=== design 1 ===
Fig. 1: design 1, placement by cell class
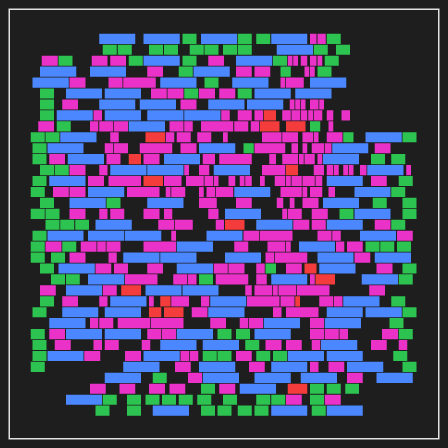

--- config.mk ---
export PLATFORM = sky130hd
export DESIGN_NAME = panda_cmp_iter
export DESIGN_NICKNAME = d
export VERILOG_FILES = /design/src/rtl/panda_pkg.sv /design/src/rtl/panda_cmp_chunk.sv /design/src/rtl/panda_cmp_iter.sv
export SDC_FILE = /design/constraint.sdc
export NUM_CORES = 1
export LEC_CHECK = 0
export CORE_MARGIN = 5
export CORE_UTILIZATION = 55
export CTS_CLUSTER_SIZE = 28
export DETAILED_ROUTE_END_ITERATION = 10
export PLACE_DENSITY = 0.82
export SYNTH_ARGS = -nofsm -noshare
export SYNTH_HDL_FRONTEND = slang
export SYNTH_HIERARCHICAL = 1
export SYNTH_SLANG_ARGS = --single-unit
export TNS_END_PERCENT = 10
--- constraint.sdc ---
create_clock -name clk_i -period 8.8 [get_ports clk_i]
set_clock_uncertainty 0.05 [all_clocks]
set_input_delay 1.32 -clock clk_i [delete_from_list [all_inputs] [get_ports clk_i]]
set_output_delay 1.32 -clock clk_i [all_outputs]
set_load 0.02 [all_outputs]
--- src/rtl/panda_pkg.sv ---
// Shared types for the Panda compare unit: op encoding, FSM states and the
// chunk-index width helper.
package panda_pkg;

   typedef enum logic [2:0] {
      OpEq  = 3'd0,
      OpNe  = 3'd1,
      OpLt  = 3'd2,
      OpGe  = 3'd3,
      OpMin = 3'd4,
      OpMax = 3'd5
   } cmp_op_e;

   typedef enum logic [1:0] {
      IDLE = 2'd0,
      SCAN = 2'd1,
      DONE = 2'd2
   } cmp_state_e;

   // A single-chunk configuration still needs a 1-bit index register.
   function automatic int unsigned idx_width(input int unsigned num_chunks);
      return (num_chunks > 1) ? $clog2(num_chunks) : 1;
   endfunction

endpackage

--- src/rtl/panda_cmp_chunk.sv ---
// Combinational compare of one ChunkWidth-bit slice. The sign-bit rule only
// applies to the most significant chunk.
module panda_cmp_chunk #(
   parameter int unsigned ChunkWidth = 8
) (
   input  logic [ChunkWidth-1:0] a,
   input  logic [ChunkWidth-1:0] b,
   input  logic                  is_top,
   input  logic                  sign,
   output logic                  chunk_eq,
   output logic                  chunk_lt
);

   logic msb_differs;

   always_comb begin
      msb_differs = is_top && sign && (a[ChunkWidth-1] != b[ChunkWidth-1]);
      chunk_eq    = (a == b);
      // Negative operand (MSB set) is the smaller one when signs differ.
      chunk_lt    = msb_differs ? a[ChunkWidth-1] : (a < b);
   end

endmodule

--- src/rtl/panda_cmp_iter.sv ---
// Iterative MSB-first compare unit with valid/ready handshake, flush and min/max ops.
// Define PANDA_CMP_EARLY_EXIT_EN to leave SCAN at the first differing chunk.
module panda_cmp_iter
   import panda_pkg::*;
#(
   parameter int unsigned Width      = 32,
   parameter int unsigned ChunkWidth = 8
) (
   input  logic             clk_i,
   input  logic             rst_i,
   input  logic             valid_i,
   output logic             ready_o,
   input  logic [Width-1:0] a_i,
   input  logic [Width-1:0] b_i,
   input  logic [2:0]       op_i,
   input  logic             sign_i,
   input  logic             flush_i,
   output logic             valid_o,
   input  logic             ready_i,
   output logic [Width-1:0] result_o,
   output logic             is_equal_o,
   output logic             is_less_o
);

   localparam int unsigned NumChunks = Width / ChunkWidth;
   localparam int unsigned IdxW      = idx_width(NumChunks);
   localparam logic [IdxW-1:0] TopIdx = IdxW'(NumChunks - 1);

   cmp_state_e       state_q;
   logic [IdxW-1:0]  idx_q;
   logic [Width-1:0] a_q, b_q;
   logic [2:0]       op_q;
   logic             sign_q;
   logic             decided_q, less_q;
   logic             valid_q, eq_q, lt_q;
   logic [Width-1:0] result_q;

   logic [ChunkWidth-1:0] chunk_a, chunk_b;
   logic                  chunk_eq, chunk_lt;
   logic                  fin_eq, fin_less, scan_last;
   logic [Width-1:0]      res;

   assign chunk_a = a_q[idx_q*ChunkWidth +: ChunkWidth];
   assign chunk_b = b_q[idx_q*ChunkWidth +: ChunkWidth];

   panda_cmp_chunk #(
      .ChunkWidth (ChunkWidth)
   ) u_chunk (
      .a        (chunk_a),
      .b        (chunk_b),
      .is_top   (idx_q == TopIdx),
      .sign     (sign_q),
      .chunk_eq (chunk_eq),
      .chunk_lt (chunk_lt)
   );

   // A decision latched on an earlier chunk wins over the current one.
   always_comb begin
      fin_eq   = !decided_q && chunk_eq;
      fin_less = decided_q ? less_q : (!chunk_eq && chunk_lt);
`ifdef PANDA_CMP_EARLY_EXIT_EN
      scan_last = !chunk_eq || (idx_q == '0);
`else
      scan_last = (idx_q == '0);
`endif
   end

   always_comb begin
      res = '0;
      case (op_q)
         OpEq:    res[0] = fin_eq;
         OpNe:    res[0] = !fin_eq;
         OpLt:    res[0] = fin_less;
         OpGe:    res[0] = !fin_less;
         OpMin:   res    = fin_less ? a_q : b_q;
         OpMax:   res    = fin_less ? b_q : a_q;
         default: res    = '0;
      endcase
   end

   always_ff @(posedge clk_i or posedge rst_i) begin
      if (rst_i) begin
         state_q   <= IDLE;
         idx_q     <= '0;
         a_q       <= '0;
         b_q       <= '0;
         op_q      <= '0;
         sign_q    <= 1'b0;
         decided_q <= 1'b0;
         less_q    <= 1'b0;
         valid_q   <= 1'b0;
         eq_q      <= 1'b0;
         lt_q      <= 1'b0;
         result_q  <= '0;
      end else if (flush_i) begin
         state_q <= IDLE;
         valid_q <= 1'b0;
      end else begin
         case (state_q)
            IDLE: begin
               if (valid_i) begin
                  a_q       <= a_i;
                  b_q       <= b_i;
                  op_q      <= op_i;
                  sign_q    <= sign_i;
                  idx_q     <= TopIdx;
                  decided_q <= 1'b0;
                  less_q    <= 1'b0;
                  state_q   <= SCAN;
               end
            end
            SCAN: begin
               if (!decided_q && !chunk_eq) begin
                  decided_q <= 1'b1;
                  less_q    <= chunk_lt;
               end
               if (idx_q != '0) idx_q <= idx_q - IdxW'(1);
               if (scan_last) begin
                  state_q  <= DONE;
                  valid_q  <= 1'b1;
                  result_q <= res;
                  eq_q     <= fin_eq;
                  lt_q     <= fin_less;
               end
            end
            DONE: begin
               if (ready_i) begin
                  state_q <= IDLE;
                  valid_q <= 1'b0;
               end
            end
            default: state_q <= IDLE;
         endcase
      end
   end

   assign ready_o    = (state_q == IDLE);
   assign valid_o    = valid_q;
   assign result_o   = result_q;
   assign is_equal_o = eq_q;
   assign is_less_o  = lt_q;

endmodule
=== design 2 ===
[config.mk]
export PLATFORM = sky130hd
export DESIGN_NAME = if_prefetch_queue
export DESIGN_NICKNAME = d
export VERILOG_FILES = /design/src/rtl/if_prefetch_queue.sv
export SDC_FILE = /design/constraint.sdc
export NUM_CORES = 1
export LEC_CHECK = 0
export ABC_AREA = 0
export CAP_MARGIN = 20
export CORE_MARGIN = 4
export CORE_UTILIZATION = 55
export CTS_CLUSTER_DIAMETER = 80
export DETAILED_ROUTE_END_ITERATION = 12
export PLACE_DENSITY_LB_ADDON = 0.12
export SLEW_MARGIN = 15
export SYNTH_ARGS = -nofsm -noshare
export SYNTH_HDL_FRONTEND = slang
export SYNTH_SLANG_ARGS = --single-unit
[constraint.sdc]
create_clock -name clk -period 7.7 [get_ports clk]
set_input_delay 1.54 -clock clk [delete_from_list [all_inputs] [get_ports clk]]
set_output_delay 1.54 -clock clk [all_outputs]
set_load 0.01 [all_outputs]
[src/rtl/if_prefetch_queue.sv]
// if_prefetch_queue: instruction-fetch front end feeding the decode stage.
// Issues reads to a 1-cycle-latency instruction memory, buffers the returned
// words with their PC in a small FIFO, and hands them to decode with a
// valid/ready handshake. A redirect flushes buffered and in-flight words and
// restarts fetch at the redirect target.
// Optional feature macro: FETCH_STATS_EN adds a saturating discard_count port
// that accumulates the number of words thrown away by redirects.
module if_prefetch_queue #(
    parameter int               ISIZE    = 16,
    parameter int               DSIZE    = 16,
    parameter int               DEPTH    = 4,
    parameter logic [ISIZE-1:0] RESET_PC = '0
) (
    input  logic             clk,
    input  logic             rst,
    output logic             imem_en,
    output logic [ISIZE-1:0] imem_addr,
    input  logic [DSIZE-1:0] imem_data,
    input  logic             redirect_valid,
    input  logic [ISIZE-1:0] redirect_pc,
    output logic             out_valid,
    input  logic             out_ready,
    output logic [DSIZE-1:0] out_inst,
    output logic [ISIZE-1:0] out_pc,
    output logic [ISIZE-1:0] out_next_pc
`ifdef FETCH_STATS_EN
    ,
    output logic [15:0]      discard_count
`endif
);

    localparam int PTR_W = $clog2(DEPTH);
    localparam int CNT_W = PTR_W + 1;

    // Fetch-side control state
    logic [ISIZE-1:0] fetch_pc;
    logic             req_pending;
    logic [ISIZE-1:0] pending_pc;

    // Buffer state
    logic [CNT_W-1:0] count;
    logic [PTR_W-1:0] rd_ptr;
    logic [PTR_W-1:0] wr_ptr;
    logic [ISIZE-1:0] fifo_pc   [DEPTH];
    logic [DSIZE-1:0] fifo_inst [DEPTH];

    // Registered copy of the head entry driving decode
    logic [ISIZE-1:0] head_pc;
    logic [DSIZE-1:0] head_inst;

    logic [CNT_W-1:0] occupancy;
    logic [CNT_W-1:0] count_after_pop;
    logic [PTR_W-1:0] rd_ptr_nxt;
    logic             issue;
    logic             push;
    logic             pop;

`ifdef FETCH_STATS_EN
    // Saturating 16-bit accumulate used by the discard statistics counter
    function automatic logic [15:0] sat_add16(input logic [15:0] a, input logic [15:0] b);
        logic [16:0] s;
        s = {1'b0, a} + {1'b0, b};
        return s[16] ? 16'hFFFF : s[15:0];
    endfunction
`endif

    // Issue/push/pop decisions; redirect and reset override everything
    always_comb begin
        occupancy       = count + CNT_W'(req_pending);
        issue           = !rst && !redirect_valid && (occupancy < CNT_W'(DEPTH));
        push            = !rst && !redirect_valid && req_pending;
        out_valid       = !rst && !redirect_valid && (count != '0);
        pop             = out_valid && out_ready;
        count_after_pop = count - CNT_W'(pop);
        rd_ptr_nxt      = rd_ptr + PTR_W'(1);
    end

    // Memory request and decode-facing outputs (head comes from a register only)
    always_comb begin
        imem_en     = issue;
        imem_addr   = rst ? RESET_PC : fetch_pc;
        out_pc      = rst ? '0 : head_pc;
        out_inst    = rst ? '0 : head_inst;
        out_next_pc = rst ? ISIZE'(1) : head_pc + ISIZE'(1);
    end

    // Control state: fetch PC, in-flight flag, pointers and occupancy
    always_ff @(posedge clk) begin
        if (rst) begin
            fetch_pc    <= RESET_PC;
            req_pending <= 1'b0;
            count       <= '0;
            rd_ptr      <= '0;
            wr_ptr      <= '0;
        end else if (redirect_valid) begin
            fetch_pc    <= redirect_pc;
            req_pending <= 1'b0;
            count       <= '0;
            rd_ptr      <= '0;
            wr_ptr      <= '0;
        end else begin
            req_pending <= issue;
            if (issue)
                fetch_pc <= fetch_pc + ISIZE'(1);
            if (push)
                wr_ptr <= wr_ptr + PTR_W'(1);
            if (pop)
                rd_ptr <= rd_ptr_nxt;
            case ({push, pop})
                2'b10:   count <= count + CNT_W'(1);
                2'b01:   count <= count - CNT_W'(1);
                default: count <= count;
            endcase
        end
    end

    // Remember the address of the read in flight so the returning word gets its PC
    always_ff @(posedge clk) begin
        if (issue)
            pending_pc <= fetch_pc;
    end

    // FIFO storage write of the returning word at the tail
    always_ff @(posedge clk) begin
        if (push) begin
            fifo_pc[wr_ptr]   <= pending_pc;
            fifo_inst[wr_ptr] <= imem_data;
        end
    end

    // Head register: follows the head entry, holds when the buffer drains
    always_ff @(posedge clk) begin
        if (rst) begin
            head_pc   <= '0;
            head_inst <= '0;
        end else if (!redirect_valid) begin
            if (push && (count_after_pop == '0)) begin
                head_pc   <= pending_pc;
                head_inst <= imem_data;
            end else if (pop && (count_after_pop != '0)) begin
                head_pc   <= fifo_pc[rd_ptr_nxt];
                head_inst <= fifo_inst[rd_ptr_nxt];
            end
        end
    end

`ifdef FETCH_STATS_EN
    // Count words (buffered plus in flight) thrown away by each redirect cycle
    always_ff @(posedge clk) begin
        if (rst)
            discard_count <= '0;
        else if (redirect_valid)
            discard_count <= sat_add16(discard_count, 16'(occupancy));
    end
`endif

endmodule

=== design 3 ===
<file path="src/rtl/dcache_ctrl.sv">
// Direct-mapped, write-back, write-allocate data cache controller between the MEM stage
// and backing memory. Misses stall the pipeline while a line is evicted and/or fetched.
module dcache_ctrl #(
  parameter int NUM_LINES  = 16,
  parameter int MEM_LINE_W = 128
) (
  input  logic                  clk_i,
  input  logic                  rst_i,
  input  logic [31:0]           addr_i,
  input  logic [31:0]           data_i,
  input  logic                  MemRd_i,
  input  logic                  MemWr_i,
  output logic [31:0]           data_o,
  output logic                  stall_o,
  output logic                  mem_req_o,
  output logic                  mem_we_o,
  output logic [31:0]           mem_addr_o,
  output logic [MEM_LINE_W-1:0] mem_wdata_o,
  input  logic [MEM_LINE_W-1:0] mem_rdata_i,
  input  logic                  mem_ack_i,
  output logic [31:0]           hit_cnt_o,
  output logic [31:0]           miss_cnt_o
);

  localparam int IW = $clog2(NUM_LINES);
  localparam int TW = 28 - IW;

  typedef enum logic [1:0] {IDLE, WBACK, ALLOC} state_t;

  state_t state, next_state;

  logic [NUM_LINES-1:0]  valid;
  logic [NUM_LINES-1:0]  dirty;
  logic [TW-1:0]         tag_arr  [NUM_LINES];
  logic [MEM_LINE_W-1:0] data_arr [NUM_LINES];

  logic [TW-1:0]         req_tag;
  logic [IW-1:0]         idx;
  logic [1:0]            word;
  logic [TW-1:0]         line_tag;
  logic [MEM_LINE_W-1:0] line;
  logic [31:0]           sel_word;
  logic                  req;
  logic                  hit;
  logic                  store_hit;
  logic                  replay;
  logic                  unused_bits;

  logic                  mem_req, mem_we;
  logic [31:0]           mem_addr;
  logic [MEM_LINE_W-1:0] mem_wdata;
  logic                  req_n, we_n;
  logic [31:0]           addr_n;
  logic [MEM_LINE_W-1:0] wdata_n;
  logic [31:0]           hit_cnt, miss_cnt;

  assign req_tag     = addr_i[31:4+IW];
  assign idx         = addr_i[3+IW:4];
  assign word        = addr_i[3:2];
  assign unused_bits = ^addr_i[1:0];

  assign line_tag  = tag_arr[idx];
  assign line      = data_arr[idx];
  assign sel_word  = line[{word, 5'b0} +: 32];
  assign req       = MemRd_i | MemWr_i;
  assign hit       = valid[idx] && (line_tag == req_tag);
  assign store_hit = req && hit && MemWr_i;

  assign stall_o = (state != IDLE) || (req && !hit);
  assign data_o  = (state == IDLE && MemRd_i && hit) ? sel_word : 32'd0;

  assign mem_req_o   = mem_req;
  assign mem_we_o    = mem_we;
  assign mem_addr_o  = mem_addr;
  assign mem_wdata_o = mem_wdata;
  assign hit_cnt_o   = hit_cnt;
  assign miss_cnt_o  = miss_cnt;

  // Memory-port values are computed here and registered, so they are launched on the
  // same edge the FSM leaves IDLE and stay stable until the acknowledging edge.
  always_comb begin
    next_state = state;
    req_n      = mem_req;
    we_n       = mem_we;
    addr_n     = mem_addr;
    wdata_n    = mem_wdata;
    case (state)
      IDLE: begin
        if (req && !hit) begin
          req_n = 1'b1;
          if (valid[idx] && dirty[idx]) begin
            next_state = WBACK;
            we_n       = 1'b1;
            addr_n     = {line_tag, idx, 4'b0};
            wdata_n    = line;
          end else begin
            next_state = ALLOC;
            we_n       = 1'b0;
            addr_n     = {req_tag, idx, 4'b0};
            wdata_n    = '0;
          end
        end
      end
      WBACK: begin
        if (mem_ack_i) begin
          next_state = ALLOC;
          we_n       = 1'b0;
          addr_n     = {req_tag, idx, 4'b0};
          wdata_n    = '0;
        end
      end
      ALLOC: begin
        if (mem_ack_i) begin
          next_state = IDLE;
          req_n      = 1'b0;
          we_n       = 1'b0;
          addr_n     = '0;
          wdata_n    = '0;
        end
      end
      default: begin
        next_state = IDLE;
        req_n      = 1'b0;
        we_n       = 1'b0;
        addr_n     = '0;
        wdata_n    = '0;
      end
    endcase
  end

  // replay marks the single IDLE cycle after a fill, whose hit belongs to the miss already counted.
  always_ff @(posedge clk_i) begin
    if (rst_i) begin
      state     <= IDLE;
      mem_req   <= 1'b0;
      mem_we    <= 1'b0;
      mem_addr  <= '0;
      mem_wdata <= '0;
      valid     <= '0;
      dirty     <= '0;
      hit_cnt   <= '0;
      miss_cnt  <= '0;
      replay    <= 1'b0;
    end else begin
      state     <= next_state;
      mem_req   <= req_n;
      mem_we    <= we_n;
      mem_addr  <= addr_n;
      mem_wdata <= wdata_n;
      replay    <= (state == ALLOC) && mem_ack_i;
      if (state == IDLE && req && hit && !replay && hit_cnt != 32'hFFFF_FFFF)
        hit_cnt <= hit_cnt + 32'd1;
      if (state == IDLE && req && !hit && miss_cnt != 32'hFFFF_FFFF)
        miss_cnt <= miss_cnt + 32'd1;
      if (state == IDLE && store_hit)
        dirty[idx] <= 1'b1;
      else if (state == WBACK && mem_ack_i)
        dirty[idx] <= 1'b0;
      else if (state == ALLOC && mem_ack_i) begin
        dirty[idx] <= 1'b0;
        valid[idx] <= 1'b1;
      end
    end
  end

  // Tag and data storage carries no reset; writes are suppressed while reset is asserted
  // so an aborted fill never lands in the array.
  always_ff @(posedge clk_i) begin
    if (!rst_i) begin
      if (state == IDLE && store_hit)
        data_arr[idx][{word, 5'b0} +: 32] <= data_i;
      else if (state == ALLOC && mem_ack_i) begin
        data_arr[idx] <= mem_rdata_i;
        tag_arr[idx]  <= req_tag;
      end
    end
  end

endmodule

</file>
<file path="config.mk">
export PLATFORM = sky130hd
export DESIGN_NAME = dcache_ctrl
export DESIGN_NICKNAME = d
export VERILOG_FILES = /design/src/rtl/dcache_ctrl.sv
export SDC_FILE = /design/constraint.sdc
export NUM_CORES = 2
export LEC_CHECK = 0
export ABC_AREA = 1
export CORE_UTILIZATION = 46
export CTS_CLUSTER_DIAMETER = 80
export DETAILED_ROUTE_END_ITERATION = 8
export PLACE_DENSITY = 0.74
export SKIP_LAST_GASP = 1
export SYNTH_ARGS = -nofsm -noshare
export SYNTH_HDL_FRONTEND = slang
export SYNTH_SLANG_ARGS = --single-unit
</file>
<file path="constraint.sdc">
create_clock -name clk_i -period 12.4 [get_ports clk_i]
set_input_delay 2.48 -clock clk_i [delete_from_list [all_inputs] [get_ports clk_i]]
set_output_delay 2.48 -clock clk_i [all_outputs]
set_load 0.01 [all_outputs]
</file>
=== design 4 ===
**src/rtl/ram_arb_pkg.sv**
```systemverilog
// ram_arb_pkg: shared widths and FSM states for ram1024x4_arbiter.
package ram_arb_pkg;
  localparam int ADDR_W = 10;
  localparam int DATA_W = 4;
  localparam int RAM_DEPTH = 1024;
  typedef enum logic {CLEAR, RUN} state_t;
endpackage

```
**src/rtl/rr_arb2.sv**
```systemverilog
// rr_arb2: two-input round-robin grant; last points at the most recently granted port.
module rr_arb2 (
  input  logic       clk,
  input  logic       rst,
  input  logic       en,
  input  logic [1:0] req,
  output logic [1:0] gnt
);
  logic last;
  always_comb begin
    gnt[0] = en && req[0] && (!req[1] || last);
    gnt[1] = en && req[1] && (!req[0] || !last);
  end
  always_ff @(posedge clk) last <= rst ? 1'b1 : (|gnt ? gnt[1] : last);
endmodule

```
**src/rtl/ram1024x4_arbiter.sv**
```systemverilog
// ram1024x4_arbiter: two-requester round-robin front end for an external SB_RAM1024x4.
// Define RAM1024_ARB_CLEAR_EN to fill the RAM with CLEAR_VALUE after every reset.
module ram1024x4_arbiter
  import ram_arb_pkg::*;
#(
  parameter logic [DATA_W-1:0] CLEAR_VALUE = 4'h0
) (
  input  logic              clk,
  input  logic              rst,
  input  logic              p0_req_valid,
  output logic              p0_req_ready,
  input  logic              p0_req_we,
  input  logic [ADDR_W-1:0] p0_req_addr,
  input  logic [DATA_W-1:0] p0_req_wdata,
  output logic              p0_rsp_valid,
  output logic [DATA_W-1:0] p0_rsp_rdata,
  input  logic              p1_req_valid,
  output logic              p1_req_ready,
  input  logic              p1_req_we,
  input  logic [ADDR_W-1:0] p1_req_addr,
  input  logic [DATA_W-1:0] p1_req_wdata,
  output logic              p1_rsp_valid,
  output logic [DATA_W-1:0] p1_rsp_rdata,
  output logic [ADDR_W-1:0] ram_raddr,
  output logic [ADDR_W-1:0] ram_waddr,
  output logic              ram_re,
  output logic              ram_we,
  output logic [DATA_W-1:0] ram_wdata,
  input  logic [DATA_W-1:0] ram_rdata,
  output logic              busy
);
  state_t state, state_nxt;
  logic [1:0] gnt;
  logic [ADDR_W-1:0] cnt, addr;
  logic [DATA_W-1:0] wdata;
  logic run, clr, sel, wr, rd, rsp_pend, rsp_tag;
`ifdef RAM1024_ARB_CLEAR_EN
  localparam state_t RST_STATE = CLEAR;
  always_ff @(posedge clk) cnt <= (rst || state != CLEAR) ? '0 : cnt + 1'b1;
  assign clr = !rst && state == CLEAR;
  always_comb state_nxt = (state == CLEAR && cnt != ADDR_W'(RAM_DEPTH - 1)) ? CLEAR : RUN;
`else
  localparam state_t RST_STATE = RUN;
  assign cnt = '0;
  assign clr = 1'b0;
  always_comb state_nxt = RUN;
`endif
  always_ff @(posedge clk) state <= rst ? RST_STATE : state_nxt;
  assign run = !rst && state == RUN;
  rr_arb2 u_arb (
    .clk (clk),
    .rst (rst),
    .en  (run),
    .req ({p1_req_valid, p0_req_valid}),
    .gnt (gnt)
  );
  always_comb begin
    sel = gnt[1];
    addr = sel ? p1_req_addr : p0_req_addr;
    wdata = sel ? p1_req_wdata : p0_req_wdata;
    wr = |gnt && (sel ? p1_req_we : p0_req_we);
    rd = |gnt && !(sel ? p1_req_we : p0_req_we);
    p0_req_ready = gnt[0];
    p1_req_ready = gnt[1];
    ram_we = clr || wr;
    ram_waddr = clr ? cnt : (wr ? addr : '0);
    ram_wdata = clr ? CLEAR_VALUE : (wr ? wdata : '0);
    ram_re = rd;
    ram_raddr = rd ? addr : '0;
    busy = clr;
  end
  // Tag remembers which port owns the read data the RAM returns next cycle.
  always_ff @(posedge clk) begin
    rsp_pend <= !rst && rd;
    rsp_tag <= rst ? 1'b0 : sel;
  end
  always_comb begin
    p0_rsp_valid = !rst && rsp_pend && !rsp_tag;
    p1_rsp_valid = !rst && rsp_pend && rsp_tag;
    p0_rsp_rdata = p0_rsp_valid ? ram_rdata : '0;
    p1_rsp_rdata = p1_rsp_valid ? ram_rdata : '0;
  end
endmodule

```
**config.mk**
```make
export PLATFORM = sky130hd
export DESIGN_NAME = ram1024x4_arbiter
export DESIGN_NICKNAME = d
export VERILOG_FILES = /design/src/rtl/ram_arb_pkg.sv /design/src/rtl/rr_arb2.sv /design/src/rtl/ram1024x4_arbiter.sv
export SDC_FILE = /design/constraint.sdc
export NUM_CORES = 1
export LEC_CHECK = 0
export CORE_MARGIN = 4
export CORE_UTILIZATION = 30
export DETAILED_ROUTE_END_ITERATION = 10
export GPL_ROUTABILITY_DRIVEN = 0
export GPL_TIMING_DRIVEN = 0
export PLACE_DENSITY = 0.93
export SYNTH_ARGS = -nofsm -noshare
export SYNTH_HDL_FRONTEND = slang
export SYNTH_SLANG_ARGS = --single-unit
```
**constraint.sdc**
```tcl
create_clock -name clk -period 1.8 [get_ports clk]
set_clock_uncertainty 0.15 [all_clocks]
set_input_delay 0.36 -clock clk [delete_from_list [all_inputs] [get_ports clk]]
set_output_delay 0.36 -clock clk [all_outputs]
set_load 0.01 [all_outputs]
```
=== design 5 ===
**config.mk**
```make
export PLATFORM = sky130hd
export DESIGN_NAME = datapath_sequencer
export DESIGN_NICKNAME = d
export VERILOG_FILES = /design/src/rtl/seq_pkg.sv /design/src/rtl/seq_prog_mem.sv /design/src/rtl/datapath_sequencer.sv
export SDC_FILE = /design/constraint.sdc
export NUM_CORES = 1
export LEC_CHECK = 0
export ABC_AREA = 0
export CAP_MARGIN = 20
export CORE_UTILIZATION = 40
export CTS_CLUSTER_SIZE = 24
export DETAILED_ROUTE_END_ITERATION = 10
export SYNTH_ARGS = -nofsm -noshare
export SYNTH_HDL_FRONTEND = slang
export SYNTH_SLANG_ARGS = --single-unit
```
**constraint.sdc**
```tcl
create_clock -name clk -period 3.55 [get_ports clk]
set_clock_uncertainty 0.05 [all_clocks]
set_input_delay 0.71 -clock clk [delete_from_list [all_inputs] [get_ports clk]]
set_output_delay 0.71 -clock clk [all_outputs]
set_load 0.05 [all_outputs]
```
**src/rtl/seq_pkg.sv**
```systemverilog
// Shared definitions for the datapath micro-sequencer:
// instruction layout, FSM state encoding and register indices.
package seq_pkg;

  localparam int INSTR_W = 11;

  localparam int HALT_B  = 10;
  localparam int WR_B    = 9;
  localparam int ALU_HI  = 8;
  localparam int ALU_LO  = 6;
  localparam int DST_HI  = 5;
  localparam int DST_LO  = 4;
  localparam int SRC2_HI = 3;
  localparam int SRC2_LO = 2;
  localparam int SRC1_HI = 1;
  localparam int SRC1_LO = 0;

  typedef enum logic [1:0] {
    S_IDLE  = 2'd0,
    S_FETCH = 2'd1,
    S_EXEC  = 2'd2,
    S_DONE  = 2'd3
  } seq_state_e;

  localparam logic [1:0] R0 = 2'd0;
  localparam logic [1:0] R1 = 2'd1;
  localparam logic [1:0] R2 = 2'd2;
  localparam logic [1:0] R3 = 2'd3;

  typedef struct packed {
    logic       halt;
    logic       wr;
    logic [2:0] alu_op;
    logic [1:0] dest;
    logic [1:0] src2;
    logic [1:0] src1;
  } instr_t;

endpackage

```
**src/rtl/seq_prog_mem.sv**
```systemverilog
// Program store for the sequencer: synchronous write,
// registered read; contents survive reset.
module seq_prog_mem #(
  parameter int DEPTH = 16,
  parameter int AW    = 4,
  parameter int W     = 11
) (
  input  logic         clk,
  input  logic         we_i,
  input  logic [AW-1:0] waddr_i,
  input  logic [W-1:0]  wdata_i,
  input  logic         re_i,
  input  logic [AW-1:0] raddr_i,
  output logic [W-1:0]  rdata_o
);

  logic [W-1:0] mem_q [DEPTH];
  logic [W-1:0] rdata_q;

  always_ff @(posedge clk) begin
    if (we_i) begin
      mem_q[waddr_i] <= wdata_i;
    end
    if (re_i) begin
      rdata_q <= mem_q[raddr_i];
    end
  end

  assign rdata_o = rdata_q;

endmodule

```
**src/rtl/datapath_sequencer.sv**
```systemverilog
// Micro-sequencer stepping a small program through the
// Datapath control lines, one instruction per two cycles.
module datapath_sequencer
  import seq_pkg::*;
#(
  parameter int PROG_DEPTH = 16,
  parameter int PC_W       = 4,
  parameter int INSTR_W    = 11
) (
  input  logic              clk,
  input  logic              reset,
  input  logic              prog_we,
  input  logic [PC_W-1:0]    prog_addr,
  input  logic [INSTR_W-1:0] prog_wdata,
  input  logic              start,
  input  logic              abort,
  output logic              busy,
  output logic              done,
  output logic [PC_W-1:0]    pc,
  output logic [1:0]        srcReg1Addr,
  output logic [1:0]        srcReg2Addr,
  output logic [1:0]        destRegAddr,
  output logic [2:0]        aluOp,
  output logic              regWrite
);

  seq_state_e state_q, state_d;
  logic [PC_W-1:0] pc_q, pc_d;

  logic [INSTR_W-1:0] rdata;
  instr_t ir;

  logic [1:0] src1_q;
  logic [1:0] src2_q;
  logic [1:0] dst_q;
  logic [2:0] alu_q;

  logic mem_we;
  logic mem_re;
  logic exec;
  logic last;
  logic kill;

  assign mem_we = reset && prog_we && (state_q == S_IDLE);
  assign mem_re = (state_q == S_FETCH);

  seq_prog_mem #(
    .DEPTH (PROG_DEPTH),
    .AW    (PC_W),
    .W     (INSTR_W)
  ) u_mem (
    .clk     (clk),
    .we_i    (mem_we),
    .waddr_i (prog_addr),
    .wdata_i (prog_wdata),
    .re_i    (mem_re),
    .raddr_i (pc_q),
    .rdata_o (rdata)
  );

  // The memory's read register doubles as the instruction register.
  assign ir   = instr_t'(rdata);
  assign exec = (state_q == S_EXEC);
  assign last = ir.halt || (pc_q == PC_W'(PROG_DEPTH - 1));
  assign kill = abort && (state_q != S_IDLE);

  always_comb begin
    state_d = state_q;
    pc_d    = pc_q;
    unique case (state_q)
      S_IDLE: begin
        pc_d = '0;
        if (start) begin
          state_d = S_FETCH;
        end
      end
      S_FETCH: begin
        state_d = S_EXEC;
      end
      S_EXEC: begin
        if (last) begin
          state_d = S_DONE;
        end else begin
          state_d = S_FETCH;
          pc_d    = pc_q + 1'b1;
        end
      end
      S_DONE: begin
        state_d = S_IDLE;
        pc_d    = '0;
      end
    endcase
    if (kill) begin
      state_d = S_IDLE;
      pc_d    = '0;
    end
  end

  always_ff @(posedge clk) begin
    if (!reset) begin
      state_q <= S_IDLE;
      pc_q    <= '0;
      src1_q  <= '0;
      src2_q  <= '0;
      dst_q   <= '0;
      alu_q   <= '0;
    end else begin
      state_q <= state_d;
      pc_q    <= pc_d;
      if (exec) begin
        src1_q <= ir.src1;
        src2_q <= ir.src2;
        dst_q  <= ir.dest;
        alu_q  <= ir.alu_op;
      end
    end
  end

  // Outside EXEC the Datapath sees the last executed fields.
  assign srcReg1Addr = exec ? ir.src1   : src1_q;
  assign srcReg2Addr = exec ? ir.src2   : src2_q;
  assign destRegAddr = exec ? ir.dest   : dst_q;
  assign aluOp       = exec ? ir.alu_op : alu_q;
  assign regWrite    = exec && ir.wr && !abort;

  assign busy = (state_q != S_IDLE);
  assign done = (state_q == S_DONE) && !abort;
  assign pc   = pc_q;

endmodule

```
Fig. 2: design 1, wiring by layer
Bar = 20 um.
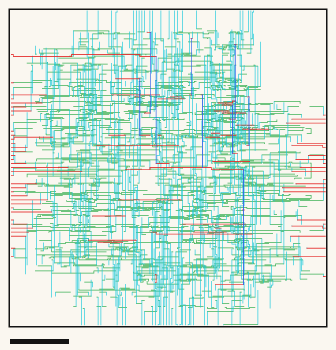
Key: M3 = red [wire length 750 um]; M1 = green [wire length 5200 um]; M4 = blue [wire length 222 um]; M2 = cyan [wire length 5700 um]
total track usage: 22.3%
WL final: 11900 um
vias after detailed routing: 3462
DR WL/cell: 20.1 um

Notes on Fig. 1 above:
Key: remaining buffers and delay cells = green [cells 113, share of their area 18%]; clock drivers and dummy loads = red [cells 16, share of their area 2.8%]; remaining logic cells = magenta [cells 240, share of their area 36%]; registers = blue [cells 109, share of their area 43%]
Core Footprint: 9150 sq um
Final Util: 70.1%
floorplan row count: 35

==> results.py, design 1 <==
# Physical implementation metrics
metrics = {
    "status": {
        "status": "finished clean",
    },
    "final_layout": {
        "final_common_cell": "dfrtp_1",
        "regArea_sq_um": 2730,
        "layout.cells.non_filler": 589,
        "comb_area_sq_um": 2200,
        "clock_cell_area_share_pct": 2.79,
        "buf_share_pct": 17.4,
        "seq_share_pct": 42.5,
        "diodes": 0,
        "seq_cells": 109,
        "drive_gt1_share_pct": 23.6,
        "nMultiInputCombCells": 227,
        "dominant_cells": "sequential cells",
    },
    "synth": {
        "ys_warn_count": 6,
        "syn_nets": 456,
        "yosysTopAreaCellShare_pct": 53.3,
        "synthArstFlopShare_pct": 100,
        "yosys_cells": 373,
        "ys_ff": 109,
        "netlist_area_sq_um": 5120,
        "syn_inst": 373,
        "synth-edff-count": 0,
        "area_leaders": "dfrtp_1 (53%), mux2_2 (15%), mux4_2 (7.0%)",
        "top_cell": "dfrtp_1",
        "largest_area_cell": "dfrtp_1",
    },
    "worst_setup_path": {
        "crit_cells": 13,
        "crit_family": "flip-flops",
        "critPathLaunch": "idx_q[1]",
        "path_buffers": 2,
        "required_ps": 9060,
        "crit_chain": "mux4_2 > inv_1 > ha_1 > a21o_1 > nand2_1 > a31oi_1 > nor2_1 > nand2b_4 > o21a_4 > xnor2_2 > nor4_4 > buf_4 > a221o_1",
    },
    "global_routing": {
        "use_met2_pct": 35.2,
        "grtUsageMet3_pct": 4.80,
        "top_usage_layer": "met2",
    },
    "sta": {
        "setup_viol": 0,
        "hold_viol": 0,
        "rsz0062_at_grt": "false",
    },
    "flow_run": {
        "maxCapViolCount": 0,
        "stage_log_warnings": 27,
    },
    "power": {
        "irDropWorstVdd_v": 0.000103,
        "p_per_area_nw_per_um2": 210,
    },
    "clock_tree": {
        "clk_latency_ps": 380,
        "post_cts_buffers": 0,
        "cts_htree_levels": 3,
        "ctsResizeCount": 0,
    },
    "worst_hold_path": {
        "min-delay-start": "is_equal_o",
    },
    "drt": {
        "wl_met1_um": 5200,
        "via_per_inst": 5.88,
        "wl_met3_um": 749,
        "dr.pass1.iters": 5,
    },
    "floorplanning": {
        "ios": 109,
        "die_x_um": 106,
    },
    "placed_design": {
        "place_congestion": 0.843,
        "port_buffers": 108,
        "place_hpwl_um": 8200,
        "detailed_place.area_sq_um": 6240,
    },
}
-- design 1: logic make-up after synthesis --
kind of cell    after synthesis  synth area share (%)
xor+xnor                      2                 0.489
simple gates                 73                  8.36
compound gates               56                  9.27
fa+ha+maj                    10                  2.44
mux                          86                  22.4
flops                       109                  53.3
buf+inv                      37                  3.72
-- design 1: power by group --
group / total [mW] / internal (mW) / leakage [nW] / switching (mW)
Clock: 0.291 / 0.108 / 0.0883 / 0.183
Combinational: 0.391 / 0.228 / 1.32 / 0.163
Sequential: 0.664 / 0.582 / 1.36 / 0.0827
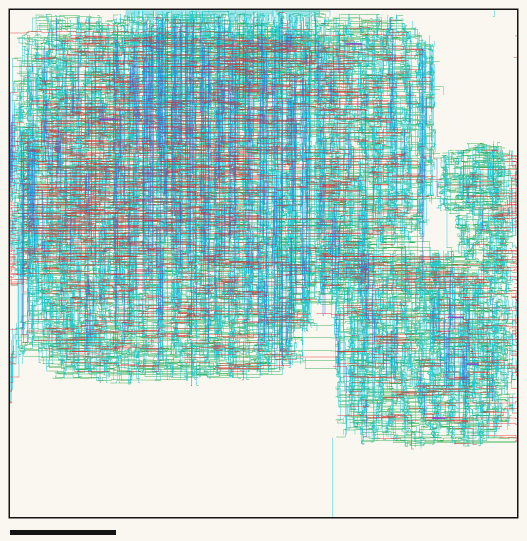
Fig. 3. Wiring by layer (design 3).
Bar = 100 um.
Key: M4 = blue [wire length 22.5 mm]; M2 = cyan [wire length 146 mm]; M3 = red [wire length 47.0 mm]; M5 = purple [wire length 64.4 um]; M1 = green [wire length 115 mm]
WL final: 331000 um
DR WL/cell: 28.2 um
vias after detailed routing: 74103
total track usage: 27.9%

Fig. 4: design 3, routed clock nets over the placement
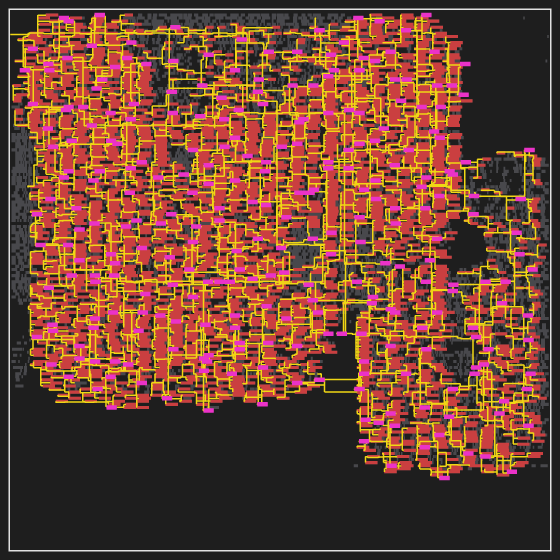
Key: flip-flops = red [count 2689]; clock-net drivers = magenta [count 275]; clock wires = yellow [length 28.2 mm]
There are 276 routed clock nets.
power in the clock group: 7.80 mW
Setup Skew: 103 ps
Clk pwr share: 40.0%

==> results.py, design 3 <==
# Physical implementation metrics
metrics = {
    "synth": {
        "top_cell": "edfxtp_1",
        "synthArstFlopShare_pct": 0,
        "synth-edff-count": 2432,
        "synth.top_cells.by_count": "edfxtp_1 (2432), nand2_1 (1510), o22ai_1 (1050)",
        "yosys.area_share.xor_xnor_pct": 0.251,
        "syn_inst": 8198,
        "fa_ha_area_share_pct": 0.120,
    },
    "sta": {
        "drv_slew": 0,
    },
    "clock_tree": {
        "clk_latency_ps": 960,
        "cts_buffers": 275,
        "cts_htree_levels": 5,
    },
    "final_layout": {
        "regArea_sq_um": 78200,
        "layout.cells.non_filler": 11725,
        "sh_comb_area_pct": 19.8,
    },
    "flow_run": {
        "stage_log_warnings": 71,
    },
    "global_routing": {
        "grt_pass1_vias": 68659,
        "grtUsageMet3_pct": 7.56,
    },
    "status": {
        "status": "finished clean",
    },
    "drt": {
        "wl_met2_um": 146000,
    },
}
## design 3: through the flow
step / power [mW] / area [sq um]
2_1_floorplan: 11.1 / 105000
3_3_place_gp: 11.8 / 113000
3_5_place_dp: 11.8 / 113000
4_1_cts: 19.4 / 121000
5_1_grt: 19.9 / 121000
6_report: 19.5 / 121000
## design 3: flip-flops by register name, indices dropped and copies added, names as in the netlist, named ones only
name	flops
data_arr	2048
hit_cnt_o	32
mem_addr_o	28
mem_req_o	1
mem_wdata_o	128
mem_we_o	1
miss_cnt_o	32
replay	1
state	2
tag_arr	384
valid	16
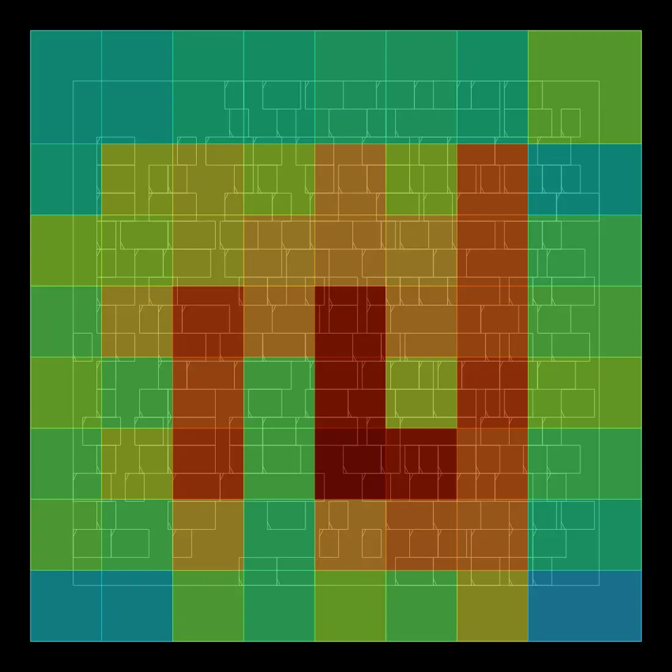
Fig. 5. Track usage over the die (design 4).
Final Util: 68.3%
routing usage on met3: 6.10%

==> results.py, design 4 <==
# Physical implementation metrics
metrics = {
    "status": {
        "status": "finished with violations",
        "violations": "negative setup slack",
    },
    "power": {
        "switching_share_pct": 39.3,
        "p_per_area_nw_per_um2": 359,
    },
    "sta": {
        "holdWs_ps": 294,
        "hold_viol": 0,
        "layout_setup_ws_ps": -308,
        "setup_viol": 27,
    },
    "final_layout": {
        "syn_to_final_growth_pct": 116,
    },
    "global_routing": {
        "top_usage_layer": "met2",
        "track_usage_pct": 23.9,
    },
    "floorplanning": {
        "core_area_sq_um": 2500,
    },
    "worst_setup_path": {
        "r2r-end": "rsp_pend",
    },
    "synth": {
        "largest_area_cell": "a211oi_2",
        "ff_type": "dfxtp_1",
    },
    "drt": {
        "top_layer": "met4",
    },
}
## design 4: sequential cells by signal, indices dropped and copies added (netlist names)
| signal | count |
|---|---|
| rsp_pend | 1 |
| rsp_tag | 1 |
| u_arb.last | 1 |
## design 4: cell families (layout without fill, tap and decap cells)
kind of cell / Yosys count / in the layout / synth area share (%)
compound gates: 43 / 43 / 53.6
buf+inv: 11 / 107 / 10.1
other cells: 1 / 1 / 0.475
simple gates: 35 / 35 / 28.2
flops: 3 / 3 / 7.61
Fig. 6: design 2, PDN straps and rails
Bar = 50 um. Pins as bars on the die edge.
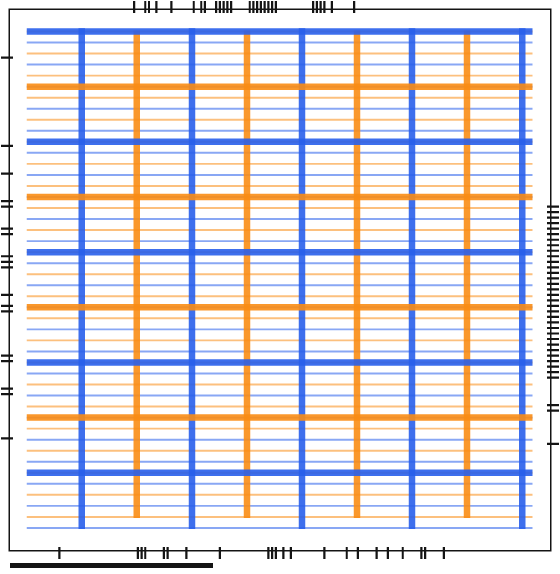
Key: VSS = blue; VDD = orange
102 signal pins sit on the boundary. The core has 45 rows. 9 straps on met5. 9 straps on met4. 46 met1 rails follow the rows.
Core Footprint: 15300 sq um
peak supply drop: 0.000148 V

Fig. 7: design 2, track usage over the die
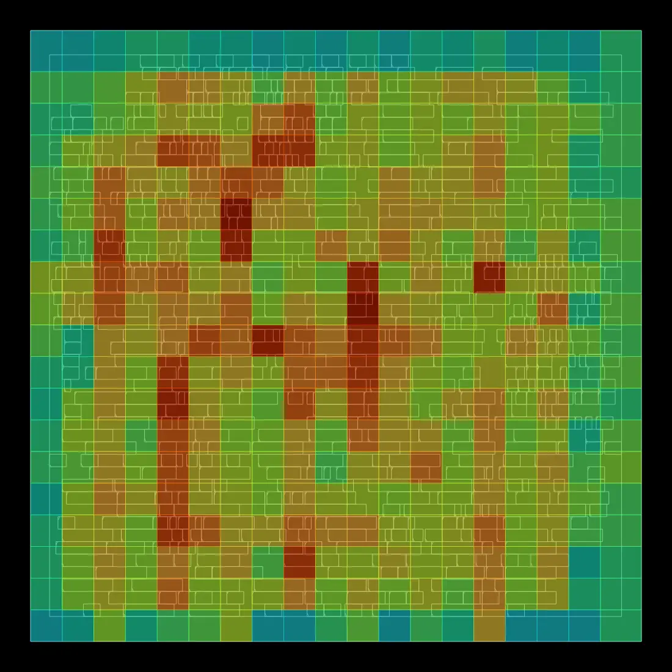
M2 GR Usage: 34.9%
DR WL/cell: 20.2 um
total track usage: 21.2%
routing usage on met3: 4.23%
M1 GR Usage: 29.0%

==> results.py, design 2 <==
# Physical implementation metrics
metrics = {
    "drt": {
        "dr.pass1.iters": 5,
        "wl_met3_um": 1160,
        "drt_iter0_drc": 569,
    },
    "worst_setup_path": {
        "slowest_stage": "clkdlybuf4s50_1",
        "path_class": "input pin to primary output",
        "crit_chain": "clkdlybuf4s50_1 > or2_2 > nor2_1 > buf_4 > clkdlybuf4s50_1",
        "cp_max_fo": 18,
        "required_ps": 6160,
    },
    "final_layout": {
        "buf_share_pct": 10.5,
        "fillers": 1077,
        "diodes": 0,
        "seq_cells": 200,
    },
    "floorplanning": {
        "fp-utilization_pct": 56.4,
    },
    "sta": {
        "holdWs_ps": 516,
        "timing.fmax_mhz": 195,
    },
    "status": {
        "status": "finished clean",
    },
    "placed_design": {
        "place_hpwl_um": 11400,
        "detailed_place.area_sq_um": 9810,
    },
    "power": {
        "p_seq_mw": 1.20,
    },
    "synth": {
        "synthArstFlopShare_pct": 0,
        "syn_nets": 661,
    },
    "global_routing": {
        "grt_max_degree": 77,
        "top_usage_layer": "met2",
    },
}
design 2: cells in the final DEF (no fill, tap or decap), drive strengths merged, types with 4 or more instances in the layout:
cell type,netlist,routed
nor2b,43,43
clkinv,1,4
nor2,72,72
xor2,6,6
inv,14,20
or3,9,9
a21oi,5,5
clkbuf,26,17
dfxtp,56,56
o21ai,6,6
and3,7,7
clkdlybuf4s50,0,100
edfxtp,144,144
nor4,5,5
buf,16,13
a311oi,9,9
nor3,5,5
o31ai,7,7
mux4,32,32
nand4,8,8
xnor2,15,15
mux2i,32,32
nand2,13,13
ha,8,8
or4,5,5
nand3,13,13
a31oi,5,5
a221oi,32,32
Fig. 8: design 5, wiring by layer
Bar = 50 um.
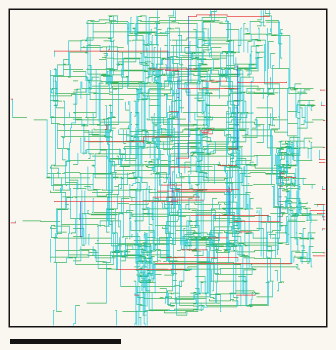
Key: M4 = blue [wire length 215 um]; M3 = red [wire length 689 um]; M1 = green [wire length 6460 um]; M2 = cyan [wire length 7860 um]
total track usage: 15.7%
DR WL/cell: 20.4 um
vias after detailed routing: 3900

==> results.py, design 5 <==
# Physical implementation metrics
metrics = {
    "placed_design": {
        "place_hpwl_um": 9640,
        "dp_cells": 707,
    },
    "status": {
        "status": "finished clean",
    },
    "synth": {
        "ys_warn_count": 0,
        "ys_ff": 202,
        "netlist_area_sq_um": 7910,
        "synth.top_cells.by_count": "edfxtp_1 (187), mux4_2 (36), nor2_1 (19)",
        "fa_ha_area_share_pct": 0.791,
        "area_leaders": "edfxtp_1 (71%), mux4_2 (10%), dfxtp_1 (3.8%)",
        "synth.distinct_cells": 39,
        "yosys_cells": 406,
        "synthArstFlopShare_pct": 0,
        "muxShareOfSynthArea_pct": 13.4,
    },
    "final_layout": {
        "clock_cell_area_share_pct": 7.16,
        "final_common_cell": "edfxtp_1",
        "diodes": 0,
        "layout_top_cells": "edfxtp_1 (187), mux4_2 (36), clkdlybuf4s50_1 (35), clkbuf_16 (23), buf_4 (20)",
        "buffers": 57,
        "syn_to_final_growth_pct": 17.9,
        "seq_cells": 202,
    },
    "worst_setup_path": {
        "startpoint_type": "register",
        "r2r-end": "u_mem.rdata_o[5]",
        "crit_path_end_kind": "primary output",
    },
    "power": {
        "p_comb_share_pct": 6.7,
        "p_clk_share_pct": 40.8,
        "power.total_mw": 5.10,
        "p_per_area_nw_per_um2": 547,
        "power_switching_mw": 1.08,
    },
    "worst_hold_path": {
        "hold_depth": 2,
        "min-delay-start": "dst_q[0]",
    },
    "sta": {
        "rsz0062_at_grt": "false",
        "drv_slew": 0,
        "fin_crit_sh_pct": 91.0,
        "holdWs_ps": 531,
        "timing.setup.tns_ps": 0,
    },
    "clock_tree": {
        "cts_tree": "built",
        "cts_htree_levels": 1,
        "hold_buffers": 0,
        "post_cts_buffers": 0,
        "clk_latency_ps": 490,
        "ctsResizeCount": 0,
    },
    "drt": {
        "wl_met3_um": 688,
    },
    "global_routing": {
        "antenna_found_initial": 0,
        "grt_pass1_vias": 4044,
    },
    "floorplanning": {
        "taps": 265,
        "fp-utilization_pct": 40.8,
        "num_rows": 51,
    },
}
## design 5: critical path, stage by stage (launching register included)
cell	delay (ps)
dfxtp_1	410
ha_2	480
mux2_2	400
clkdlybuf4s50_1	700
## design 5: power by group through the flow
stage               combinational, mW  clock (mW)  sequential (mW)
global placement                0.336           0             2.72
global route                    0.371        2.23             2.68
detailed placement              0.347           0             2.73
finish                          0.343        2.08             2.68
floorplan                       0.206           0             2.72
CTS                             0.348        2.14             2.68

## Gallery

Placement by cell class.
Plate I
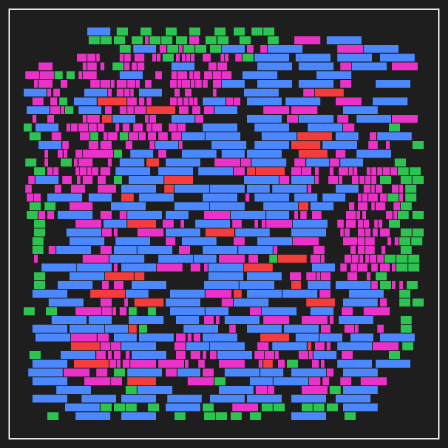
Plate II
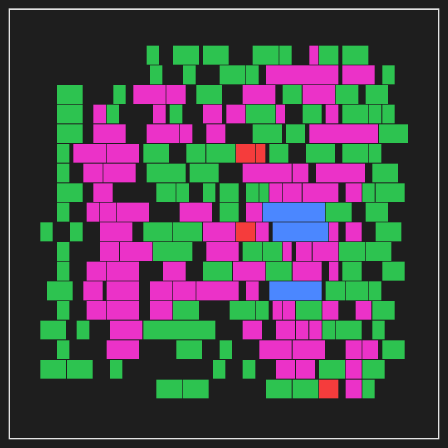
Plate III
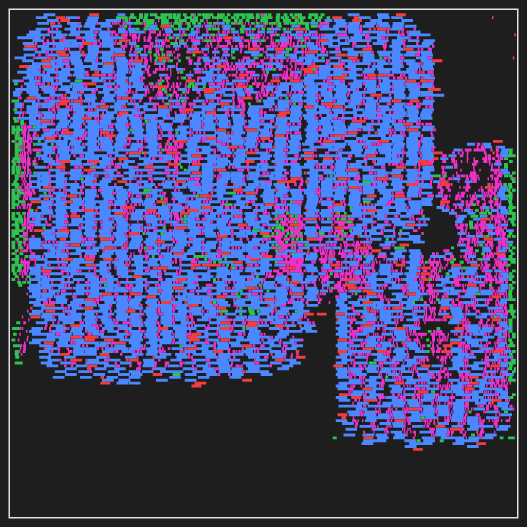
Plate IV
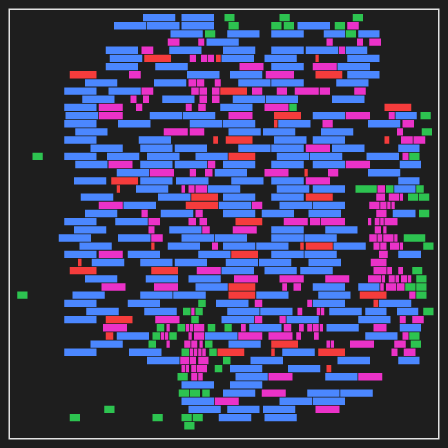
| picture | from |
|---|---|
| Plate I | design 2 |
| Plate III | design 3 |
| Plate II | design 4 |
| Plate IV | design 5 |
- most sequential cells: Plate III
- fewest sequential cells: Plate II

Key to Plate I:
Key: registers = blue [cells 200, share of their area 54%]; clock drivers and dummy loads = red [cells 32, share of their area 6.1%]; remaining logic cells = magenta [cells 374, share of their area 30%]; remaining buffers and delay cells = green [cells 113, share of their area 11%]


=== design 6 ===
Fig. 9: design 6, PDN straps and rails
Bar = 20 um. Pins as bars on the die edge.
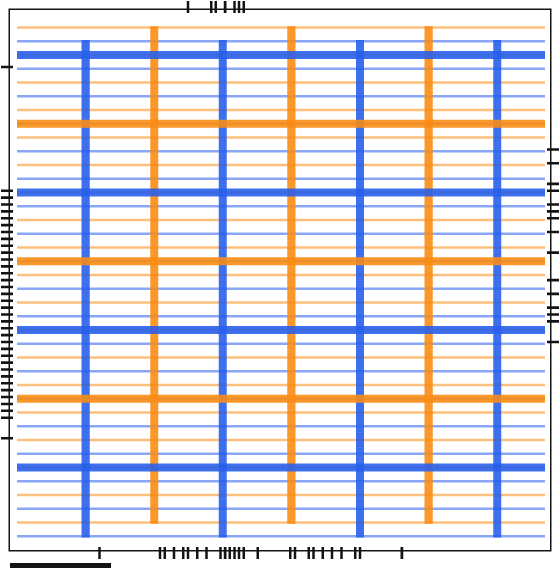

**config.mk**
```make
export PLATFORM = sky130hd
export DESIGN_NAME = systolic_ctrl
export DESIGN_NICKNAME = d
export VERILOG_FILES = /design/src/rtl/systolic_ctrl.sv
export SDC_FILE = /design/constraint.sdc
export NUM_CORES = 1
export LEC_CHECK = 0
export ABC_AREA = 1
export CORE_UTILIZATION = 40
export CTS_BUF_LIST = sky130_fd_sc_hd__clkbuf_2
export DETAILED_ROUTE_END_ITERATION = 16
export GPL_TIMING_DRIVEN = 0
export PLACE_DENSITY = 0.76
export SYNTH_ARGS = -nofsm -noshare
export SYNTH_HDL_FRONTEND = slang
export SYNTH_SLANG_ARGS = --single-unit
```
**constraint.sdc**
```tcl
create_clock -name clk -period 2.8 [get_ports clk]
set_clock_uncertainty 0.2 [all_clocks]
set_input_delay 0.56 -clock clk [delete_from_list [all_inputs] [get_ports clk]]
set_output_delay 0.56 -clock clk [all_outputs]
set_load 0.05 [all_outputs]
```
**src/rtl/systolic_ctrl.sv**
```systemverilog
// Sequencer for a weight-stationary PE array: loads a weight tile row by row,
// streams activation vectors through the array and drains the pipeline.
module systolic_ctrl #(
   parameter int ROWS     = 8,
   parameter int COLS     = 8,
   parameter int ADDR_W   = 10,
   parameter int VEC_W    = 12,
   parameter int PIPE_LAT = ROWS + COLS
) (
   input  logic              clk,
   input  logic              rst,
   input  logic              start,
   input  logic [VEC_W-1:0]  cfg_num_vec,
   input  logic [ADDR_W-1:0] cfg_w_base,
   input  logic [ADDR_W-1:0] cfg_a_base,
   input  logic              cfg_reuse_w,
   input  logic              res_ready,
   output logic              busy,
   output logic              done,
   output logic              wgt_rd_en,
   output logic [ADDR_W-1:0] wgt_rd_addr,
   output logic [ROWS-1:0]   load_weight_row,
   output logic              act_rd_en,
   output logic [ADDR_W-1:0] act_rd_addr,
   output logic              en_compute,
   output logic              res_valid,
   output logic [VEC_W-1:0]  res_idx
);

   localparam int LC_W = $clog2(ROWS + 1);
   localparam logic [LC_W-1:0]  LC_LAST = LC_W'(ROWS);
   localparam logic [VEC_W:0]   PIPE_C  = (VEC_W + 1)'(PIPE_LAT);
   localparam logic [ROWS-1:0]  ROW0    = ROWS'(1);

   typedef enum logic [2:0] {
      IDLE,
      LOAD_W,
      COMPUTE,
      DRAIN,
      DONE
   } state_t;

   state_t             state, state_nx;
   logic [LC_W-1:0]    lc, lc_nx;
   logic [VEC_W:0]     cc, cc_nx;
   logic [VEC_W-1:0]   num_vec;
   logic [ADDR_W-1:0]  w_base;
   logic [ADDR_W-1:0]  a_base;
   logic [VEC_W:0]     num_vec_ext;
   logic [VEC_W:0]     cc_last;
   logic               running;

   assign num_vec_ext = {1'b0, num_vec};
   assign cc_last     = num_vec_ext + PIPE_C - 1'b1;

   always_ff @(posedge clk) begin
      if (rst) begin
         state   <= IDLE;
         lc      <= '0;
         cc      <= '0;
         num_vec <= '0;
         w_base  <= '0;
         a_base  <= '0;
      end else begin
         state <= state_nx;
         lc    <= lc_nx;
         cc    <= cc_nx;
         if (state == IDLE && start) begin
            num_vec <= cfg_num_vec;
            w_base  <= cfg_w_base;
            a_base  <= cfg_a_base;
         end
      end
   end

   always_comb begin
      state_nx = state;
      lc_nx    = lc;
      cc_nx    = cc;
      case (state)
         IDLE: begin
            if (start) begin
               lc_nx = '0;
               cc_nx = '0;
               if (!cfg_reuse_w)           state_nx = LOAD_W;
               else if (cfg_num_vec != '0) state_nx = COMPUTE;
               else                        state_nx = DONE;
            end
         end
         LOAD_W: begin
            if (lc == LC_LAST) begin
               cc_nx    = '0;
               state_nx = (num_vec == '0) ? DONE : COMPUTE;
            end else begin
               lc_nx = lc + 1'b1;
            end
         end
         COMPUTE: begin
            if (res_ready) begin
               cc_nx = cc + 1'b1;
               if (cc_nx == num_vec_ext) state_nx = DRAIN;
            end
         end
         DRAIN: begin
            if (res_ready) begin
               cc_nx = cc + 1'b1;
               if (cc == cc_last) state_nx = DONE;
            end
         end
         DONE:    state_nx = IDLE;
         default: state_nx = IDLE;
      endcase
   end

   assign running = (state == COMPUTE) || (state == DRAIN);

   // Weight buffer has one cycle of read latency, so the row enable trails lc by one.
   always_comb begin
      busy            = (state == LOAD_W) || running;
      done            = (state == DONE);
      wgt_rd_en       = (state == LOAD_W) && (lc < LC_LAST);
      wgt_rd_addr     = (state == LOAD_W) ? w_base + ADDR_W'(lc) : '0;
      load_weight_row = (state == LOAD_W && lc != '0) ? ROW0 << (lc - 1'b1) : '0;
      en_compute      = running && res_ready;
      act_rd_en       = running && res_ready && (cc < num_vec_ext);
      act_rd_addr     = running ? a_base + ADDR_W'(cc) : '0;
      res_valid       = running && res_ready && (cc >= PIPE_C);
      res_idx         = res_valid ? VEC_W'(cc - PIPE_C) : '0;
   end

endmodule

```
=== design 7 ===
<file path="src/rtl/reg_bank_pkg.sv">
// ---------------------------------------------------------------------------
// reg_bank_pkg
// Shared definitions for the register-bank write path: the data width of a
// bank register and the state encoding of the write arbiter FSM.
// No ports (package).
// ---------------------------------------------------------------------------
package reg_bank_pkg;

  // Width of every register in the bank and of the shared Din bus.
  localparam int DATA_W = 4;

  // Write arbiter states. The unused code 2'd3 is treated as illegal and the
  // FSM falls back to IDLE from it.
  typedef enum logic [1:0] {
    IDLE  = 2'd0,
    WRITE = 2'd1,
    DONE  = 2'd2
  } state_e;

endpackage

</file>
<file path="src/rtl/rr_arbiter.sv">
// ---------------------------------------------------------------------------
// rr_arbiter
// Combinational round-robin search. Starting at ptr and ascending (wrapping
// from NREQ-1 back to 0), the first requester with its req bit set wins.
// Ports:
//   req   in   NREQ  request vector
//   ptr   in   IW    highest-priority requester index (must be < NREQ)
//   valid out  1     at least one request is pending
//   idx   out  IW    index of the winning requester (0 when valid is low)
// ---------------------------------------------------------------------------
module rr_arbiter #(
  parameter int NREQ = 3,
  parameter int IW   = (NREQ > 1) ? $clog2(NREQ) : 1
) (
  input  logic [NREQ-1:0] req,
  input  logic [IW-1:0]   ptr,
  output logic            valid,
  output logic [IW-1:0]   idx
);

  // One extra bit so ptr + offset never overflows before the wrap.
  logic [IW:0] cand;

  // Walk the candidates in priority order: offset k from ptr, reduced
  // modulo NREQ. The inner loop turns the candidate number into a constant
  // bit select so no variable-width indexing is needed. The first hit
  // freezes valid, which blocks every later candidate.
  always_comb begin
    valid = 1'b0;
    idx   = '0;
    cand  = '0;
    for (int k = 0; k < NREQ; k++) begin
      cand = {1'b0, ptr} + (IW+1)'(k);
      if (cand >= (IW+1)'(NREQ)) begin
        cand = cand - (IW+1)'(NREQ);
      end
      for (int j = 0; j < NREQ; j++) begin
        if (!valid && (cand == (IW+1)'(j)) && req[j]) begin
          valid = 1'b1;
          idx   = IW'(j);
        end
      end
    end
  end

endmodule

</file>
<file path="src/rtl/reg_bank_wr_arbiter.sv">
// ---------------------------------------------------------------------------
// reg_bank_wr_arbiter
// Sole writer of a bank of NREG 4-bit registers, shared among NREQ
// requesters with round-robin arbitration and a req/ack handshake.
// Each write walks IDLE -> WRITE -> DONE -> IDLE: the winner's addr and
// wdata are latched in IDLE, the one-hot reg_en pulses in WRITE, and ack
// (plus err for an out-of-range address) pulses in DONE.
// Ports:
//   clk      in   1            clock, rising edge
//   reset_n  in   1            asynchronous, active-low reset
//   req      in   NREQ         write requests, held until ack
//   addr     in   NREQ*AW      per-requester register index, slice i*AW +: AW
//   wdata    in   NREQ*DATA_W  per-requester write data, slice i*4 +: 4
//   ack      out  NREQ         one-cycle completion pulse to the winner
//   err      out  1            pulses with ack when the latched addr >= NREG
//   reg_en   out  NREG         one-hot load enable to the bank
//   reg_din  out  DATA_W       shared Din bus to the bank
//   busy     out  1            high whenever the FSM is not in IDLE
// ---------------------------------------------------------------------------
module reg_bank_wr_arbiter
  import reg_bank_pkg::*;
#(
  parameter int NREQ = 3,
  parameter int NREG = 4,
  parameter int AW   = 2
) (
  input  logic                     clk,
  input  logic                     reset_n,
  input  logic [NREQ-1:0]          req,
  input  logic [NREQ*AW-1:0]       addr,
  input  logic [NREQ*DATA_W-1:0]   wdata,
  output logic [NREQ-1:0]          ack,
  output logic                     err,
  output logic [NREG-1:0]          reg_en,
  output logic [DATA_W-1:0]        reg_din,
  output logic                     busy
);

  localparam int IW = (NREQ > 1) ? $clog2(NREQ) : 1;

  state_e            state;
  state_e            state_next;
  logic [IW-1:0]     rr_ptr;
  logic [IW-1:0]     gnt_idx;
  logic [AW-1:0]     addr_q;
  logic [DATA_W-1:0] data_q;

  logic              arb_valid;
  logic [IW-1:0]     arb_idx;
  logic [AW-1:0]     addr_sel;
  logic [DATA_W-1:0] data_sel;
  logic              addr_oob;

  rr_arbiter #(
    .NREQ (NREQ),
    .IW   (IW)
  ) u_rr_arbiter (
    .req   (req),
    .ptr   (rr_ptr),
    .valid (arb_valid),
    .idx   (arb_idx)
  );

  // Pick the winner's address and data slices. Looping over constant
  // slices keeps every part-select static.
  always_comb begin
    addr_sel = '0;
    data_sel = '0;
    for (int i = 0; i < NREQ; i++) begin
      if (arb_idx == IW'(i)) begin
        addr_sel = addr[i*AW +: AW];
        data_sel = wdata[i*DATA_W +: DATA_W];
      end
    end
  end

  // Registers: FSM state, the latched transaction and the round-robin
  // pointer. The transaction is captured only in IDLE, so requests seen in
  // WRITE or DONE never start a second write. The pointer advances past
  // the winner only once the write completes, so an aborted write leaves
  // fairness untouched (reset clears it anyway).
  always_ff @(posedge clk or negedge reset_n) begin
    if (!reset_n) begin
      state   <= IDLE;
      rr_ptr  <= '0;
      gnt_idx <= '0;
      addr_q  <= '0;
      data_q  <= '0;
    end else begin
      state <= state_next;
      if ((state == IDLE) && arb_valid) begin
        gnt_idx <= arb_idx;
        addr_q  <= addr_sel;
        data_q  <= data_sel;
      end
      if (state == DONE) begin
        rr_ptr <= (gnt_idx == IW'(NREQ-1)) ? '0 : gnt_idx + 1'b1;
      end
    end
  end

  // An address beyond the populated bank becomes a no-op write that is
  // still acknowledged, flagged with err.
  assign addr_oob = 32'(addr_q) >= 32'(NREG);

  // Next-state and output decode. All outputs come from registers only, so
  // they all fall to zero the moment reset is asserted. reg_din simply
  // mirrors data_q in every state; reg_en alone qualifies the bank write.
  always_comb begin
    state_next = state;
    reg_en     = '0;
    ack        = '0;
    err        = 1'b0;
    busy       = (state != IDLE);
    reg_din    = data_q;
    case (state)
      IDLE: begin
        if (arb_valid) begin
          state_next = WRITE;
        end
      end
      WRITE: begin
        for (int i = 0; i < NREG; i++) begin
          reg_en[i] = (addr_q == AW'(i));
        end
        state_next = DONE;
      end
      DONE: begin
        for (int i = 0; i < NREQ; i++) begin
          ack[i] = (gnt_idx == IW'(i));
        end
        err        = addr_oob;
        state_next = IDLE;
      end
      default: begin
        state_next = IDLE;
      end
    endcase
  end

endmodule
</file>
<file path="config.mk">
export PLATFORM = sky130hd
export DESIGN_NAME = reg_bank_wr_arbiter
export DESIGN_NICKNAME = d
export VERILOG_FILES = /design/src/rtl/reg_bank_pkg.sv /design/src/rtl/rr_arbiter.sv /design/src/rtl/reg_bank_wr_arbiter.sv
export SDC_FILE = /design/constraint.sdc
export NUM_CORES = 1
export LEC_CHECK = 0
export CORE_MARGIN = 2
export CORE_UTILIZATION = 40
export CTS_CLUSTER_DIAMETER = 40
export CTS_CLUSTER_SIZE = 12
export DETAILED_ROUTE_END_ITERATION = 10
export PLACE_DENSITY_LB_ADDON = 0.25
export SETUP_SLACK_MARGIN = 0.2
export SLEW_MARGIN = 20
export SYNTH_ARGS = -nofsm -noshare
export SYNTH_HDL_FRONTEND = slang
export SYNTH_SLANG_ARGS = --single-unit
</file>
<file path="constraint.sdc">
create_clock -name clk -period 2.46 [get_ports clk]
set_clock_uncertainty 0.05 [all_clocks]
set_input_delay 0.246 -clock clk [delete_from_list [all_inputs] [get_ports clk]]
set_output_delay 0.246 -clock clk [all_outputs]
set_load 0.01 [all_outputs]
</file>
=== design 8 ===
$ cat config.mk
export PLATFORM = sky130hd
export DESIGN_NAME = lc3_mem_arbiter
export DESIGN_NICKNAME = d
export VERILOG_FILES = /design/src/rtl/lc3_mem_arbiter.sv
export SDC_FILE = /design/constraint.sdc
export NUM_CORES = 1
export LEC_CHECK = 0
export CELL_PAD_IN_SITES_DETAIL_PLACEMENT = 1
export CELL_PAD_IN_SITES_GLOBAL_PLACEMENT = 2
export CORE_MARGIN = 4
export CORE_UTILIZATION = 24
export CTS_CLUSTER_DIAMETER = 40
export DETAILED_ROUTE_END_ITERATION = 16
export PLACE_DENSITY_LB_ADDON = 0.1
export SYNTH_ARGS = -nofsm -noshare
export SYNTH_HDL_FRONTEND = slang
export SYNTH_SLANG_ARGS = --single-unit
$ cat constraint.sdc
create_clock -name clock -period 4 [get_ports clock]
set_input_delay 0.8 -clock clock [delete_from_list [all_inputs] [get_ports clock]]
set_output_delay 0.8 -clock clock [all_outputs]
set_load 0.02 [all_outputs]
$ cat src/rtl/lc3_mem_arbiter.sv
// Two-requester arbiter (instruction fetch / MemAccess) for one shared single-port memory.
// Optional BUSY-state watchdog with sticky mem_err is built when LC3_MEM_TIMEOUT_EN is defined.
module lc3_mem_arbiter #(
    parameter int unsigned MAX_CONSEC = 3
`ifdef LC3_MEM_TIMEOUT_EN
    , parameter int unsigned TIMEOUT = 64
`endif
) (
    input  logic        clock,
    input  logic        reset,
    input  logic        instrmem_rd,
    input  logic [15:0] pc,
    input  logic        Data_req,
    input  logic        Data_rd,
    input  logic [15:0] Data_addr,
    input  logic [15:0] Data_din,
    output logic [15:0] Instr_dout,
    output logic [15:0] Data_dout,
    output logic        complete_instr,
    output logic        complete_data,
    output logic        mem_req,
    output logic        mem_we,
    output logic [15:0] mem_addr,
    output logic [15:0] mem_wdata,
    input  logic [15:0] mem_rdata,
    input  logic        mem_ack,
    output logic        mem_err
);

    typedef enum logic [2:0] {IDLE, BUSY_I, BUSY_D, RESP_I, RESP_D} state_e;

    localparam int unsigned   CW   = (MAX_CONSEC < 1) ? 1 : $clog2(MAX_CONSEC + 1);
    localparam logic [CW-1:0] CMAX = CW'(MAX_CONSEC);

    state_e        state_q, state_d;
    logic          req_q, req_d;
    logic          we_q, we_d;
    logic [15:0]   addr_q, addr_d;
    logic [15:0]   wdata_q, wdata_d;
    logic [15:0]   idout_q, idout_d;
    logic [15:0]   ddout_q, ddout_d;
    logic [CW-1:0] consec_q, consec_d;
    logic          grant_data;

`ifdef LC3_MEM_TIMEOUT_EN
    localparam int unsigned   TW    = (TIMEOUT < 2) ? 1 : $clog2(TIMEOUT);
    localparam logic [TW-1:0] TLAST = TW'(TIMEOUT - 1);

    logic [TW-1:0] tcnt_q, tcnt_d;
    logic          err_q, err_d;
`endif

    // Data normally wins; a pending fetch takes one turn once the data streak saturates.
    assign grant_data = Data_req && !(instrmem_rd && (consec_q == CMAX));

    always_comb begin
        state_d  = state_q;
        req_d    = req_q;
        we_d     = we_q;
        addr_d   = addr_q;
        wdata_d  = wdata_q;
        idout_d  = idout_q;
        ddout_d  = ddout_q;
        consec_d = consec_q;
`ifdef LC3_MEM_TIMEOUT_EN
        tcnt_d   = tcnt_q;
        err_d    = err_q;
`endif
        unique case (state_q)
            IDLE: begin
                if (Data_req || instrmem_rd) begin
                    req_d   = 1'b1;
                    wdata_d = Data_din;
`ifdef LC3_MEM_TIMEOUT_EN
                    tcnt_d  = '0;
`endif
                    if (grant_data) begin
                        state_d = BUSY_D;
                        addr_d  = Data_addr;
                        we_d    = ~Data_rd;
                        if (!instrmem_rd)
                            consec_d = '0;
                        else if (consec_q != CMAX)
                            consec_d = consec_q + 1'b1;
                    end else begin
                        state_d  = BUSY_I;
                        addr_d   = pc;
                        we_d     = 1'b0;
                        consec_d = '0;
                    end
                end
            end
            BUSY_I, BUSY_D: begin
                if (mem_ack) begin
                    req_d   = 1'b0;
                    we_d    = 1'b0;
                    state_d = (state_q == BUSY_I) ? RESP_I : RESP_D;
                    if (state_q == BUSY_I)
                        idout_d = mem_rdata;
                    else if (!we_q)
                        ddout_d = mem_rdata;
                end
`ifdef LC3_MEM_TIMEOUT_EN
                else if (tcnt_q == TLAST) begin
                    req_d   = 1'b0;
                    we_d    = 1'b0;
                    err_d   = 1'b1;
                    state_d = (state_q == BUSY_I) ? RESP_I : RESP_D;
                    if (state_q == BUSY_I)
                        idout_d = '0;
                    else if (!we_q)
                        ddout_d = '0;
                end else begin
                    tcnt_d = tcnt_q + 1'b1;
                end
`endif
            end
            RESP_I, RESP_D: state_d = IDLE;
            default:        state_d = IDLE;
        endcase
    end

    always_ff @(posedge clock) begin
        if (!reset) begin
            state_q  <= IDLE;
            req_q    <= 1'b0;
            we_q     <= 1'b0;
            addr_q   <= '0;
            wdata_q  <= '0;
            idout_q  <= '0;
            ddout_q  <= '0;
            consec_q <= '0;
`ifdef LC3_MEM_TIMEOUT_EN
            tcnt_q   <= '0;
            err_q    <= 1'b0;
`endif
        end else begin
            state_q  <= state_d;
            req_q    <= req_d;
            we_q     <= we_d;
            addr_q   <= addr_d;
            wdata_q  <= wdata_d;
            idout_q  <= idout_d;
            ddout_q  <= ddout_d;
            consec_q <= consec_d;
`ifdef LC3_MEM_TIMEOUT_EN
            tcnt_q   <= tcnt_d;
            err_q    <= err_d;
`endif
        end
    end

    assign mem_req        = req_q;
    assign mem_we         = we_q;
    assign mem_addr       = addr_q;
    assign mem_wdata      = wdata_q;
    assign Instr_dout     = idout_q;
    assign Data_dout      = ddout_q;
    assign complete_instr = (state_q == RESP_I);
    assign complete_data  = (state_q == RESP_D);
`ifdef LC3_MEM_TIMEOUT_EN
    assign mem_err        = err_q;
`else
    assign mem_err        = 1'b0;
`endif

endmodule
=== design 9 ===
## config.mk

```make
export PLATFORM = sky130hd
export DESIGN_NAME = paddle_move_ctrl
export DESIGN_NICKNAME = d
export VERILOG_FILES = /design/src/rtl/pong_pkg.sv /design/src/rtl/paddle_dir_fsm.sv /design/src/rtl/paddle_move_ctrl.sv
export SDC_FILE = /design/constraint.sdc
export NUM_CORES = 1
export LEC_CHECK = 0
export ABC_AREA = 1
export CAP_MARGIN = 25
export CORE_UTILIZATION = 40
export CTS_CLUSTER_SIZE = 25
export DETAILED_ROUTE_END_ITERATION = 8
export PLACE_DENSITY = 0.59
export SLEW_MARGIN = 20
export SYNTH_ARGS = -nofsm -noshare
export SYNTH_HDL_FRONTEND = slang
export SYNTH_SLANG_ARGS = --single-unit
```

## constraint.sdc

```tcl
create_clock -name CLK_100MHz -period 3.85 [get_ports CLK_100MHz]
set_clock_uncertainty 0.2 [all_clocks]
set_input_delay 0.9625 -clock CLK_100MHz [delete_from_list [all_inputs] [get_ports CLK_100MHz]]
set_output_delay 0.9625 -clock CLK_100MHz [all_outputs]
set_load 0.02 [all_outputs]
```

## src/rtl/pong_pkg.sv

```systemverilog
// Shared Pong definitions: paddle direction state encoding and screen geometry.
package pong_pkg;

    typedef enum logic [1:0] {
        SIDLE = 2'b00,
        SUP   = 2'b01,
        SDOWN = 2'b10
    } dir_state_t;

    localparam logic [9:0] SCREEN_WIDTH  = 10'd640;
    localparam logic [9:0] SCREEN_HEIGHT = 10'd480;

endpackage

```

## src/rtl/paddle_dir_fsm.sv

```systemverilog
// Per-paddle direction FSM: steps only on tick, emits one-cycle move pulses.
// A reversal always passes through SIDLE for one full step period.
module paddle_dir_fsm
    import pong_pkg::*;
(
    input  logic clk,
    input  logic rst,
    input  logic tick,
    input  logic req_up,
    input  logic req_down,
    input  logic force_idle,
    output logic move_up,
    output logic move_down
);

    dir_state_t state_q, state_d;
    logic       move_up_q, move_up_d;
    logic       move_down_q, move_down_d;

    always_comb begin
        state_d     = state_q;
        move_up_d   = 1'b0;
        move_down_d = 1'b0;
        if (force_idle) begin
            state_d = SIDLE;
        end else if (tick) begin
            case (state_q)
                SIDLE:   state_d = req_up ? SUP : (req_down ? SDOWN : SIDLE);
                SUP:     state_d = req_up ? SUP : SIDLE;
                SDOWN:   state_d = req_down ? SDOWN : SIDLE;
                default: state_d = SIDLE;
            endcase
            move_up_d   = (state_d == SUP);
            move_down_d = (state_d == SDOWN);
        end
    end

    always_ff @(posedge clk) begin
        if (rst) begin
            state_q     <= SIDLE;
            move_up_q   <= 1'b0;
            move_down_q <= 1'b0;
        end else begin
            state_q     <= state_d;
            move_up_q   <= move_up_d;
            move_down_q <= move_down_d;
        end
    end

    assign move_up   = move_up_q;
    assign move_down = move_down_q;

endmodule

```

## src/rtl/paddle_move_ctrl.sv

```systemverilog
// Paddle move scheduler: button synchronizers, step-rate counter, CPU ball
// tracker for the right paddle, and two direction FSMs.
module paddle_move_ctrl
    import pong_pkg::*;
#(
    parameter int         STEP_DIV  = 250000,
    parameter logic [9:0] DEAD_BAND = 10'd4
) (
    input  logic       CLK_100MHz,
    input  logic       Reset,
    input  logic       btnUpL,
    input  logic       btnDownL,
    input  logic       btnUpR,
    input  logic       btnDownR,
    input  logic       cpuR,
    input  logic [9:0] ballVmin,
    input  logic [9:0] ballVmax,
    input  logic [9:0] padRVmin,
    input  logic [9:0] padRVmax,
    output logic       stepTick,
    output logic       moveUpL,
    output logic       moveDownL,
    output logic       moveUpR,
    output logic       moveDownR
);

    localparam int            CW       = $clog2(STEP_DIV);
    localparam logic [CW-1:0] CNT_LAST = CW'(STEP_DIV - 1);

    // bit order: {up_l, down_l, up_r, down_r}
    logic [3:0]    sync1_q, sync1_d, sync2_q, sync2_d;
    logic [CW-1:0] cnt_q, cnt_d;
    logic          step_tick_q, step_tick_d;
    logic          trk_up_q, trk_up_d, trk_dn_q, trk_dn_d;
    logic          cpu_prev_q, cpu_prev_d;

    logic [10:0]   ball_sum, pad_sum, ball_c, pad_c;
    logic          req_up_l, req_dn_l, req_up_r, req_dn_r;

    always_comb begin
        sync1_d     = {btnUpL, btnDownL, btnUpR, btnDownR};
        sync2_d     = sync1_q;
        cnt_d       = (cnt_q == CNT_LAST) ? '0 : cnt_q + 1'b1;
        step_tick_d = (cnt_q == CNT_LAST);
        cpu_prev_d  = cpuR;

        ball_sum = {1'b0, ballVmin} + {1'b0, ballVmax};
        pad_sum  = {1'b0, padRVmin} + {1'b0, padRVmax};
        ball_c   = ball_sum >> 1;
        pad_c    = pad_sum >> 1;
        trk_up_d = (ball_c + {1'b0, DEAD_BAND}) < pad_c;
        trk_dn_d = ball_c > (pad_c + {1'b0, DEAD_BAND});

        req_up_l = sync2_q[3] & ~sync2_q[2];
        req_dn_l = sync2_q[2] & ~sync2_q[3];
        if (cpuR) begin
            req_up_r = trk_up_q;
            req_dn_r = trk_dn_q;
        end else begin
            req_up_r = sync2_q[1] & ~sync2_q[0];
            req_dn_r = sync2_q[0] & ~sync2_q[1];
        end
    end

    always_ff @(posedge CLK_100MHz) begin
        if (Reset) begin
            sync1_q     <= '0;
            sync2_q     <= '0;
            cnt_q       <= '0;
            step_tick_q <= 1'b0;
            trk_up_q    <= 1'b0;
            trk_dn_q    <= 1'b0;
        end else begin
            sync1_q     <= sync1_d;
            sync2_q     <= sync2_d;
            cnt_q       <= cnt_d;
            step_tick_q <= step_tick_d;
            trk_up_q    <= trk_up_d;
            trk_dn_q    <= trk_dn_d;
        end
    end

    // Tracks cpuR through reset too, so a mode held across reset is not a change.
    always_ff @(posedge CLK_100MHz) begin
        cpu_prev_q <= cpu_prev_d;
    end

    paddle_dir_fsm u_fsm_l (
        .clk        (CLK_100MHz),
        .rst        (Reset),
        .tick       (step_tick_q),
        .req_up     (req_up_l),
        .req_down   (req_dn_l),
        .force_idle (1'b0),
        .move_up    (moveUpL),
        .move_down  (moveDownL)
    );

    paddle_dir_fsm u_fsm_r (
        .clk        (CLK_100MHz),
        .rst        (Reset),
        .tick       (step_tick_q),
        .req_up     (req_up_r),
        .req_down   (req_dn_r),
        .force_idle (cpuR ^ cpu_prev_q),
        .move_up    (moveUpR),
        .move_down  (moveDownR)
    );

    assign stepTick = step_tick_q;

endmodule

```

Fig. 10: design 9, routed clock nets over the placement
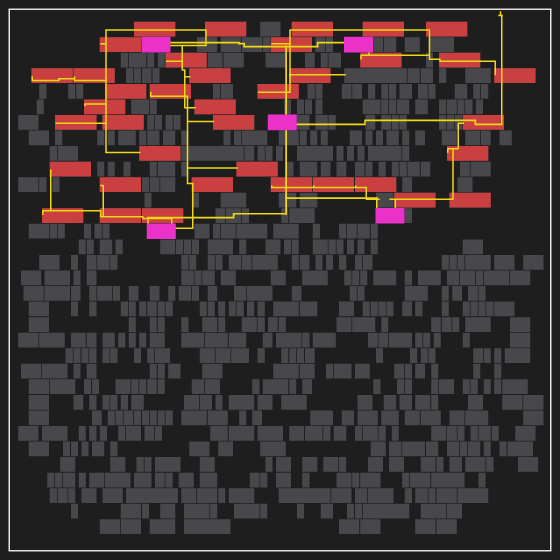
Key: clock wires = yellow [length 506 um]; clock-net drivers = magenta [count 5]; flip-flops = red [count 38]
There are 6 routed clock nets.
power in the clock group: 0.408 mW
clk latency late pin: 300 ps

Fig. 11: design 9, wiring by layer
Bar = 20 um.
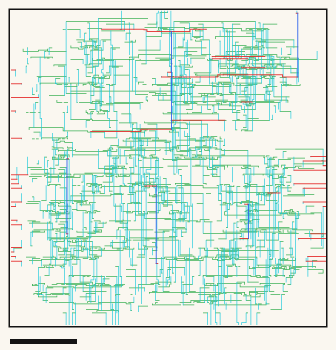
Key: M4 = blue [wire length 104 um]; M3 = red [wire length 277 um]; M2 = cyan [wire length 3390 um]; M1 = green [wire length 3570 um]
vias after detailed routing: 3398
total track usage: 17.6%
DR WL/cell: 10.1 um
WL final: 7340 um

==> results.py, design 9 <==
# Physical implementation metrics
metrics = {
    "status": {
        "status": "finished clean",
    },
    "synth": {
        "synth.distinct_cells": 39,
        "top_cell": "nand2_1",
        "largest_area_cell": "dfxtp_1",
        "ys_ff": 38,
        "area_leaders": "dfxtp_1 (22%), nand2_1 (16%), ha_1 (14%)",
        "synth-edff-count": 0,
    },
    "sta": {
        "post-route-min-period_ps": 3650,
    },
    "final_layout": {
        "final_common_cell": "nand2_1",
        "fillers": 825,
        "n_all_inverters": 85,
        "seq_cells": 38,
        "drive_gt1_share_pct": 18.0,
    },
    "floorplanning": {
        "die-height_um": 94.5,
    },
    "drt": {
        "drt_iter0_drc": 123,
    },
    "power": {
        "power_switching_mw": 0.481,
        "seqPwrFrac_pct": 28.4,
        "p_clk_share_pct": 28.2,
    },
    "clock_tree": {
        "cts_tree": "built",
        "ctsResizeCount": 0,
    },
    "global_routing": {
        "grt_max_degree": 19,
    },
    "flow_run": {
        "stage_log_warnings": 27,
    },
}
design 9: final timing paths:
| path | from | to | slack [ps] | cells past startpoint |
|---|---|---|---|---|
| setup / recovery | ballVmin[3] | trk_up_q | 200 | 20 |
| hold / removal | sync1_q[0] | sync2_q[0] | 200 | 2 |
| setup reg to reg | cnt_q[0] | cnt_q[10] | 1910 | 9 |
| hold reg to reg | sync1_q[0] | sync2_q[0] | 200 | 2 |
design 9: sequential cells by signal (all words and copies together) (netlist names), 2 cells and up:
name,count
sync2_q,4
u_fsm_l.state_q,2
sync1_q,4
cnt_q,18
u_fsm_r.state_q,2
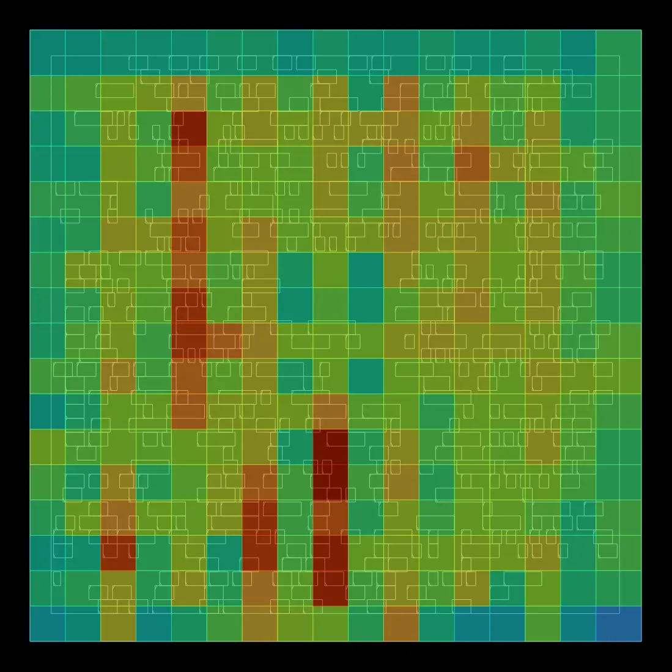
Fig. 12. Track usage over the die (design 8).
M2 GR Usage: 23.8%
DR WL/cell: 16.7 um

Fig. 13: design 8, wiring by layer
Bar = 20 um.
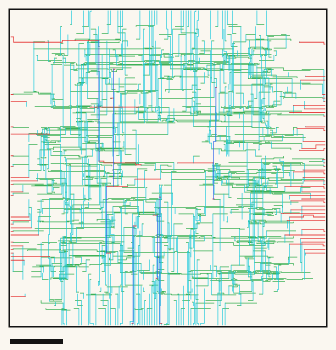
Key: M1 = green [wire length 4750 um]; M3 = red [wire length 567 um]; M2 = cyan [wire length 4930 um]; M4 = blue [wire length 266 um]
total track usage: 14.8%
vias after detailed routing: 2953

==> results.py, design 8 <==
# Physical implementation metrics
metrics = {
    "worst_setup_path": {
        "critPathLaunch": "state_q[1]",
        "crit_family": "flip-flops",
        "reg2reg_depth": 4,
        "crit_chain": "and3b_1 > clkdlybuf4s50_1",
        "crit_cells": 2,
        "rrSetupSlack_ps": 1970,
        "startpoint_type": "register",
        "cp_max_fo": 14,
        "path_buffers": 1,
        "r2r-start": "state_q[0]",
    },
    "worst_hold_path": {
        "hold_depth": 2,
        "min-delay-start": "Instr_dout[14]",
        "worst_hold_path.endpoint": "Instr_dout[14]",
        "hp-class": "register to register",
    },
    "synth": {
        "largest_area_cell": "dfxtp_1",
        "area_leaders": "dfxtp_1 (48%), a21oi_1 (11%), nand3_1 (5.6%)",
        "muxShareOfSynthArea_pct": 5.77,
        "syn_inst": 339,
        "synth_area_per_cell_sq_um": 8.77,
        "synthArstFlopShare_pct": 0,
        "topCombFamilyByArea": "AND-OR/OR-AND gates",
        "synth-compound-area-share_pct": 22.4,
        "yosys.area_share.xor_xnor_pct": 0,
        "syn_nets": 410,
        "fa_ha_area_share_pct": 0.421,
    },
    "drt": {
        "wl_met2_um": 4930,
        "drt_iter0_drc": 137,
        "drc": 0,
        "wl_met3_um": 566,
        "dr.pass1.iters": 4,
        "wl_um": 10500,
    },
    "sta": {
        "timing.fmax_mhz": 386,
        "rsz0062_at_grt": "false",
        "hold_viol": 0,
        "tightest_slew_ps": 1180,
        "holdWs_ps": 454,
    },
    "power": {
        "power_clock_mw": 0.786,
        "top_power_group": "registers",
        "p_clk_share_pct": 38.8,
        "p_int_mw": 1.46,
    },
    "flow_run": {
        "maxCapViolCount": 0,
    },
    "placed_design": {
        "place_hpwl_um": 7290,
    },
    "floorplanning": {
        "num_rows": 40,
        "die_x_um": 119,
        "ios": 139,
        "core_area_sq_um": 12100,
    },
    "final_layout": {
        "layout_top_cells": "clkdlybuf4s50_1 (137), dfxtp_1 (71), a21oi_1 (66), nand2_1 (37), nand3_1 (33)",
        "stdcell_area_sq_um": 4670,
        "fillers": 1377,
        "syn_to_final_growth_pct": 57.3,
    },
    "global_routing": {
        "grt_pass1_vias": 3081,
        "grt.overflow.total": 0,
        "grtUsageMet3_pct": 3.80,
        "top_usage_layer": "met2",
    },
    "status": {
        "status": "finished clean",
    },
    "clock_tree": {
        "cts_buffers": 9,
        "post_cts_buffers": 0,
    },
}
design 8: cell type report:
| cell class | instances | area [sq um] | area share, % |
|---|---|---|---|
| Sequential cell | 71 | 1420 | 30.4 |
| Timing Repair Buffer | 141 | 1400 | 30.0 |
| Multi-Input combinational cell | 233 | 1340 | 28.7 |
| Clock buffer | 14 | 284 | 6.08 |
| Tap cell | 168 | 210 | 4.50 |
| Clock inverter | 2 | 12.5 | 0.268 |
| Inverter | 1 | 3.75 | 0.0803 |
Fig. 14: design 6, track usage over the die
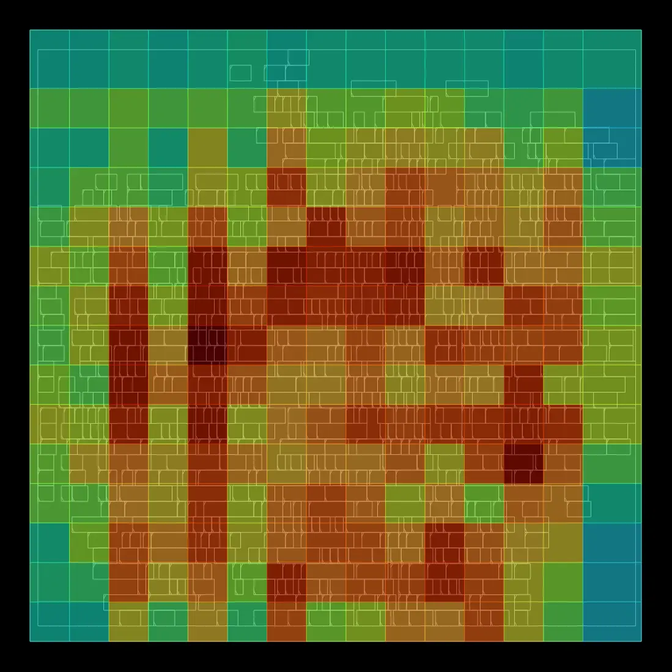
M1 GR Usage: 32.2%
M2 GR Usage: 44.3%
layer with the highest usage: met2

Fig. 15: design 6, routed clock nets over the placement
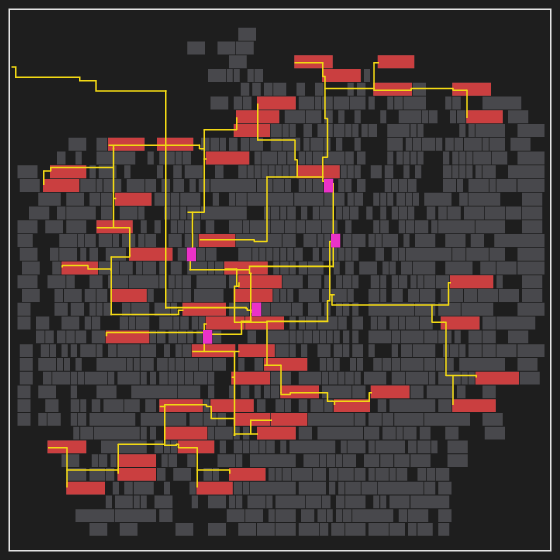
Key: flip-flops = red [count 52]; clock wires = yellow [length 748 um]; clock-net drivers = magenta [count 5]
Position of the flops: spread over the die. There are 6 routed clock nets.
clk latency late pin: 470 ps
Clk pwr share: 7.0%
power in the clock group: 0.363 mW

Notes on Fig. 9 above:
Key: VDD = orange; VSS = blue
7 straps on met4. 83 signal pins sit on the boundary.
Die H: 107 um
Core Footprint: 10500 sq um

==> results.py, design 6 <==
# Physical implementation metrics
metrics = {
    "worst_setup_path": {
        "rrSetupSlack_ps": 230,
        "slowest_delay_ps": 450,
    },
    "drt": {
        "via_per_inst": 5.37,
        "wl_met1_um": 6480,
    },
    "power": {
        "switching_share_pct": 53.5,
        "leakagePower_nw": 2.88,
        "power_switching_mw": 2.76,
        "top_power_group": "combinational logic",
        "p_comb_share_pct": 70.8,
    },
    "status": {
        "status": "finished with violations",
        "violations": "negative setup slack",
    },
    "synth": {
        "muxShareOfSynthArea_pct": 0,
    },
    "final_layout": {
        "diodes": 0,
        "nets": 914,
        "final_common_cell": "nand2_1",
        "regArea_sq_um": 1120,
        "drive_gt1_share_pct": 37.9,
    },
    "sta": {
        "setup_viol": 28,
        "layout_setup_ws_ps": -545,
    },
    "flow_run": {
        "maxCapViolCount": 0,
    },
    "placed_design": {
        "place_congestion": 0.909,
    },
    "global_routing": {
        "grt_pass1_wl_um": 23300,
    },
    "floorplanning": {
        "die_x_um": 107,
    },
}
==> design 6: what timing repair did <==
action / 4_1_cts / 5_1_grt
gates cloned: 1 / 0
pin swaps: 38 / 51
resized: 391 / 126
setup endpoints to repair: 45 / 44
setup buffers: 41 / 32
==> design 6: registers in the layout (all words and copies together) (netlist names) <==
| name | count |
|---|---|
| cc | 13 |
| num_vec | 12 |
| a_base | 10 |
| w_base | 10 |
| lc | 4 |
| state | 3 |
Fig. 16: design 7, wiring by layer
Bar = 10 um.
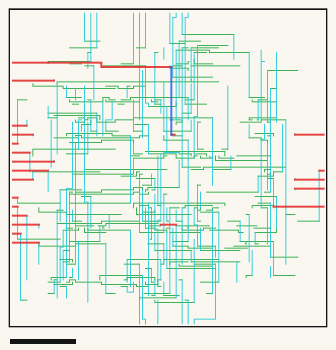
Key: M1 = green [wire length 854 um]; M4 = blue [wire length 10.2 um]; M3 = red [wire length 89.9 um]; M2 = cyan [wire length 938 um]
WL final: 1890 um
vias after detailed routing: 719

==> results.py, design 7 <==
# Physical implementation metrics
metrics = {
    "drt": {
        "wl_per_cell_um": 13.1,
        "wl_met2_um": 937,
    },
    "final_layout": {
        "seq_share_pct": 26.0,
        "seq_cells": 12,
        "final_util_pct": 65.5,
        "stdcell_area_sq_um": 1160,
        "dominant_cells": "logic gates",
        "n_all_inverters": 5,
        "fillers": 168,
    },
    "sta": {
        "tightest_slew_ps": 568,
        "layout_setup_ws_ps": 419,
    },
    "status": {
        "status": "finished clean",
    },
    "placed_design": {
        "place_congestion": 0.758,
        "dp_cells": 140,
        "place_hpwl_um": 1440,
        "post-place-ws_ps": 455,
    },
    "power": {
        "power_switching_mw": 0.527,
        "seqPwrFrac_pct": 28.5,
        "leakagePower_nw": 0.505,
        "p_comb_share_pct": 59.1,
        "irDropWorstVdd_v": 0.000546,
    },
    "floorplanning": {
        "fp-utilization_pct": 43.3,
    },
    "clock_tree": {
        "post_cts_buffers": 0,
        "ctsResizeCount": 0,
        "clock_sinks": 12,
        "clock_tree.root_cell": "clkbuf_4",
    },
    "global_routing": {
        "grt_max_degree": 13,
    },
    "synth": {
        "muxShareOfSynthArea_pct": 3.93,
        "fa_ha_area_share_pct": 3.27,
        "synth_area_per_cell_sq_um": 9.10,
        "ys_seq_share_pct": 39.3,
        "ff_type": "dfrtp_1",
        "yosys.area_share.xor_xnor_pct": 0,
        "area_leaders": "dfrtp_1 (39%), nand2_1 (5.9%), o211ai_2 (4.9%)",
    },
    "worst_setup_path": {
        "cp.arrival_ps": 1750,
        "slowest_delay_ps": 600,
        "slowest_stage": "clkdlybuf4s50_1",
        "crit_family": "buffers and inverters",
        "rrSetupSlack_ps": 450,
        "reg2reg_depth": 7,
        "path_class": "register to primary output",
    },
}
==> design 7: power by group through the flow <==
stage | Combinational, mW | Sequential, mW | Clock (mW)
after floorplan | 0.512 | 0.371 | 0
after global placement | 0.759 | 0.367 | 0
after detailed placement | 0.771 | 0.373 | 0
after CTS | 0.778 | 0.372 | 0.163
after global routing | 0.852 | 0.383 | 0.173
final | 0.769 | 0.371 | 0.162
==> design 7: flip-flops by register name (all words and copies together) (netlist names) <==
signal	cells
reg_din	4
addr_q	2
gnt_idx	2
rr_ptr	2
state	2

==> layout pictures side by side <==
Placement by cell class.
panel A
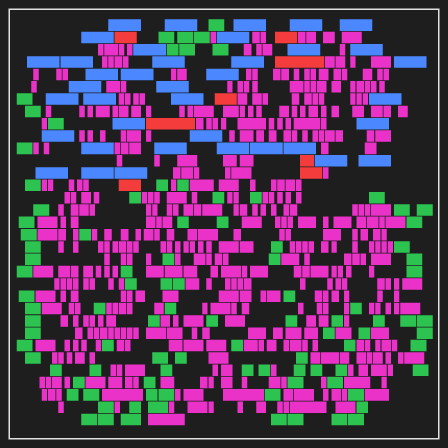
panel B
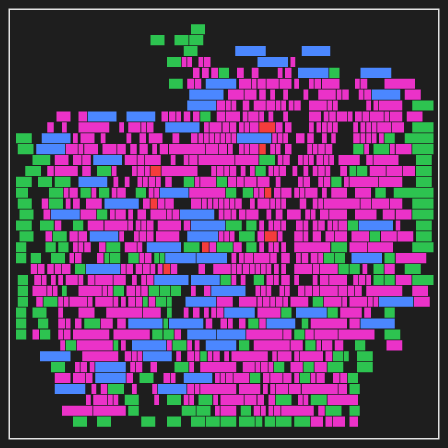
panel C
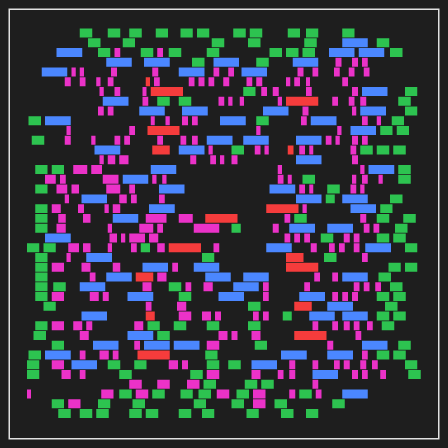
panel D
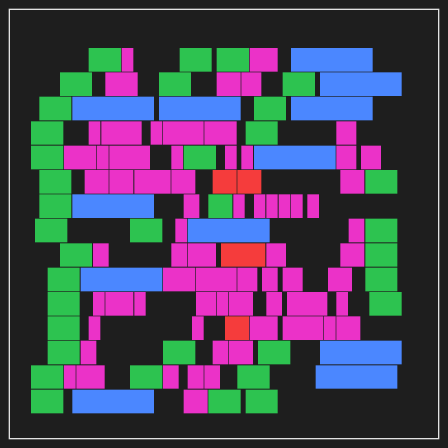
design 7: panel D
design 9: panel A
design 6: panel B
design 8: panel C



==> notes/layouts.md <==
Pictures saved along the way, in no particular order.

PDN straps and rails.
shot_01.png
Bar = 20 um. Pins as bars on the die edge.
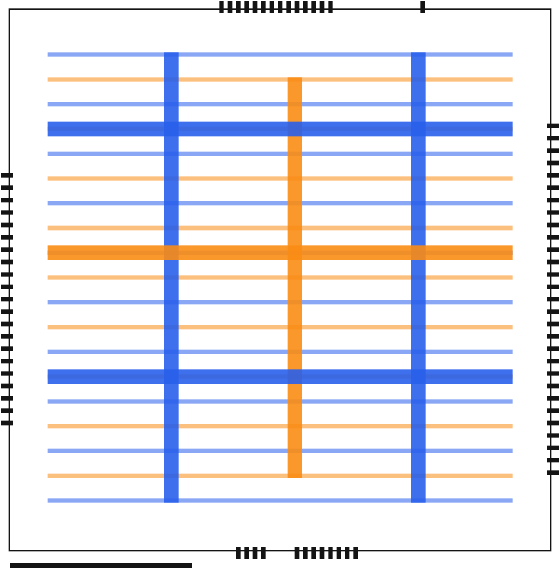
shot_02.png
Bar = 50 um. Pins as bars on the die edge.
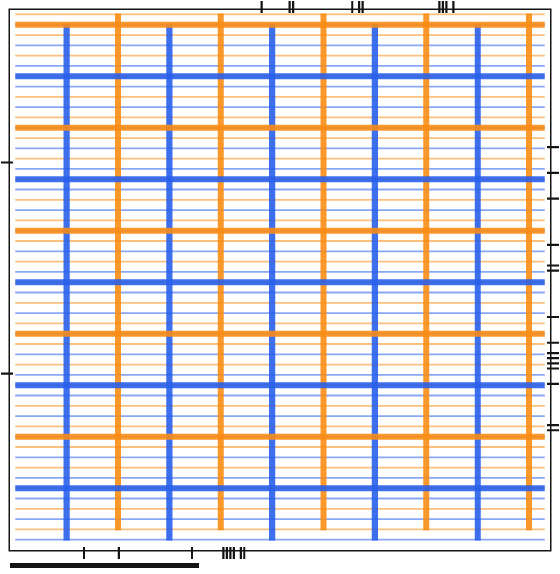
shot_03.png
Bar = 20 um. Pins as bars on the die edge.
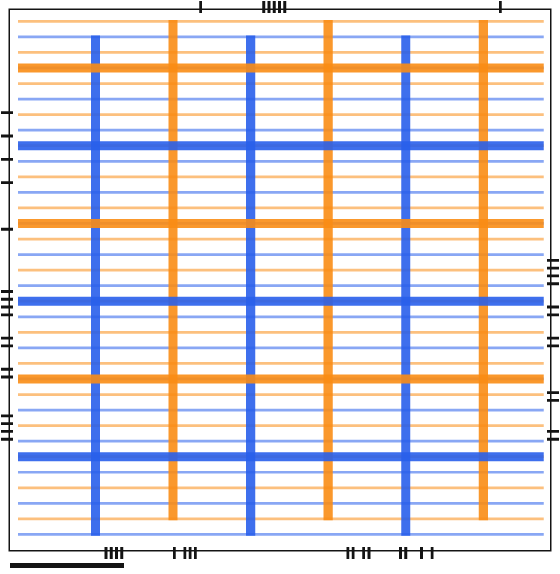
shot_04.png
Bar = 100 um. Pins as bars on the die edge.
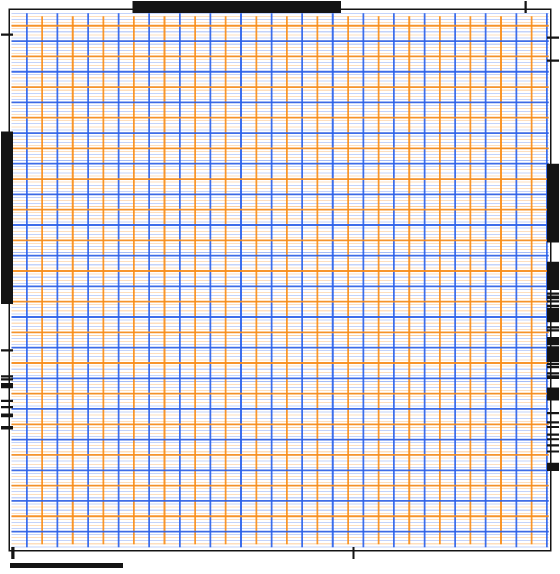
shot_05.png
Bar = 20 um. Pins as bars on the die edge.
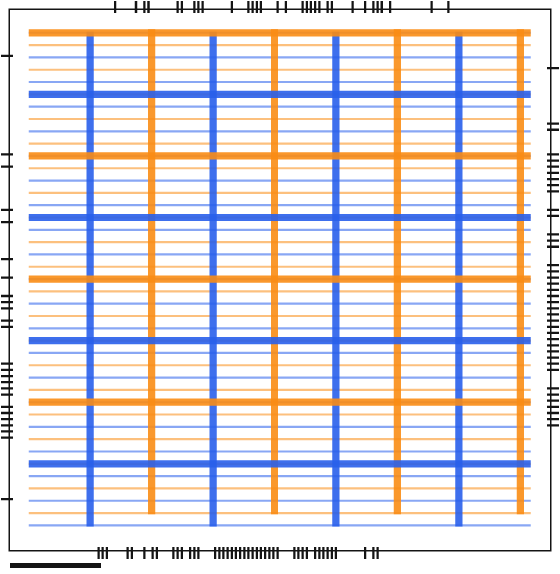
shot_06.png
Bar = 20 um. Pins as bars on the die edge.
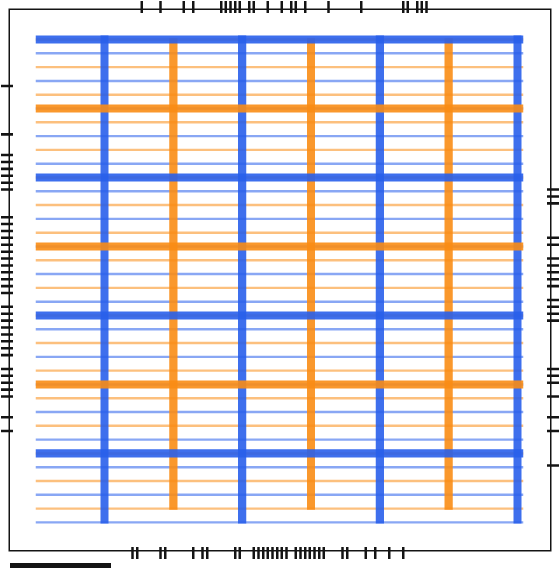
| from | picture |
|---|---|
| design 1 | shot_06.png |
| design 8 | shot_05.png |
| design 3 | shot_04.png |
| design 9 | shot_03.png |
| design 5 | shot_02.png |
| design 4 | shot_01.png |

Key to shot_02.png:
Key: VDD = orange; VSS = blue
10 straps on met4. The core has 51 rows. 52 met1 rails follow the rows.


==> screenshots <==
Track usage over the die.
(a)
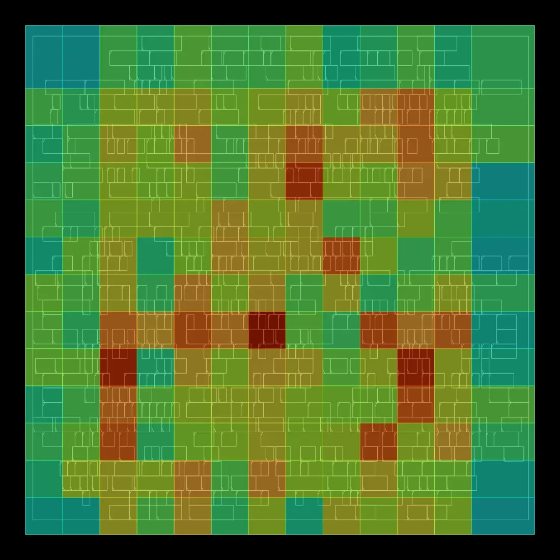
(b)
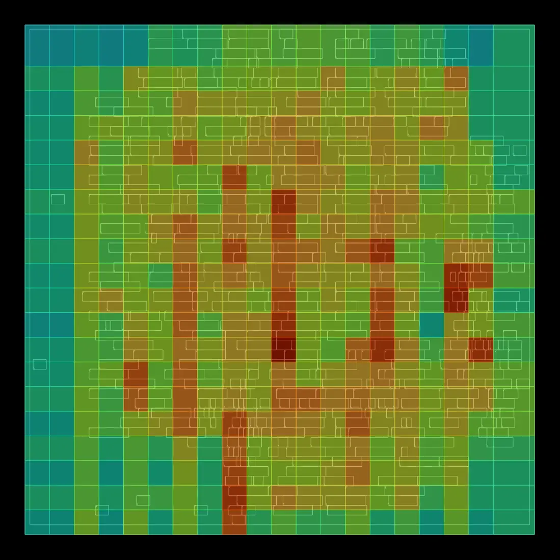
(c)
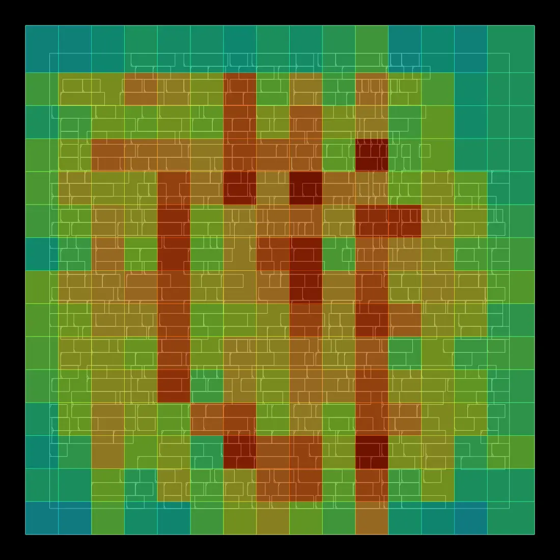
(d)
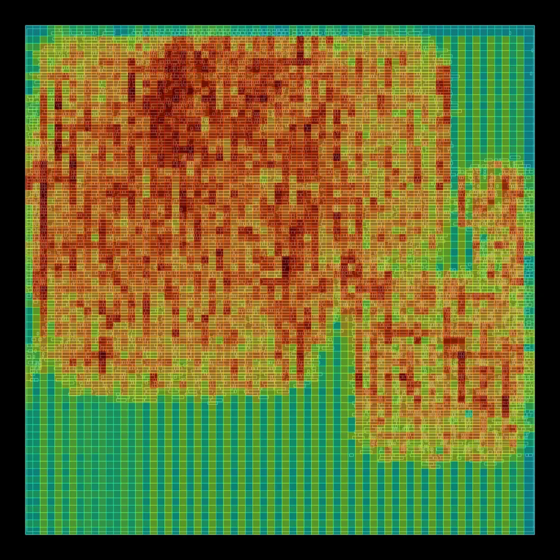
(e)
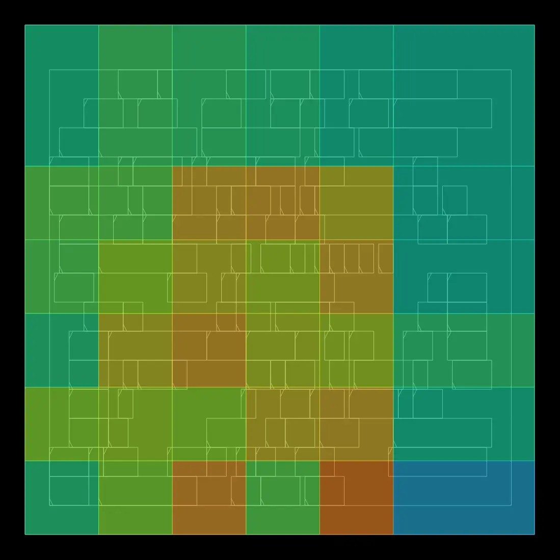
Of these, highest track usage: (d)
Of these, most wire per cell: (d)
| picture | from |
|---|---|
| (d) | design 3 |
| (c) | design 1 |
| (a) | design 9 |
| (e) | design 7 |
| (b) | design 5 |

No activity file was given, so power comes from the tool's default toggle rates.
